# ---- obc_da_seq_ctrl ----
obc_da_seq_ctrl/sizes.png
Scale bar: 50 um.
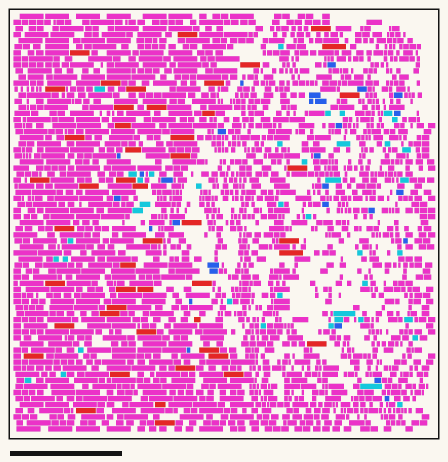

===== src/rtl/obc_da_seq_ctrl.sv =====
`default_nettype none
// ============================================================================
// obc_da_seq_ctrl : bit-serial sequencer + shift-accumulator, OBC DA 16-pt DFT
// Revision: 1.0
// ============================================================================
module obc_da_seq_ctrl #(
   parameter int DATA_W = 16,
   parameter int ACC_W  = 32,
   parameter int RES_W  = 48
) (
   input  logic                          clk,
   input  logic                          rst,
   input  logic                          in_valid,
   output logic                          in_ready,
   input  logic [16*DATA_W-1:0]          in_data,
   output logic [15:0]                   bit_slice,
   output logic [$clog2(DATA_W)-1:0]     bit_idx,
   output logic                          msb_cycle,
   input  logic signed [ACC_W-1:0]       rom_sum,
   input  logic signed [ACC_W-1:0]       offset_val,
   output logic                          out_valid,
   input  logic                          out_ready,
   output logic signed [RES_W-1:0]       out_data,
   output logic                          busy
);

   localparam int N_SMP = 16;
   localparam int CNT_W = $clog2(DATA_W);

   typedef enum logic [1:0] {
      S_IDLE   = 2'd0,
      S_RUN    = 2'd1,
      S_OFFSET = 2'd2,
      S_DONE   = 2'd3
   } state_t;

   state_t                   r_state, w_next;
   logic [CNT_W-1:0]         r_cnt;
   logic signed [RES_W-1:0]  r_acc;
   logic [DATA_W-1:0]        r_sreg [N_SMP];

   logic signed [RES_W-1:0]  w_rom_ext;
   logic signed [RES_W-1:0]  w_off_ext;
   logic                     w_first;

   assign w_rom_ext = {{(RES_W-ACC_W){rom_sum[ACC_W-1]}}, rom_sum};
   assign w_off_ext = {{(RES_W-ACC_W){offset_val[ACC_W-1]}}, offset_val};
   assign w_first   = (r_cnt == CNT_W'(DATA_W-1));

   always_ff @(posedge clk) begin
      if (rst) r_state <= S_IDLE;
      else     r_state <= w_next;
   end

   always_comb begin
      w_next    = r_state;
      in_ready  = 1'b0;
      busy      = 1'b0;
      out_valid = 1'b0;
      out_data  = '0;
      bit_slice = '0;
      bit_idx   = '0;
      msb_cycle = 1'b0;
      case (r_state)
         S_IDLE: begin
            in_ready = 1'b1;
            if (in_valid) w_next = S_RUN;
         end
         S_RUN: begin
            busy      = 1'b1;
            bit_idx   = r_cnt;
            msb_cycle = w_first;
            for (int k = 0; k < N_SMP; k++) bit_slice[k] = r_sreg[k][DATA_W-1];
            if (r_cnt == '0) w_next = S_OFFSET;
         end
         S_OFFSET: begin
            busy   = 1'b1;
            w_next = S_DONE;
         end
         S_DONE: begin
            busy      = 1'b1;
            out_valid = 1'b1;
            out_data  = r_acc;
            if (out_ready) w_next = S_IDLE;
         end
         default: w_next = S_IDLE;
      endcase
   end

   // Sign bit carries negative weight, so the MSB slice seeds the accumulator negated.
   always_ff @(posedge clk) begin
      if (rst) begin
         r_cnt <= '0;
         r_acc <= '0;
         for (int k = 0; k < N_SMP; k++) r_sreg[k] <= '0;
      end else begin
         case (r_state)
            S_IDLE: begin
               if (in_valid) begin
                  r_cnt <= CNT_W'(DATA_W-1);
                  r_acc <= '0;
                  for (int k = 0; k < N_SMP; k++)
                     r_sreg[k] <= in_data[k*DATA_W +: DATA_W];
               end
            end
            S_RUN: begin
               if (w_first) r_acc <= -w_rom_ext;
               else         r_acc <= (r_acc <<< 1) + w_rom_ext;
               r_cnt <= r_cnt - CNT_W'(1);
               for (int k = 0; k < N_SMP; k++)
                  r_sreg[k] <= {r_sreg[k][DATA_W-2:0], 1'b0};
            end
            S_OFFSET: r_acc <= r_acc + w_off_ext;
            default: ;
         endcase
      end
   end

endmodule
`default_nettype wire


===== config.mk =====
export PLATFORM = sky130hd
export DESIGN_NAME = obc_da_seq_ctrl
export DESIGN_NICKNAME = d
export VERILOG_FILES = /design/src/rtl/obc_da_seq_ctrl.sv
export SDC_FILE = /design/constraint.sdc
export NUM_CORES = 1
export LEC_CHECK = 0
export CORE_MARGIN = 1
export CORE_UTILIZATION = 53
export CTS_CLUSTER_DIAMETER = 120
export DETAILED_ROUTE_END_ITERATION = 10
export MAX_ROUTING_LAYER = met4
export PLACE_DENSITY = 0.82
export SKIP_CTS_REPAIR_TIMING = 1
export SYNTH_ARGS = -nofsm -noshare
export SYNTH_HDL_FRONTEND = slang
export SYNTH_SLANG_ARGS = --single-unit

===== constraint.sdc =====
create_clock -name clk -period 4.8 [get_ports clk]
set_input_delay 0.96 -clock clk [delete_from_list [all_inputs] [get_ports clk]]
set_output_delay 0.96 -clock clk [all_outputs]
set_load 0.05 [all_outputs]

# ---- delay_ram_sequencer ----
==> config.mk <==
export PLATFORM = sky130hd
export DESIGN_NAME = delay_ram_sequencer
export DESIGN_NICKNAME = d
export VERILOG_FILES = /design/src/rtl/delay_ram_sequencer.sv
export SDC_FILE = /design/constraint.sdc
export NUM_CORES = 1
export LEC_CHECK = 0
export CORE_MARGIN = 3
export CORE_UTILIZATION = 52
export DETAILED_ROUTE_END_ITERATION = 8
export GPL_TIMING_DRIVEN = 0
export PLACE_DENSITY = 0.79
export REMOVE_ABC_BUFFERS = 1
export SLEW_MARGIN = 10
export SYNTH_ARGS = -nofsm -noshare
export SYNTH_HDL_FRONTEND = slang
export SYNTH_SLANG_ARGS = --single-unit
==> constraint.sdc <==
create_clock -name clkMain -period 4.7 [get_ports clkMain]
set_clock_uncertainty 0.15 [all_clocks]
set_input_delay 0.94 -clock clkMain [delete_from_list [all_inputs] [get_ports clkMain]]
set_output_delay 0.94 -clock clkMain [all_outputs]
set_load 0.1 [all_outputs]
==> src/rtl/delay_ram_sequencer.sv <==
// Two-tap delay line sequencer sharing one single-port sample RAM: write, read tap 1, read tap 2 per strobe.
// Optional macro DELAY_SLEW_EN: effective tap delays slew one step per sample toward the request.
module delay_ram_sequencer #(
    parameter int DATA_W    = 16,
    parameter int ADDR_W    = 12,
    parameter int MAX_DELAY = 4095
) (
    input  logic              clkMain,
    input  logic              rst,
    input  logic              sampleStrobe,
    input  logic [DATA_W-1:0] inData,
    input  logic [ADDR_W-1:0] delay1,
    input  logic [ADDR_W-1:0] delay2,
    output logic [ADDR_W-1:0] ramAddr,
    output logic              ramWe,
    output logic [DATA_W-1:0] ramWdata,
    input  logic [DATA_W-1:0] ramRdata,
    output logic [DATA_W-1:0] out1,
    output logic [DATA_W-1:0] out2,
    output logic              outValid,
    output logic              busy,
    output logic              overrun
);

    typedef enum logic [2:0] {
        IDLE,
        WR,
        RD1,
        RD2,
        FIN
    } state_t;

    localparam logic [ADDR_W-1:0] MAX_D    = ADDR_W'(MAX_DELAY);
    localparam logic [ADDR_W-1:0] FILL_MAX = '1;
    localparam logic [ADDR_W-1:0] ONE      = ADDR_W'(1);

    state_t              state_q, state_d;
    logic [ADDR_W-1:0]   wr_ptr_q, wr_ptr_d;
    logic [ADDR_W-1:0]   fill_q, fill_d;
    logic [ADDR_W-1:0]   dly1_q, dly1_d;
    logic [ADDR_W-1:0]   dly2_q, dly2_d;
    logic [DATA_W-1:0]   hold1_q, hold1_d;
    logic [ADDR_W-1:0]   ram_addr_q, ram_addr_d;
    logic                ram_we_q, ram_we_d;
    logic [DATA_W-1:0]   ram_wdata_q, ram_wdata_d;
    logic [DATA_W-1:0]   out1_q, out1_d;
    logic [DATA_W-1:0]   out2_q, out2_d;
    logic                out_valid_q, out_valid_d;
    logic                overrun_q, overrun_d;

    function automatic logic [ADDR_W-1:0] clamp_delay(input logic [ADDR_W-1:0] req);
        return (req > MAX_D) ? MAX_D : req;
    endfunction

`ifdef DELAY_SLEW_EN
    function automatic logic [ADDR_W-1:0] step_toward(input logic [ADDR_W-1:0] cur,
                                                      input logic [ADDR_W-1:0] target);
        if (cur < target) begin
            return cur + ONE;
        end else if (cur > target) begin
            return cur - ONE;
        end
        return cur;
    endfunction
`endif

    // The write data register doubles as the latched sample; ram_addr holds through FIN and IDLE.
    always_comb begin
        state_d     = state_q;
        wr_ptr_d    = wr_ptr_q;
        fill_d      = fill_q;
        dly1_d      = dly1_q;
        dly2_d      = dly2_q;
        hold1_d     = hold1_q;
        ram_addr_d  = ram_addr_q;
        ram_we_d    = 1'b0;
        ram_wdata_d = ram_wdata_q;
        out1_d      = out1_q;
        out2_d      = out2_q;
        out_valid_d = 1'b0;
        overrun_d   = overrun_q;

        if (sampleStrobe && (state_q != IDLE)) begin
            overrun_d = 1'b1;
        end

        case (state_q)
            IDLE: begin
                if (sampleStrobe) begin
`ifdef DELAY_SLEW_EN
                    dly1_d = step_toward(dly1_q, clamp_delay(delay1));
                    dly2_d = step_toward(dly2_q, clamp_delay(delay2));
`else
                    dly1_d = clamp_delay(delay1);
                    dly2_d = clamp_delay(delay2);
`endif
                    ram_addr_d  = wr_ptr_q;
                    ram_we_d    = 1'b1;
                    ram_wdata_d = inData;
                    state_d     = WR;
                end
            end
            WR: begin
                ram_addr_d = wr_ptr_q - dly1_q;
                state_d    = RD1;
            end
            RD1: begin
                ram_addr_d = wr_ptr_q - dly2_q;
                state_d    = RD2;
            end
            RD2: begin
                hold1_d = ramRdata;
                state_d = FIN;
            end
            FIN: begin
                // A tap reaching further back than the samples written since reset reads as silence.
                out1_d      = (dly1_q > fill_q) ? '0 : hold1_q;
                out2_d      = (dly2_q > fill_q) ? '0 : ramRdata;
                out_valid_d = 1'b1;
                wr_ptr_d    = wr_ptr_q + ONE;
                fill_d      = (fill_q == FILL_MAX) ? fill_q : fill_q + ONE;
                state_d     = IDLE;
            end
            default: begin
                state_d = IDLE;
            end
        endcase
    end

    always_ff @(posedge clkMain) begin
        if (rst) begin
            state_q     <= IDLE;
            wr_ptr_q    <= '0;
            fill_q      <= '0;
            dly1_q      <= '0;
            dly2_q      <= '0;
            hold1_q     <= '0;
            ram_addr_q  <= '0;
            ram_we_q    <= 1'b0;
            ram_wdata_q <= '0;
            out1_q      <= '0;
            out2_q      <= '0;
            out_valid_q <= 1'b0;
            overrun_q   <= 1'b0;
        end else begin
            state_q     <= state_d;
            wr_ptr_q    <= wr_ptr_d;
            fill_q      <= fill_d;
            dly1_q      <= dly1_d;
            dly2_q      <= dly2_d;
            hold1_q     <= hold1_d;
            ram_addr_q  <= ram_addr_d;
            ram_we_q    <= ram_we_d;
            ram_wdata_q <= ram_wdata_d;
            out1_q      <= out1_d;
            out2_q      <= out2_d;
            out_valid_q <= out_valid_d;
            overrun_q   <= overrun_d;
        end
    end

    assign ramAddr  = ram_addr_q;
    assign ramWe    = ram_we_q;
    assign ramWdata = ram_wdata_q;
    assign out1     = out1_q;
    assign out2     = out2_q;
    assign outValid = out_valid_q;
    assign busy     = (state_q != IDLE);
    assign overrun  = overrun_q;

endmodule


==> notes/layouts.md <==
Pictures saved along the way, in no particular order.

Clock distribution.
(a)
Scale bar: 50 um.
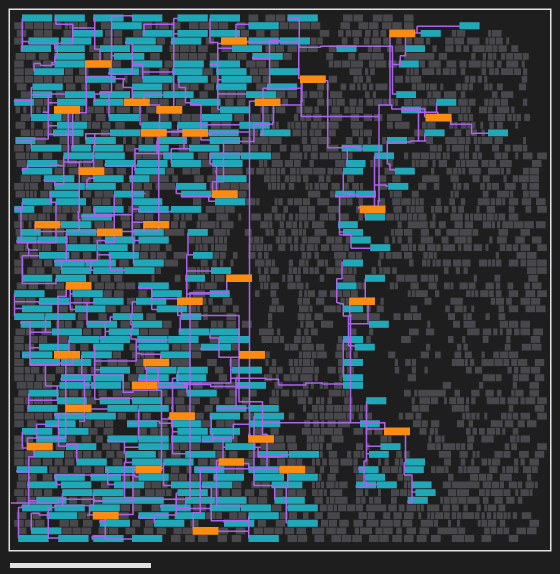
(b)
Scale bar: 20 um.
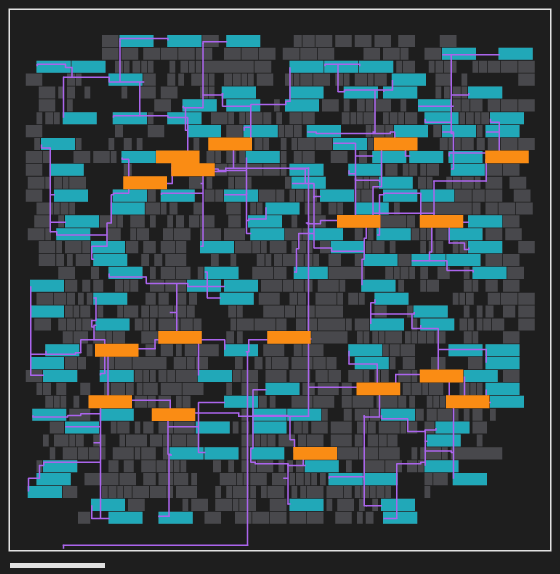
Of these, most sequential cells: (a)
Of these, largest die: (a)
obc_da_seq_ctrl is (a).
delay_ram_sequencer is (b).

obc_da_seq_ctrl/clocks.png
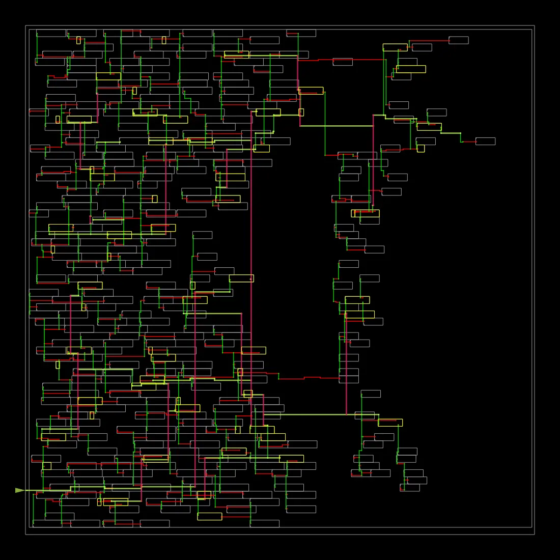
registers: 310
TritonCTS buffer count: 35
Insertion Delay late pin: 0.53 ns
CLK BUF: 42

About obc_da_seq_ctrl/sizes.png:
[_3 and _4 cells] cyan | cells: 41 | share: 1.8% | most used: buf_4
[_6 and larger] red | cells: 48 | share: 2.2% | most used: clkbuf_16
[_2 cells] blue | cells: 29 | share: 1.3% | most used: clkinv_2
[_0 and _1 cells] magenta | cells: 2104 | share: 95% | most used: clkdlybuf4s50_1
number of non-clock buffers: 426
final design instance area without fill: 24700 sq um

==> flow_summary.json, obc_da_seq_ctrl <==
{
  "status": "finished, final reports clean",
  "fp_util": 0.537,
  "crit_fanout": 5,
  "top_layer_used": "met4",
  "cts_tree": "yes",
  "final-instance-count-excl-fill": 2691,
  "grt_pass1_vias": 16165,
  "nFillCells": 2660,
  "peakVddDrop_v": 0.000407,
  "p_leak_nw": 9.78,
  "pre_cts_slack_ns": 0.323,
  "routed_wl_mm": 60.1,
  "tightest_slew_ns": 1.16,
  "synth_flops": 310,
  "wl_per_cell_um": 22.3,
  "pwr-share-comb": 0.327,
  "antenna_cells": 8,
  "crit_chain": "clkdlybuf4s50_1 -> ha_1 -> fa_1 -> a211o_1 -> o211ai_1 -> a211o_1 -> a21oi_1 -> a41o_1 -> a31o_2 -> a41o_1 -> a21oi_2 -> xnor2_1 -> a221o_1",
  "io_pins": 396,
  "total_power_mw": 10.8,
  "post-route-period-util": 0.830,
  "cp-start-kind": "primary input",
  "use_met1": 0.438,
  "yosysTopAreaCellShare": 0.390,
  "muxShareOfSynthArea": 0.00327,
  "reg2regPathDepth": 12,
  "slew_headroom": 0.226,
  "synthArstFlopShare": 0,
  "lay_top_count": "clkdlybuf4s50_1",
  "wl_met2_mm": 27.4,
  "cp_slowest_cell": "clkdlybuf4s50_1",
  "post-place-cells": 2619,
  "hp-start": "r_sreg[1][48]",
  "drive_gt1_frac": 0.0531,
  "area_growth_pct": 29.1,
  "yosys-stat-area_sq_um": 19100
}
delay_ram_sequencer/layer_met4.png
Supply wires on this layer in grey.
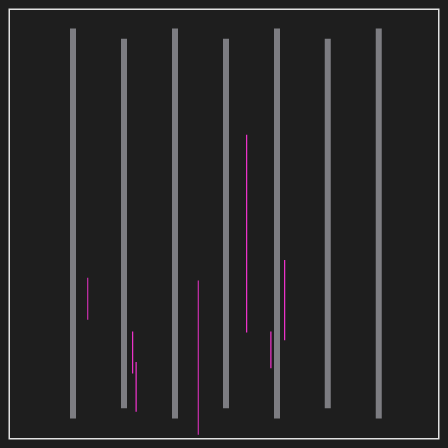
longest straight run: 52.4 um
wire length on this layer: 158 um
vias: 5670
total wire length: 15.9 mm

==> flow_summary.json, delay_ram_sequencer <==
{
  "cts_inserted_buffers": 17,
  "arrival_ns": 2.25,
  "htreeDepth": 4,
  "maxCapViolations": 0,
  "hold_class": "reg2reg",
  "p_leak_nw": 2.96,
  "yosysTopAreaCellShare": 0.429,
  "path_depth": 3,
  "drtPass1Iterations": 8,
  "final-comb-area_sq_um": 3250,
  "cp_data_required_time_ns": 3.61,
  "synthArstFlopShare": 0,
  "final_cell_area_sq_um": 8000,
  "crit_buf_inv": 2,
  "clk_latency_ns": 0.41,
  "drc": 0,
  "final-hold-violation-count": 0,
  "drive_gt1_frac": 0.0618,
  "grt-busiest-layer": "met2",
  "topCellsByArea": "dfxtp_1, nand2_1, ha_1",
  "cts_buffer_depth": 2,
  "io_pins": 123,
  "ant_nets": 0,
  "ys_cells": 740,
  "status": "finished, final reports clean",
  "lay_top_count": "nand2_1",
  "ys_sh_xor": 0.0318,
  "power.group.top": "clock"
}

# ---- spi_target_flat ----
spi_target_flat/logic_types.png
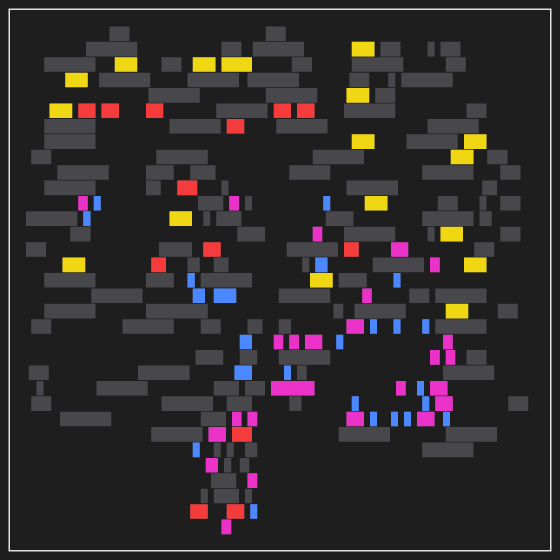

File: src/rtl/spi_pkg.sv
// Shared definitions for the SPI target: mode encoding, FSM state type and the
// helper that picks sample/shift strobes out of synchronised sclk edges.
package spi_pkg;

   typedef enum logic [1:0] {
      MODE0 = 2'b00,
      MODE1 = 2'b01,
      MODE2 = 2'b10,
      MODE3 = 2'b11
   } spi_mode_e;

   typedef enum logic [1:0] {
      WAIT_IDLE,
      IDLE,
      ACTIVE
   } spi_state_e;

   function automatic logic mode_cpol(input spi_mode_e mode);
      return mode[1];
   endfunction

   function automatic logic mode_cpha(input spi_mode_e mode);
      return mode[0];
   endfunction

   // Returns the sample strobe when want_sample is set, otherwise the shift strobe.
   function automatic logic sel_edge(input logic cpol, input logic cpha,
                                     input logic want_sample,
                                     input logic rise, input logic fall);
      logic leading;
      logic trailing;
      leading  = cpol ? fall : rise;
      trailing = cpol ? rise : fall;
      if (want_sample)
         return cpha ? trailing : leading;
      else
         return cpha ? leading : trailing;
   endfunction

endpackage

File: src/rtl/spi_target_if.sv
// Fabric-side bundle of the SPI target: buffered transmit handshake, receive
// strobe and error strobes.
interface spi_target_if #(
   parameter int WIDTH = 8
);
   logic [WIDTH-1:0] tx_data;
   logic             tx_valid;
   logic             tx_ready;
   logic [WIDTH-1:0] rx_data;
   logic             rx_valid;
   logic             tx_underrun;
   logic             cs_abort;

   modport master (
      output tx_data, tx_valid,
      input  tx_ready, rx_data, rx_valid, tx_underrun, cs_abort
   );

   modport slave (
      input  tx_data, tx_valid,
      output tx_ready, rx_data, rx_valid, tx_underrun, cs_abort
   );
endinterface

File: src/rtl/spi_sync_edge.sv
// Multi-flop synchroniser for an asynchronous SPI pin, with one-cycle rise and
// fall strobes taken against a further delayed copy.
module spi_sync_edge #(
   parameter int STAGES    = 2,
   parameter bit RESET_VAL = 1'b0
) (
   input  logic clk,
   input  logic reset,
   input  logic din,
   output logic rise,
   output logic fall
);

   logic [STAGES-1:0] chain;
   logic              prev;

   always_ff @(posedge clk or posedge reset) begin
      if (reset) begin
         chain <= {STAGES{RESET_VAL}};
         prev  <= RESET_VAL;
      end else begin
         chain <= {chain[STAGES-2:0], din};
         prev  <= chain[STAGES-1];
      end
   end

   assign rise = chain[STAGES-1] & ~prev;
   assign fall = ~chain[STAGES-1] & prev;

endmodule

File: src/rtl/spi_target.sv
// SPI target running entirely in the clk domain: pins are oversampled, words are
// shifted on synchronised sclk edges and handed to the fabric via spi_target_if.
module spi_target
   import spi_pkg::*;
#(
   parameter int WIDTH       = 8,
   parameter bit CPOL        = 1'b0,
   parameter bit CPHA        = 1'b0,
   parameter bit MSB_FIRST   = 1'b1,
   parameter int SYNC_STAGES = 2
) (
   input  logic         clk,
   input  logic         reset,
   input  logic         spi_sclk,
   input  logic         spi_cs_n,
   input  logic         spi_rx,
   output logic         spi_tx,
   output logic         spi_tx_en,
   spi_target_if.slave  fab
);

   localparam int NSYNC = (SYNC_STAGES < 2) ? 2 : SYNC_STAGES;
   localparam int CW    = $clog2(WIDTH);
   localparam logic [CW-1:0] LAST_BIT = CW'(WIDTH - 1);

   spi_state_e       state;
   spi_state_e       state_next;
   logic             sclk_rise, sclk_fall;
   logic             cs_rise, cs_fall;
   logic [NSYNC-1:0] rx_pipe;
   logic             rx_bit;
   logic             sample_stb, shift_stb, deselect, load_pt;
   logic [CW-1:0]    bit_count;
   logic [WIDTH-1:0] tx_shift, rx_shift, rx_next, hold_reg, rx_data_q;
   logic             hold_full, rx_valid_q, underrun_q, abort_q;

   // sclk resets to its idle level; cs_n resets low so the FSM always waits for
   // a visible deselect before it trusts a select.
   spi_sync_edge #(.STAGES(NSYNC), .RESET_VAL(CPOL)) u_sclk_sync (
      .clk   (clk),
      .reset (reset),
      .din   (spi_sclk),
      .rise  (sclk_rise),
      .fall  (sclk_fall)
   );

   spi_sync_edge #(.STAGES(NSYNC), .RESET_VAL(1'b0)) u_cs_sync (
      .clk   (clk),
      .reset (reset),
      .din   (spi_cs_n),
      .rise  (cs_rise),
      .fall  (cs_fall)
   );

   // MOSI goes through the same depth as sclk so data lines up with its edge strobe.
   always_ff @(posedge clk or posedge reset) begin
      if (reset)
         rx_pipe <= '0;
      else
         rx_pipe <= {rx_pipe[NSYNC-2:0], spi_rx};
   end

   assign rx_bit = rx_pipe[NSYNC-1];

   always_ff @(posedge clk or posedge reset) begin
      if (reset)
         state <= WAIT_IDLE;
      else
         state <= state_next;
   end

   // Next state plus the per-cycle strobes derived from the state and sclk edges.
   always_comb begin
      state_next = state;
      sample_stb = 1'b0;
      shift_stb  = 1'b0;
      deselect   = 1'b0;
      load_pt    = 1'b0;
      case (state)
         WAIT_IDLE: if (cs_rise) state_next = IDLE;
         IDLE: begin
            if (cs_fall) begin
               state_next = ACTIVE;
               load_pt    = !CPHA;
            end
         end
         ACTIVE: begin
            if (cs_rise) begin
               state_next = IDLE;
               deselect   = 1'b1;
            end else begin
               sample_stb = sel_edge(CPOL, CPHA, 1'b1, sclk_rise, sclk_fall);
               shift_stb  = sel_edge(CPOL, CPHA, 1'b0, sclk_rise, sclk_fall);
               load_pt    = shift_stb && (bit_count == '0);
            end
         end
         default: state_next = WAIT_IDLE;
      endcase
   end

   assign rx_next = MSB_FIRST ? {rx_shift[WIDTH-2:0], rx_bit}
                              : {rx_bit, rx_shift[WIDTH-1:1]};

   // Holding register: a write in the same cycle as an empty load still lands
   // here, so the underrunning word is lost but the new data serves the next one.
   always_ff @(posedge clk or posedge reset) begin
      if (reset) begin
         hold_reg  <= '0;
         hold_full <= 1'b0;
      end else if (fab.tx_valid && !hold_full) begin
         hold_reg  <= fab.tx_data;
         hold_full <= 1'b1;
      end else if (load_pt && hold_full) begin
         hold_full <= 1'b0;
      end
   end

   // Shift registers, bit counter and the one-cycle fabric strobes.
   always_ff @(posedge clk or posedge reset) begin
      if (reset) begin
         tx_shift   <= '0;
         rx_shift   <= '0;
         bit_count  <= '0;
         rx_data_q  <= '0;
         rx_valid_q <= 1'b0;
         underrun_q <= 1'b0;
         abort_q    <= 1'b0;
      end else begin
         rx_valid_q <= 1'b0;
         underrun_q <= 1'b0;
         abort_q    <= 1'b0;
         if (deselect) begin
            tx_shift  <= '0;
            rx_shift  <= '0;
            bit_count <= '0;
            abort_q   <= (bit_count != '0);
         end else begin
            if (load_pt) begin
               tx_shift   <= hold_full ? hold_reg : '0;
               underrun_q <= !hold_full;
            end else if (shift_stb) begin
               tx_shift <= MSB_FIRST ? {tx_shift[WIDTH-2:0], 1'b0}
                                     : {1'b0, tx_shift[WIDTH-1:1]};
            end
            if (sample_stb) begin
               rx_shift <= rx_next;
               if (bit_count == LAST_BIT) begin
                  bit_count  <= '0;
                  rx_data_q  <= rx_next;
                  rx_valid_q <= 1'b1;
               end else begin
                  bit_count <= bit_count + CW'(1);
               end
            end
         end
      end
   end

   assign spi_tx          = MSB_FIRST ? tx_shift[WIDTH-1] : tx_shift[0];
   assign spi_tx_en       = !spi_cs_n;
   assign fab.tx_ready    = !hold_full;
   assign fab.rx_data     = rx_data_q;
   assign fab.rx_valid    = rx_valid_q;
   assign fab.tx_underrun = underrun_q;
   assign fab.cs_abort    = abort_q;

endmodule

File: src/flat_wrapper.sv
// flat-port wrapper written by rule: the top's interface ports become plain ports
module spi_target_flat import spi_pkg::*;
#(
   parameter int WIDTH       = 8,
   parameter bit CPOL        = 1'b0,
   parameter bit CPHA        = 1'b0,
   parameter bit MSB_FIRST   = 1'b1,
   parameter int SYNC_STAGES = 2
)
  (clk, reset, spi_sclk, spi_cs_n, spi_rx, spi_tx, spi_tx_en, fab_tx_data, fab_tx_valid, fab_tx_ready, fab_rx_data, fab_rx_valid, fab_tx_underrun, fab_cs_abort);
  spi_target_if #(.WIDTH(WIDTH)) fab_i ();
  input  logic clk;
  input  logic reset;
  input  logic spi_sclk;
  input  logic spi_cs_n;
  input  logic spi_rx;
  output logic spi_tx;
  output logic spi_tx_en;
  input wire logic [$bits(fab_i.tx_data)-1:0] fab_tx_data;
  input wire logic [$bits(fab_i.tx_valid)-1:0] fab_tx_valid;
  output wire logic [$bits(fab_i.tx_ready)-1:0] fab_tx_ready;
  output wire logic [$bits(fab_i.rx_data)-1:0] fab_rx_data;
  output wire logic [$bits(fab_i.rx_valid)-1:0] fab_rx_valid;
  output wire logic [$bits(fab_i.tx_underrun)-1:0] fab_tx_underrun;
  output wire logic [$bits(fab_i.cs_abort)-1:0] fab_cs_abort;
  assign fab_i.tx_data = fab_tx_data;
  assign fab_i.tx_valid = fab_tx_valid;
  assign fab_tx_ready = fab_i.tx_ready;
  assign fab_rx_data = fab_i.rx_data;
  assign fab_rx_valid = fab_i.rx_valid;
  assign fab_tx_underrun = fab_i.tx_underrun;
  assign fab_cs_abort = fab_i.cs_abort;
  spi_target #(.WIDTH(WIDTH), .CPOL(CPOL), .CPHA(CPHA), .MSB_FIRST(MSB_FIRST), .SYNC_STAGES(SYNC_STAGES)) u_core (.clk(clk), .reset(reset), .spi_sclk(spi_sclk), .spi_cs_n(spi_cs_n), .spi_rx(spi_rx), .spi_tx(spi_tx), .spi_tx_en(spi_tx_en), .fab(fab_i));
endmodule
File: config.mk
export PLATFORM = sky130hd
export DESIGN_NAME = spi_target_flat
export DESIGN_NICKNAME = d
export VERILOG_FILES = /design/src/rtl/spi_pkg.sv /design/src/rtl/spi_target_if.sv /design/src/rtl/spi_sync_edge.sv /design/src/rtl/spi_target.sv /design/src/flat_wrapper.sv
export SDC_FILE = /design/constraint.sdc
export NUM_CORES = 1
export LEC_CHECK = 0
export CELL_PAD_IN_SITES_DETAIL_PLACEMENT = 1
export CELL_PAD_IN_SITES_GLOBAL_PLACEMENT = 2
export CORE_MARGIN = 2
export CORE_UTILIZATION = 25
export CTS_BUF_LIST = sky130_fd_sc_hd__clkbuf_4 sky130_fd_sc_hd__clkbuf_8
export CTS_CLUSTER_DIAMETER = 120
export DETAILED_ROUTE_END_ITERATION = 16
export PLACE_DENSITY_LB_ADDON = 0.1
export SYNTH_ARGS = -nofsm -noshare
export SYNTH_HDL_FRONTEND = slang
export SYNTH_SLANG_ARGS = --single-unit
File: constraint.sdc
create_clock -name clk -period 2.4 [get_ports clk]
set_input_delay 0.48 -clock clk [delete_from_list [all_inputs] [get_ports clk]]
set_output_delay 0.48 -clock clk [all_outputs]
set_load 0.01 [all_outputs]
# ---- sequenciador_soma ----
<file path="config.mk">
export PLATFORM = sky130hd
export DESIGN_NAME = sequenciador_soma
export DESIGN_NICKNAME = d
export VERILOG_FILES = /design/src/rtl/sequenciador_soma.sv
export SDC_FILE = /design/constraint.sdc
export NUM_CORES = 1
export LEC_CHECK = 0
export CAP_MARGIN = 40
export CORE_UTILIZATION = 45
export DETAILED_ROUTE_END_ITERATION = 8
export PLACE_DENSITY = 0.77
export SYNTH_ARGS = -nofsm -noshare
export SYNTH_HDL_FRONTEND = slang
export SYNTH_SLANG_ARGS = --single-unit
</file>
<file path="constraint.sdc">
create_clock -name clock -period 4.9 [get_ports clock]
set_input_delay 0.49 -clock clock [delete_from_list [all_inputs] [get_ports clock]]
set_output_delay 0.49 -clock clock [all_outputs]
set_load 0.05 [all_outputs]
</file>
<file path="src/rtl/sequenciador_soma.sv">
// Sequencer for a half-precision adder datapath: walks a batch of operand-pair
// words in memory and hands out one sum per pair over a valid/ready port.
// Latency: 5 cycles per pair minimum (READ, LOAD, EXEC, CAPT, OUT) plus one FIN cycle.
// Backpressure: OUT holds res_valid/res_data/res_index until res_ready; nothing else stalls.
//
// Ports:
//   clock, reset (async active-low), start, abort        - control
//   base_addr, n_ops                                      - batch descriptor, latched on start
//   endereco_Memoria, hab_Leitura, hab_Leitura_           - memory read side
//   hab_EscritaBR, controle_normaliza, controle_Resultado - datapath strobes
//   resultado                                             - sum from the datapath
//   res_data, res_index, res_valid, res_ready             - result handshake
//   busy, done, exc_count                                 - status
//
// Optional feature: define SEQ_EXCEPTION_EN to count results whose exponent field
// is all ones (Inf/NaN). Without it exc_count is tied to zero.

module sequenciador_soma (
  input  logic        clock,
  input  logic        reset,
  input  logic        start,
  input  logic        abort,
  input  logic [7:0]  base_addr,
  input  logic [7:0]  n_ops,
  output logic [7:0]  endereco_Memoria,
  output logic        hab_Leitura,
  output logic        hab_Leitura_,
  output logic        hab_EscritaBR,
  output logic        controle_normaliza,
  output logic        controle_Resultado,
  input  logic [15:0] resultado,
  output logic [15:0] res_data,
  output logic [7:0]  res_index,
  output logic        res_valid,
  input  logic        res_ready,
  output logic        busy,
  output logic        done,
  output logic [7:0]  exc_count
);

  typedef enum logic [2:0] {
    S_IDLE = 3'd0,
    S_READ = 3'd1,
    S_LOAD = 3'd2,
    S_EXEC = 3'd3,
    S_CAPT = 3'd4,
    S_OUT  = 3'd5,
    S_FIN  = 3'd6
  } state_t;

  state_t      state_q, state_d;
  logic [7:0]  base_q, base_d;
  logic [7:0]  nops_q, nops_d;
  logic [7:0]  idx_q, idx_d;
  logic [15:0] data_q, data_d;
  logic [7:0]  rindex_q, rindex_d;
  logic [8:0]  idx_inc;

  // Nine bits so that n_ops = 255 compares correctly after the last pair.
  assign idx_inc = {1'b0, idx_q} + 9'd1;

  always_ff @(posedge clock or negedge reset) begin
    if (!reset) begin
      state_q  <= S_IDLE;
      base_q   <= '0;
      nops_q   <= '0;
      idx_q    <= '0;
      data_q   <= '0;
      rindex_q <= '0;
    end else begin
      state_q  <= state_d;
      base_q   <= base_d;
      nops_q   <= nops_d;
      idx_q    <= idx_d;
      data_q   <= data_d;
      rindex_q <= rindex_d;
    end
  end

  always_comb begin
    state_d  = state_q;
    base_d   = base_q;
    nops_d   = nops_q;
    idx_d    = idx_q;
    data_d   = data_q;
    rindex_d = rindex_q;

    // Abort takes priority over everything, including a same-cycle handshake
    // in OUT and the capture in CAPT.
    if (abort && (state_q != S_IDLE)) begin
      state_d = S_IDLE;
    end else begin
      case (state_q)
        S_IDLE: begin
          if (start) begin
            if (n_ops != 8'd0) begin
              base_d  = base_addr;
              nops_d  = n_ops;
              idx_d   = '0;
              state_d = S_READ;
            end else begin
              state_d = S_FIN;
            end
          end
        end
        S_READ: state_d = S_LOAD;
        S_LOAD: state_d = S_EXEC;
        S_EXEC: state_d = S_CAPT;
        S_CAPT: begin
          data_d   = resultado;
          rindex_d = idx_q;
          state_d  = S_OUT;
        end
        S_OUT: begin
          if (res_ready) begin
            idx_d   = idx_inc[7:0];
            state_d = (idx_inc < {1'b0, nops_q}) ? S_READ : S_FIN;
          end
        end
        S_FIN:   state_d = S_IDLE;
        default: state_d = S_IDLE;
      endcase
    end
  end

  // Strobes are decoded straight from the state register so that an async
  // reset clears them without waiting for a clock edge.
  always_comb begin
    hab_Leitura        = 1'b0;
    hab_Leitura_       = 1'b0;
    hab_EscritaBR      = 1'b0;
    controle_normaliza = 1'b0;
    controle_Resultado = 1'b0;
    res_valid          = 1'b0;
    done               = 1'b0;
    endereco_Memoria   = '0;
    case (state_q)
      S_READ: begin
        endereco_Memoria = base_q + idx_q;
        hab_Leitura      = 1'b1;
        hab_Leitura_     = 1'b1;
      end
      S_LOAD: begin
        endereco_Memoria = base_q + idx_q;
        hab_EscritaBR    = 1'b1;
      end
      S_EXEC: controle_normaliza = 1'b1;
      S_CAPT: begin
        controle_normaliza = 1'b1;
        controle_Resultado = 1'b1;
      end
      S_OUT:   res_valid = 1'b1;
      S_FIN:   done      = 1'b1;
      default: ;
    endcase
  end

  assign busy      = (state_q != S_IDLE);
  assign res_data  = data_q;
  assign res_index = rindex_q;

`ifdef SEQ_EXCEPTION_EN
  logic [7:0] exc_q, exc_d;
  logic       start_acc;
  logic       capt_fire;

  assign start_acc = (state_q == S_IDLE) && start;
  assign capt_fire = (state_q == S_CAPT) && !abort;

  always_comb begin
    exc_d = exc_q;
    if (start_acc) begin
      exc_d = '0;
    end else if (capt_fire && (resultado[14:10] == 5'b11111) && (exc_q != 8'hFF)) begin
      exc_d = exc_q + 8'd1;
    end
  end

  always_ff @(posedge clock or negedge reset) begin
    if (!reset) exc_q <= '0;
    else        exc_q <= exc_d;
  end

  assign exc_count = exc_q;
`else
  assign exc_count = '0;
`endif

endmodule

</file>
# ---- apu_pulse_bank_flat ----
## config.mk

```make
export PLATFORM = sky130hd
export DESIGN_NAME = apu_pulse_bank_flat
export DESIGN_NICKNAME = d
export VERILOG_FILES = /design/src/rtl/apu_pkg.sv /design/src/rtl/apu_pulse_bank_if.sv /design/src/rtl/apu_pulse_channel.sv /design/src/rtl/apu_pulse_bank.sv /design/src/flat_wrapper.sv
export SDC_FILE = /design/constraint.sdc
export NUM_CORES = 1
export LEC_CHECK = 0
export ABC_CLOCK_PERIOD_IN_PS = 3100
export CAP_MARGIN = 20
export CORE_AREA = 5 5 134 98
export DETAILED_ROUTE_END_ITERATION = 6
export DIE_AREA = 0 0 139 103
export DONT_BUFFER_PORTS = 1
export GPL_TIMING_DRIVEN = 0
export PLACE_DENSITY_LB_ADDON = 0.05
export SKIP_LAST_GASP = 1
export SLEW_MARGIN = 30
export SYNTH_ARGS = -nofsm -noshare
export SYNTH_HDL_FRONTEND = slang
export SYNTH_HIERARCHICAL = 1
export SYNTH_SLANG_ARGS = --single-unit
```

## constraint.sdc

```tcl
create_clock -name clk -period 3.1 [get_ports clk]
set_input_delay 0.31 -clock clk [delete_from_list [all_inputs] [get_ports clk]]
set_output_delay 0.31 -clock clk [all_outputs]
set_load 0.03 [all_outputs]
```

## src/rtl/apu_pkg.sv

```systemverilog
// Shared definitions for the pulse bank: duty table, duty type, step width.
package apu_pkg;

    localparam int unsigned STEP_W = 3;

    typedef logic [1:0]        duty_t;
    typedef logic [STEP_W-1:0] step_t;

    localparam step_t STEP_LAST = '1;

    // Index 0 is the rightmost entry; bit 7 of each pattern is step 0.
    localparam logic [3:0][7:0] DUTY_TABLE = {
        8'b10011111,
        8'b01111000,
        8'b01100000,
        8'b01000000
    };

    function automatic logic duty_bit(input duty_t duty, input step_t step);
        logic [7:0] pat;
        pat = DUTY_TABLE[duty];
        return pat[3'd7 - step];
    endfunction

endpackage

```

## src/rtl/apu_pulse_bank_if.sv

```systemverilog
// Config-write and sample-stream signals of the pulse bank.
interface apu_pulse_bank_if #(
    parameter int unsigned CHANNELS = 3,
    parameter int unsigned PERIOD_W = 11,
    parameter int unsigned LEN_W    = 6
);
    import apu_pkg::*;

    localparam int unsigned SUM_W = $clog2(CHANNELS + 1);

    logic [2:0]          cfg_chan;
    logic [PERIOD_W-1:0] cfg_period;
    duty_t               cfg_duty;
    logic [LEN_W-1:0]    cfg_len;
    logic                cfg_valid;
    logic                cfg_ready;
    logic                cfg_err;
    logic [CHANNELS-1:0] out_bits;
    logic [SUM_W-1:0]    out_sum;
    logic                out_valid;
    logic                out_ready;

    modport master (
        output cfg_chan, cfg_period, cfg_duty, cfg_len, cfg_valid, out_ready,
        input  cfg_ready, cfg_err, out_bits, out_sum, out_valid
    );

    modport slave (
        input  cfg_chan, cfg_period, cfg_duty, cfg_len, cfg_valid, out_ready,
        output cfg_ready, cfg_err, out_bits, out_sum, out_valid
    );

endinterface

```

## src/rtl/apu_pulse_channel.sv

```systemverilog
// One pulse channel: period timer, 8-step duty sequencer, length counter.
module apu_pulse_channel
    import apu_pkg::*;
#(
    parameter int unsigned PERIOD_W = 11,
    parameter int unsigned LEN_W    = 6
) (
    input  logic                clk,
    input  logic                rst_n,
    input  logic                tick_i,
    input  logic                wr_i,
    input  logic [PERIOD_W-1:0] period_i,
    input  duty_t               duty_i,
    input  logic [LEN_W-1:0]    len_i,
    output logic                bit_o,
    output logic                bit_next_o
);

    logic [PERIOD_W-1:0] period_q, period_d;
    logic [PERIOD_W-1:0] timer_q,  timer_d;
    duty_t               duty_q,   duty_d;
    logic [LEN_W-1:0]    len_q,    len_d;
    step_t               step_q,   step_d;
    logic                active_q, active_d;
    logic                bit_q,    bit_d;

    always_comb begin
        period_d = period_q;
        timer_d  = timer_q;
        duty_d   = duty_q;
        len_d    = len_q;
        step_d   = step_q;
        active_d = active_q;
        // A write overrides any tick arriving in the same cycle.
        if (wr_i) begin
            period_d = period_i;
            duty_d   = duty_i;
            len_d    = len_i;
            timer_d  = period_i;
            step_d   = '0;
            active_d = 1'b1;
        end else if (tick_i && active_q && (period_q != '0)) begin
            if (timer_q == '0) begin
                timer_d = period_q;
                step_d  = step_q + 1'b1;
                if ((step_q == STEP_LAST) && (len_q != '0)) begin
                    len_d = len_q - 1'b1;
                    if (len_q == LEN_W'(1)) begin
                        active_d = 1'b0;
                        timer_d  = timer_q;
                    end
                end
            end else begin
                timer_d = timer_q - 1'b1;
            end
        end
        bit_d = active_d && (period_d != '0) && duty_bit(duty_d, step_d);
    end

    always_ff @(posedge clk or negedge rst_n) begin
        if (!rst_n) begin
            period_q <= '0;
            timer_q  <= '0;
            duty_q   <= '0;
            len_q    <= '0;
            step_q   <= '0;
            active_q <= 1'b0;
            bit_q    <= 1'b0;
        end else begin
            period_q <= period_d;
            timer_q  <= timer_d;
            duty_q   <= duty_d;
            len_q    <= len_d;
            step_q   <= step_d;
            active_q <= active_d;
            bit_q    <= bit_d;
        end
    end

    assign bit_o      = bit_q;
    assign bit_next_o = bit_d;

endmodule

```

## src/rtl/apu_pulse_bank.sv

```systemverilog
// Bank of pulse channels: write decode, error flag, sample handshake, popcount.
module apu_pulse_bank
    import apu_pkg::*;
#(
    parameter int unsigned CHANNELS = 3,
    parameter int unsigned PERIOD_W = 11,
    parameter int unsigned LEN_W    = 6
) (
    input logic             clk,
    input logic             rst_n,
    apu_pulse_bank_if.slave bus
);

    localparam int unsigned SUM_W = $clog2(CHANNELS + 1);

    logic                valid_q;
    logic                ready_q;
    logic                err_q, err_d;
    logic [SUM_W-1:0]    sum_q, sum_d;
    logic [CHANNELS-1:0] bits_cur;
    logic [CHANNELS-1:0] bits_next;
    logic                tick;
    logic                accept;

    assign tick   = valid_q && bus.out_ready;
    assign accept = bus.cfg_valid && ready_q;
    assign err_d  = accept && ({1'b0, bus.cfg_chan} >= 4'(CHANNELS));

    for (genvar g = 0; g < CHANNELS; g++) begin : g_chan
        apu_pulse_channel #(
            .PERIOD_W (PERIOD_W),
            .LEN_W    (LEN_W)
        ) u_chan (
            .clk        (clk),
            .rst_n      (rst_n),
            .tick_i     (tick),
            .wr_i       (accept && (bus.cfg_chan == 3'(g))),
            .period_i   (bus.cfg_period),
            .duty_i     (bus.cfg_duty),
            .len_i      (bus.cfg_len),
            .bit_o      (bits_cur[g]),
            .bit_next_o (bits_next[g])
        );
    end

    // Count the channels' next levels so the sum lands on the same edge as the bits.
    always_comb begin
        sum_d = '0;
        for (int unsigned i = 0; i < CHANNELS; i++) begin
            sum_d = sum_d + SUM_W'(bits_next[i]);
        end
    end

    always_ff @(posedge clk or negedge rst_n) begin
        if (!rst_n) begin
            valid_q <= 1'b0;
            ready_q <= 1'b0;
            err_q   <= 1'b0;
            sum_q   <= '0;
        end else begin
            valid_q <= 1'b1;
            ready_q <= 1'b1;
            err_q   <= err_d;
            sum_q   <= sum_d;
        end
    end

    assign bus.cfg_ready = ready_q;
    assign bus.cfg_err   = err_q;
    assign bus.out_valid = valid_q;
    assign bus.out_bits  = bits_cur;
    assign bus.out_sum   = sum_q;

endmodule

```

## src/flat_wrapper.sv

```systemverilog
// flat-port wrapper written by rule: the top's interface ports become plain ports
module apu_pulse_bank_flat import apu_pkg::*;
#(
    parameter int unsigned CHANNELS = 3,
    parameter int unsigned PERIOD_W = 11,
    parameter int unsigned LEN_W    = 6
)
  (clk, rst_n, bus_cfg_chan, bus_cfg_period, bus_cfg_duty, bus_cfg_len, bus_cfg_valid, bus_out_ready, bus_cfg_ready, bus_cfg_err, bus_out_bits, bus_out_sum, bus_out_valid);
  apu_pulse_bank_if #(.CHANNELS(CHANNELS), .PERIOD_W(PERIOD_W), .LEN_W(LEN_W)) bus_i ();
  input logic clk;
  input logic rst_n;
  input wire logic [$bits(bus_i.cfg_chan)-1:0] bus_cfg_chan;
  input wire logic [$bits(bus_i.cfg_period)-1:0] bus_cfg_period;
  input wire logic [$bits(bus_i.cfg_duty)-1:0] bus_cfg_duty;
  input wire logic [$bits(bus_i.cfg_len)-1:0] bus_cfg_len;
  input wire logic [$bits(bus_i.cfg_valid)-1:0] bus_cfg_valid;
  input wire logic [$bits(bus_i.out_ready)-1:0] bus_out_ready;
  output wire logic [$bits(bus_i.cfg_ready)-1:0] bus_cfg_ready;
  output wire logic [$bits(bus_i.cfg_err)-1:0] bus_cfg_err;
  output wire logic [$bits(bus_i.out_bits)-1:0] bus_out_bits;
  output wire logic [$bits(bus_i.out_sum)-1:0] bus_out_sum;
  output wire logic [$bits(bus_i.out_valid)-1:0] bus_out_valid;
  assign bus_i.cfg_chan = bus_cfg_chan;
  assign bus_i.cfg_period = bus_cfg_period;
  assign bus_i.cfg_duty = bus_cfg_duty;
  assign bus_i.cfg_len = bus_cfg_len;
  assign bus_i.cfg_valid = bus_cfg_valid;
  assign bus_i.out_ready = bus_out_ready;
  assign bus_cfg_ready = bus_i.cfg_ready;
  assign bus_cfg_err = bus_i.cfg_err;
  assign bus_out_bits = bus_i.out_bits;
  assign bus_out_sum = bus_i.out_sum;
  assign bus_out_valid = bus_i.out_valid;
  apu_pulse_bank #(.CHANNELS(CHANNELS), .PERIOD_W(PERIOD_W), .LEN_W(LEN_W)) u_core (.clk(clk), .rst_n(rst_n), .bus(bus_i));
endmodule
```

# ---- antilog_flat ----
File: src/rtl/antilog_if.sv
// Handshake bundle for the antilog block: log code in, linear result out.
interface antilog_if #(
  parameter int DATA_WIDTH = 8
);
  logic [DATA_WIDTH-1:0] log_i;
  logic                  valid_i;
  logic                  ready_o;
  logic [DATA_WIDTH-1:0] number_o;
  logic                  valid_o;
  logic                  ready_i;

  modport slave (
    input  log_i,
    input  valid_i,
    output ready_o,
    output number_o,
    output valid_o,
    input  ready_i
  );

  modport master (
    output log_i,
    output valid_i,
    input  ready_o,
    input  number_o,
    input  valid_o,
    output ready_i
  );
endinterface

File: src/rtl/antilog.sv
// Log-domain to linear converter: 2^(e + f/32) via a 5-step multiplicative
// mantissa refinement followed by a shift by the integer exponent.
//
// state | meaning
// IDLE  | ready_o high, waiting for a log code
// CALC  | five fixed steps, one fraction bit per cycle
// OUT   | shift mantissa by exponent, register the result
// DONE  | result presented, waiting for ready_i
module antilog #(
  parameter int DATA_WIDTH = 8,
  parameter int MANT_FRAC  = 8
) (
  input logic       clk_i,
  input logic       rst_i,
  antilog_if.slave  bus
);

  localparam int MW = MANT_FRAC + 1;
  localparam int PW = 2 * MW;
  localparam int SW = 16;

  typedef enum logic [1:0] {
    IDLE = 2'd0,
    CALC = 2'd1,
    OUT  = 2'd2,
    DONE = 2'd3
  } state_t;

  state_t state_q, state_d;

  logic [2:0]            e_q;
  logic [4:0]            f_q;
  logic [MW-1:0]         m_q;
  logic [2:0]            k_q;
  logic [DATA_WIDTH-1:0] number_q;
  logic                  valid_q;

  logic                  accept;
  logic                  f_bit;
  logic [MW-1:0]         k_const;
  logic [PW-1:0]         product;
  logic [MW-1:0]         m_step;
  logic [SW-1:0]         shifted;

  // State register
  always_ff @(posedge clk_i or posedge rst_i) begin
    if (rst_i) begin
      state_q <= IDLE;
    end else begin
      state_q <= state_d;
    end
  end

  // Next-state logic
  always_comb begin
    state_d = state_q;
    case (state_q)
      IDLE: if (bus.valid_i) state_d = CALC;
      CALC: if (k_q == 3'd4) state_d = OUT;
      OUT:  state_d = DONE;
      DONE: if (bus.ready_i) state_d = IDLE;
      default: state_d = IDLE;
    endcase
  end

  // Output logic; ready is held low while reset is asserted
  always_comb begin
    bus.ready_o  = (state_q == IDLE) && !rst_i;
    bus.valid_o  = valid_q;
    bus.number_o = number_q;
  end

  assign accept = (state_q == IDLE) && bus.valid_i;

  // Step k examines fraction bits MSB first with the matching 2^(1/2^(k+1)) factor
  always_comb begin
    f_bit   = 1'b0;
    k_const = MW'(256);
    case (k_q)
      3'd0: begin f_bit = f_q[4]; k_const = MW'(362); end
      3'd1: begin f_bit = f_q[3]; k_const = MW'(304); end
      3'd2: begin f_bit = f_q[2]; k_const = MW'(279); end
      3'd3: begin f_bit = f_q[1]; k_const = MW'(267); end
      3'd4: begin f_bit = f_q[0]; k_const = MW'(262); end
      default: begin f_bit = 1'b0; k_const = MW'(256); end
    endcase
  end

  assign product = {{MW{1'b0}}, m_q} * {{MW{1'b0}}, k_const};
  assign m_step  = product[MANT_FRAC +: MW];
  assign shifted = {{(SW-MW){1'b0}}, m_q} << e_q;

  // Datapath registers
  always_ff @(posedge clk_i or posedge rst_i) begin
    if (rst_i) begin
      e_q      <= '0;
      f_q      <= '0;
      m_q      <= '0;
      k_q      <= '0;
      number_q <= '0;
      valid_q  <= 1'b0;
    end else begin
      case (state_q)
        IDLE: begin
          if (accept) begin
            e_q <= bus.log_i[7:5];
            f_q <= bus.log_i[4:0];
            m_q <= MW'(1 << MANT_FRAC);
            k_q <= '0;
          end
        end
        CALC: begin
          if (f_bit) m_q <= m_step;
          k_q <= k_q + 3'd1;
        end
        OUT: begin
          number_q <= shifted[MANT_FRAC +: DATA_WIDTH];
          valid_q  <= 1'b1;
        end
        DONE: begin
          if (bus.ready_i) valid_q <= 1'b0;
        end
        default: ;
      endcase
    end
  end

endmodule

File: src/flat_wrapper.sv
// flat-port wrapper written by rule: the top's interface ports become plain ports
module antilog_flat 
#(
  parameter int DATA_WIDTH = 8,
  parameter int MANT_FRAC  = 8
)
  (clk_i, rst_i, bus_log_i, bus_valid_i, bus_ready_o, bus_number_o, bus_valid_o, bus_ready_i);
  antilog_if #(.DATA_WIDTH(DATA_WIDTH)) bus_i ();
  input logic clk_i;
  input logic rst_i;
  input wire logic [$bits(bus_i.log_i)-1:0] bus_log_i;
  input wire logic [$bits(bus_i.valid_i)-1:0] bus_valid_i;
  output wire logic [$bits(bus_i.ready_o)-1:0] bus_ready_o;
  output wire logic [$bits(bus_i.number_o)-1:0] bus_number_o;
  output wire logic [$bits(bus_i.valid_o)-1:0] bus_valid_o;
  input wire logic [$bits(bus_i.ready_i)-1:0] bus_ready_i;
  assign bus_i.log_i = bus_log_i;
  assign bus_i.valid_i = bus_valid_i;
  assign bus_ready_o = bus_i.ready_o;
  assign bus_number_o = bus_i.number_o;
  assign bus_valid_o = bus_i.valid_o;
  assign bus_i.ready_i = bus_ready_i;
  antilog #(.DATA_WIDTH(DATA_WIDTH), .MANT_FRAC(MANT_FRAC)) u_core (.clk_i(clk_i), .rst_i(rst_i), .bus(bus_i));
endmodule
File: config.mk
export PLATFORM = sky130hd
export DESIGN_NAME = antilog_flat
export DESIGN_NICKNAME = d
export VERILOG_FILES = /design/src/rtl/antilog_if.sv /design/src/rtl/antilog.sv /design/src/flat_wrapper.sv
export SDC_FILE = /design/constraint.sdc
export NUM_CORES = 1
export LEC_CHECK = 0
export CORE_ASPECT_RATIO = 0.6
export CORE_MARGIN = 3
export CORE_UTILIZATION = 60
export DETAILED_ROUTE_END_ITERATION = 16
export PLACE_DENSITY = 0.87
export SYNTH_ARGS = -nofsm -noshare
export SYNTH_HDL_FRONTEND = slang
export SYNTH_SLANG_ARGS = --single-unit
File: constraint.sdc
create_clock -name clk_i -period 12.2 [get_ports clk_i]
set_clock_uncertainty 0.1 [all_clocks]
set_input_delay 1.83 -clock clk_i [delete_from_list [all_inputs] [get_ports clk_i]]
set_output_delay 1.83 -clock clk_i [all_outputs]
set_load 0.02 [all_outputs]

==> notes/layouts.md <==
Pictures saved along the way, in no particular order.

Drive-strength map.
Plate I
Scale bar: 20 um.
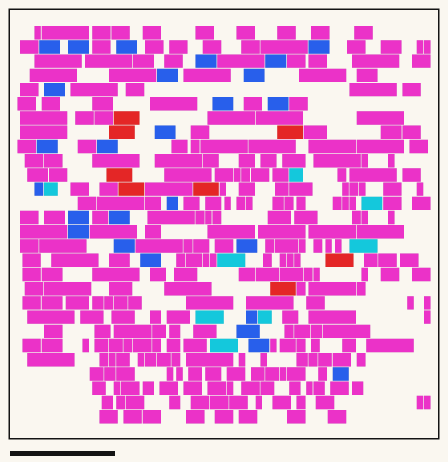
Plate II
Scale bar: 50 um.
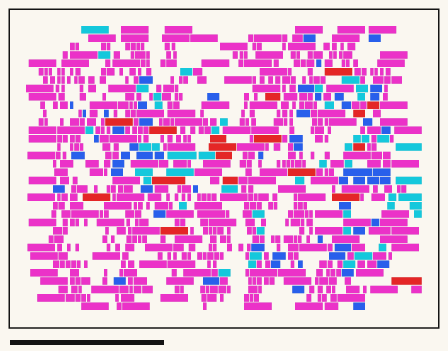
Plate III
Scale bar: 20 um.
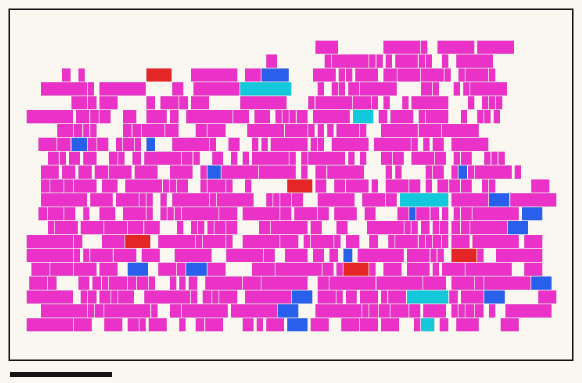
Plate IV
Scale bar: 20 um.
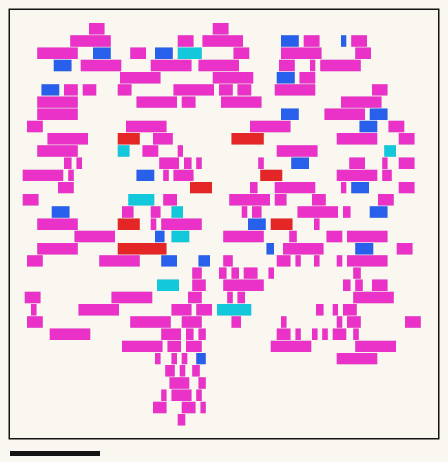
The one with the most cells is Plate II.
The one with the largest die is Plate II.
sequenciador_soma is Plate I.
apu_pulse_bank_flat is Plate II.
spi_target_flat is Plate IV.
antilog_flat is Plate III.

spi_target_flat/clocks.png
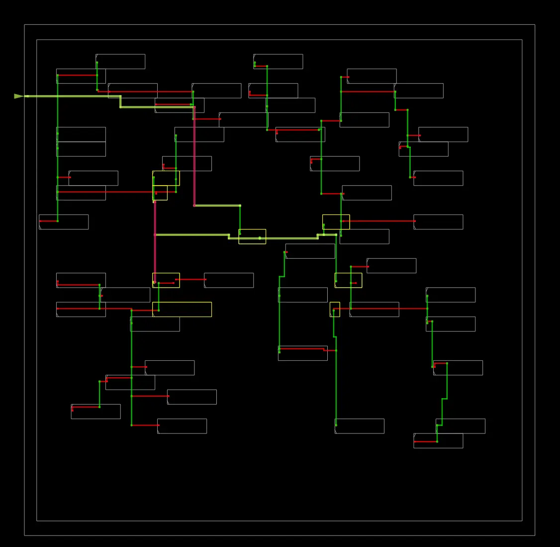
Insertion Delay late pin: 0.29 ns
CLK BUF: 6
TritonCTS buffer count: 5
registers: 48

Notes on spi_target_flat/logic_types.png above:
[NAND gates] blue | cells: 24 | most used: nand2_1
[inverting AOI/OAI gates] magenta | cells: 25 | most used: a21oi_1
[AND-OR and OR-AND gates] red | cells: 13 | most used: a22o_1
[multiplexers] yellow | cells: 17 | most used: mux2_2
combinational share of cell area: 0.312
Post-Layout Cell Count: 305
Commonest Layout Cell: dfrtp_1

==> flow_summary.json, spi_target_flat <==
{
  "status": "finished, final reports clean",
  "tapCellCount": 105,
  "endpoint": "u_core.tx_shift[3]",
  "dominant-cell-class": "registers",
  "sh_seq_area": 0.462,
  "yosys.area.top_type": "dfrtp_1",
  "logic_gate_count": 103,
  "arrival_ns": 2.17,
  "core_sq_um": 8130,
  "aoi_share": 0.137,
  "synthArstFlopShare": 1.00,
  "synth-seq-area-share": 0.576,
  "r2r_setup_slack_ns": 0.43,
  "syn_area_sq_um": 2080,
  "cts.clk_slew.worst_paths_ns": 0.09,
  "cp-start-kind": "flip-flop",
  "drtPass1Iterations": 4,
  "yosysTopAreaCellShare": 0.576,
  "ys_sh_xor": 0,
  "hp-start": "u_core.u_sclk_sync.chain[0]",
  "path_depth": 6,
  "tightest_slew_ns": 0.461,
  "grt-busiest-layer": "met2",
  "rsz0062_at_grt": "false",
  "crit_path_end_kind": "flip-flop",
  "drc": 0,
  "critical_path_class": "reg2reg",
  "die.size.y_um": 95.3,
  "slew_headroom": 0.692,
  "io_pins": 28
}
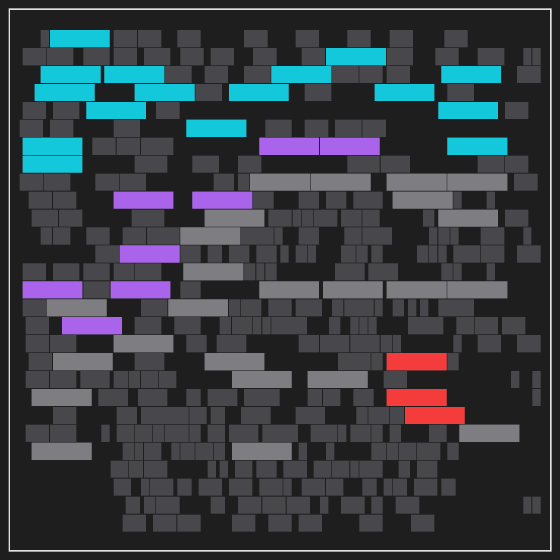
sequenciador_soma/flops_by_reg.png
Other sequential cells in the stronger grey, the rest of the logic in the fainter grey.
[state_q] red | placed flops: 3
[res_data] cyan | placed flops: 16
[res_index] purple | placed flops: 8
sequential share of cell area: 0.339
register cell area after layout: 1280 sq um
fin util: 0.624

==> flow_summary.json, sequenciador_soma <==
{
  "cp_slowest_cell": "clkdlybuf4s50_1",
  "maxCapViolations": 0,
  "post-route-period-util": 0.722,
  "drc": 0,
  "fp_util": 0.476,
  "lay_top_count": "clkdlybuf4s50_1",
  "finalSetupTns_ns": 0,
  "grt_overflow": 0,
  "cts_buffer_depth": 2,
  "rows": 28,
  "hold_class": "in2async",
  "drv_slew": 0,
  "vias": 2181,
  "ys.flop_type": "dfrtp_1",
  "yosysTopAreaCellShare": 0.445,
  "dominant-cell-class": "logic gates",
  "critical_path_class": "reg2out",
  "arrival_ns": 3.05,
  "top_logic_kind": "multiplexers",
  "area_growth_pct": 31.1,
  "final_cell_area_sq_um": 3760,
  "inverters": 10,
  "drtIter0Drc": 84,
  "most-common-layout-cells": "clkdlybuf4s50_1, dfrtp_1, mux2_2",
  "synth_flops": 51,
  "status": "finished, final reports clean"
}
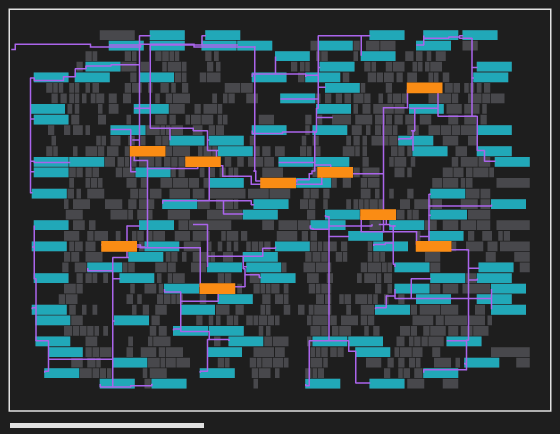
apu_pulse_bank_flat/clk_routes.png
Scale bar: 50 um.
[flip-flops] cyan | count: 109
[clock wires] purple | length: 1310 um
[clock drivers] orange | count: 9
routed clock nets: 10
flops lie: all over the die

apu_pulse_bank_flat/flops_by_reg.png
Other sequential cells in the stronger grey, the rest of the logic in the fainter grey.
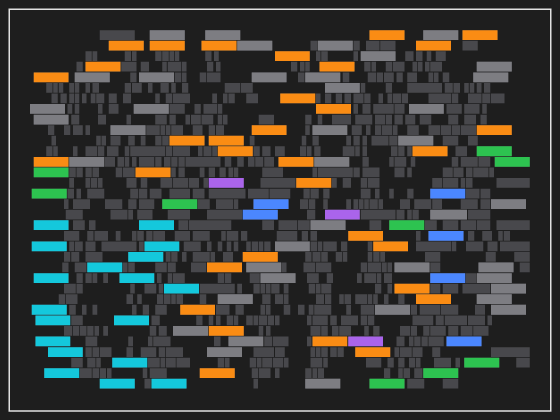
[u_core/g_chan.u_chan/active_q] purple | placed flops: 3
[u_core/g_chan.u_chan/len_q] cyan | placed flops: 18
[u_core/g_chan.u_chan/period_q] orange | placed flops: 33
[u_core/g_chan.u_chan/step_q] green | placed flops: 9
[u_core/g_chan.u_chan/duty_q] blue | placed flops: 6 | where: east
not coloured: 40
fin util: 0.608
register cell area after layout: 2730 sq um
sequential share of cell area: 0.377

==> flow_summary.json, apu_pulse_bank_flat <==
{
  "area_growth_pct": 13.7,
  "warning_count": 39,
  "hold_ws_ns": 0.0812,
  "vias_per_cell": 6.07,
  "post_cts_buffers": 12,
  "fp_util": 0.535,
  "ant_nets": 0,
  "wl_met1_mm": 8.11,
  "reg2reg_from": "u_core/g_chan[1].u_chan/timer_q[0]",
  "grt_pass1_vias": 5205,
  "setup_ws_ns": -0.112,
  "hold_class": "in2reg",
  "nets": 786,
  "violations": "negative setup slack",
  "crit_path_end_kind": "flip-flop",
  "max_stage_delay_ns": 0.47,
  "finalSetupTns_ns": -0.112,
  "drtIter0Drc": 435,
  "cts_inserted_buffers": 9,
  "finalSetupViolCount": 1,
  "grt_overflow": 0,
  "max_freq_mhz": 311,
  "vias": 5475,
  "crit_buf_inv": 1,
  "synth-seq-area-share": 0.428,
  "yosys-stat-area_sq_um": 6370,
  "status": "finished, violations left",
  "final-comb-area_sq_um": 3430,
  "final-instance-count-excl-fill": 902,
  "period_needed_ns": 3.21,
  "simple_gate_area_frac": 0.201,
  "topCellsByArea": "dfrtp_1, o21ai_0, nand2_1",
  "tapCellCount": 162,
  "most-common-layout-cells": "dfrtp_1, nand2_1, o21ai_0",
  "reg2regPathDepth": 9,
  "cts_tree": "yes",
  "clock_area_frac": 0.0418
}
antilog_flat/clk_routes.png
Scale bar: 20 um.
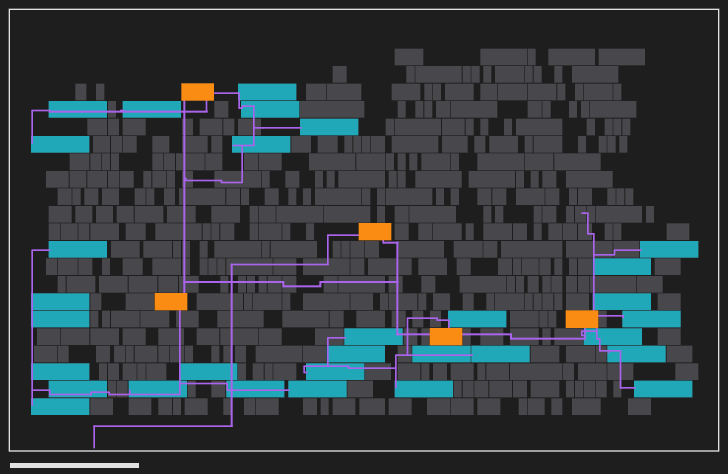
[clock drivers] orange | count: 5
[clock wires] purple | length: 471 um
[flip-flops] cyan | count: 31
flops lie: all over the die
routed clock nets: 6

==> flow_summary.json, antilog_flat <==
{
  "cts_inserted_buffers": 5,
  "simple_gate_area_frac": 0.154,
  "yosys-stat-area_sq_um": 3910,
  "clk_latency_ns": 0.30,
  "use_met1": 0.397,
  "synth-seq-area-share": 0.199,
  "vias_per_cell": 5.87,
  "top_logic_kind": "adder cells",
  "final-instance-count-excl-fill": 526,
  "rows": 22,
  "vias": 3090,
  "comb_share": 0.651,
  "muxShareOfSynthArea": 0.0576,
  "r2r_setup_slack_ns": 6.03,
  "nets": 540,
  "die.size.y_um": 68.5,
  "grt_overflow": 0,
  "wl_met1_mm": 4.39,
  "hold_end": "u_core.bus.number_o[1]",
  "final_cell_area_sq_um": 4250,
  "status": "finished, final reports clean"
}


==> layout pictures side by side <==
Register map, names as in the netlist.
panel A
Other sequential cells in the stronger grey, the rest of the logic in the fainter grey.
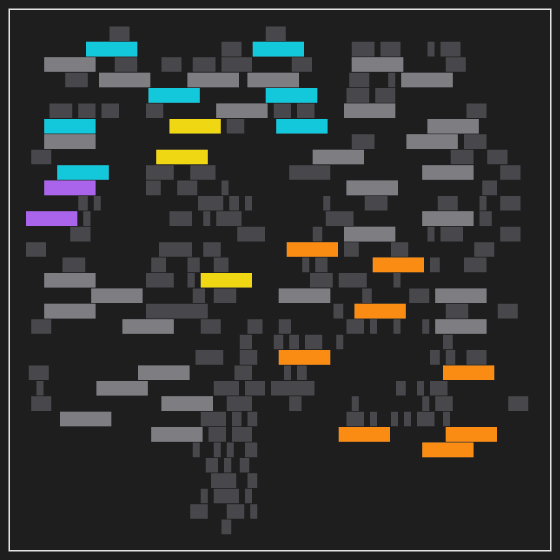
panel B
Other cells in grey.
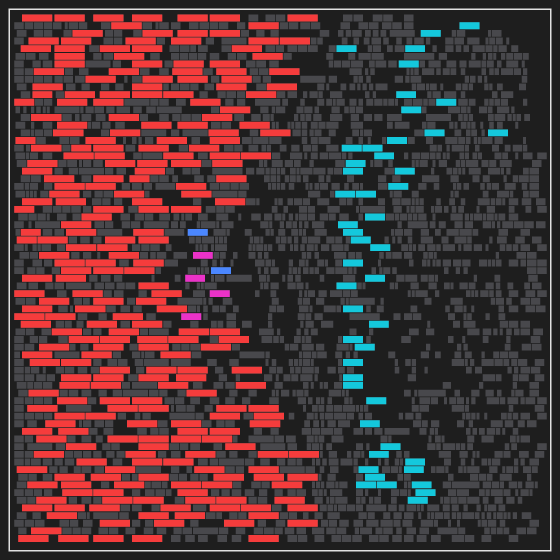
panel C
Other sequential cells in the stronger grey, the rest of the logic in the fainter grey.
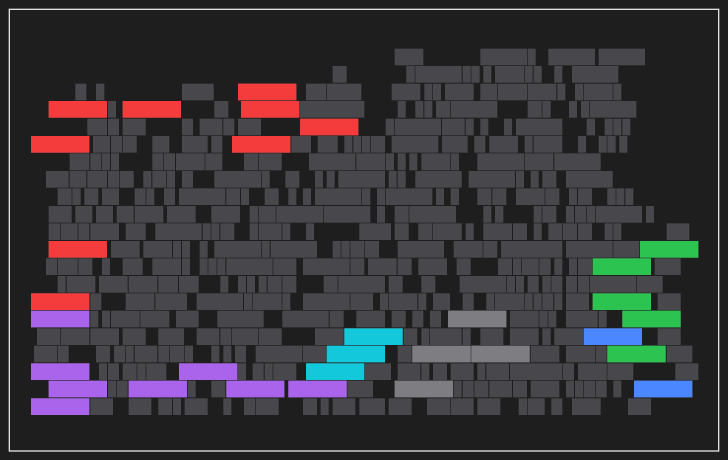
The one with the most sequential cells is panel B.
The one with the most cells is panel B.
Panel B is obc_da_seq_ctrl.
Panel C is antilog_flat.
Panel A is spi_target_flat.

Key to panel B:
[r_cnt] magenta | placed flops: 4
[r_state] blue | placed flops: 2
[r_sreg] red | placed flops: 256
[r_acc] cyan | placed flops: 48


==> screenshots <==
Metal 4.
Supply wires on this layer in grey.
shot_01.png
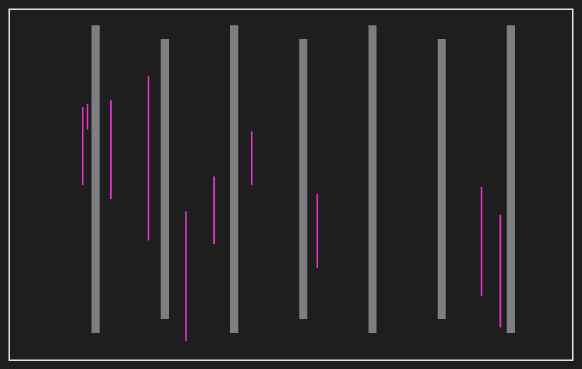
shot_02.png
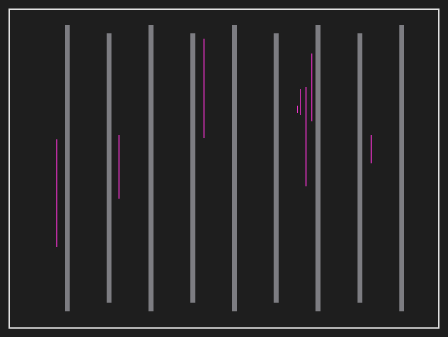
shot_03.png
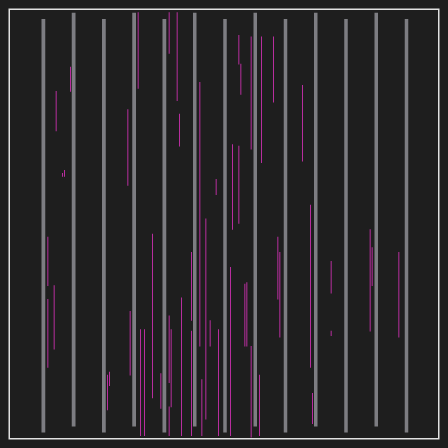
shot_01.png: antilog_flat
shot_03.png: obc_da_seq_ctrl
shot_02.png: apu_pulse_bank_flat

Power is estimated from default activity; no workload was simulated.
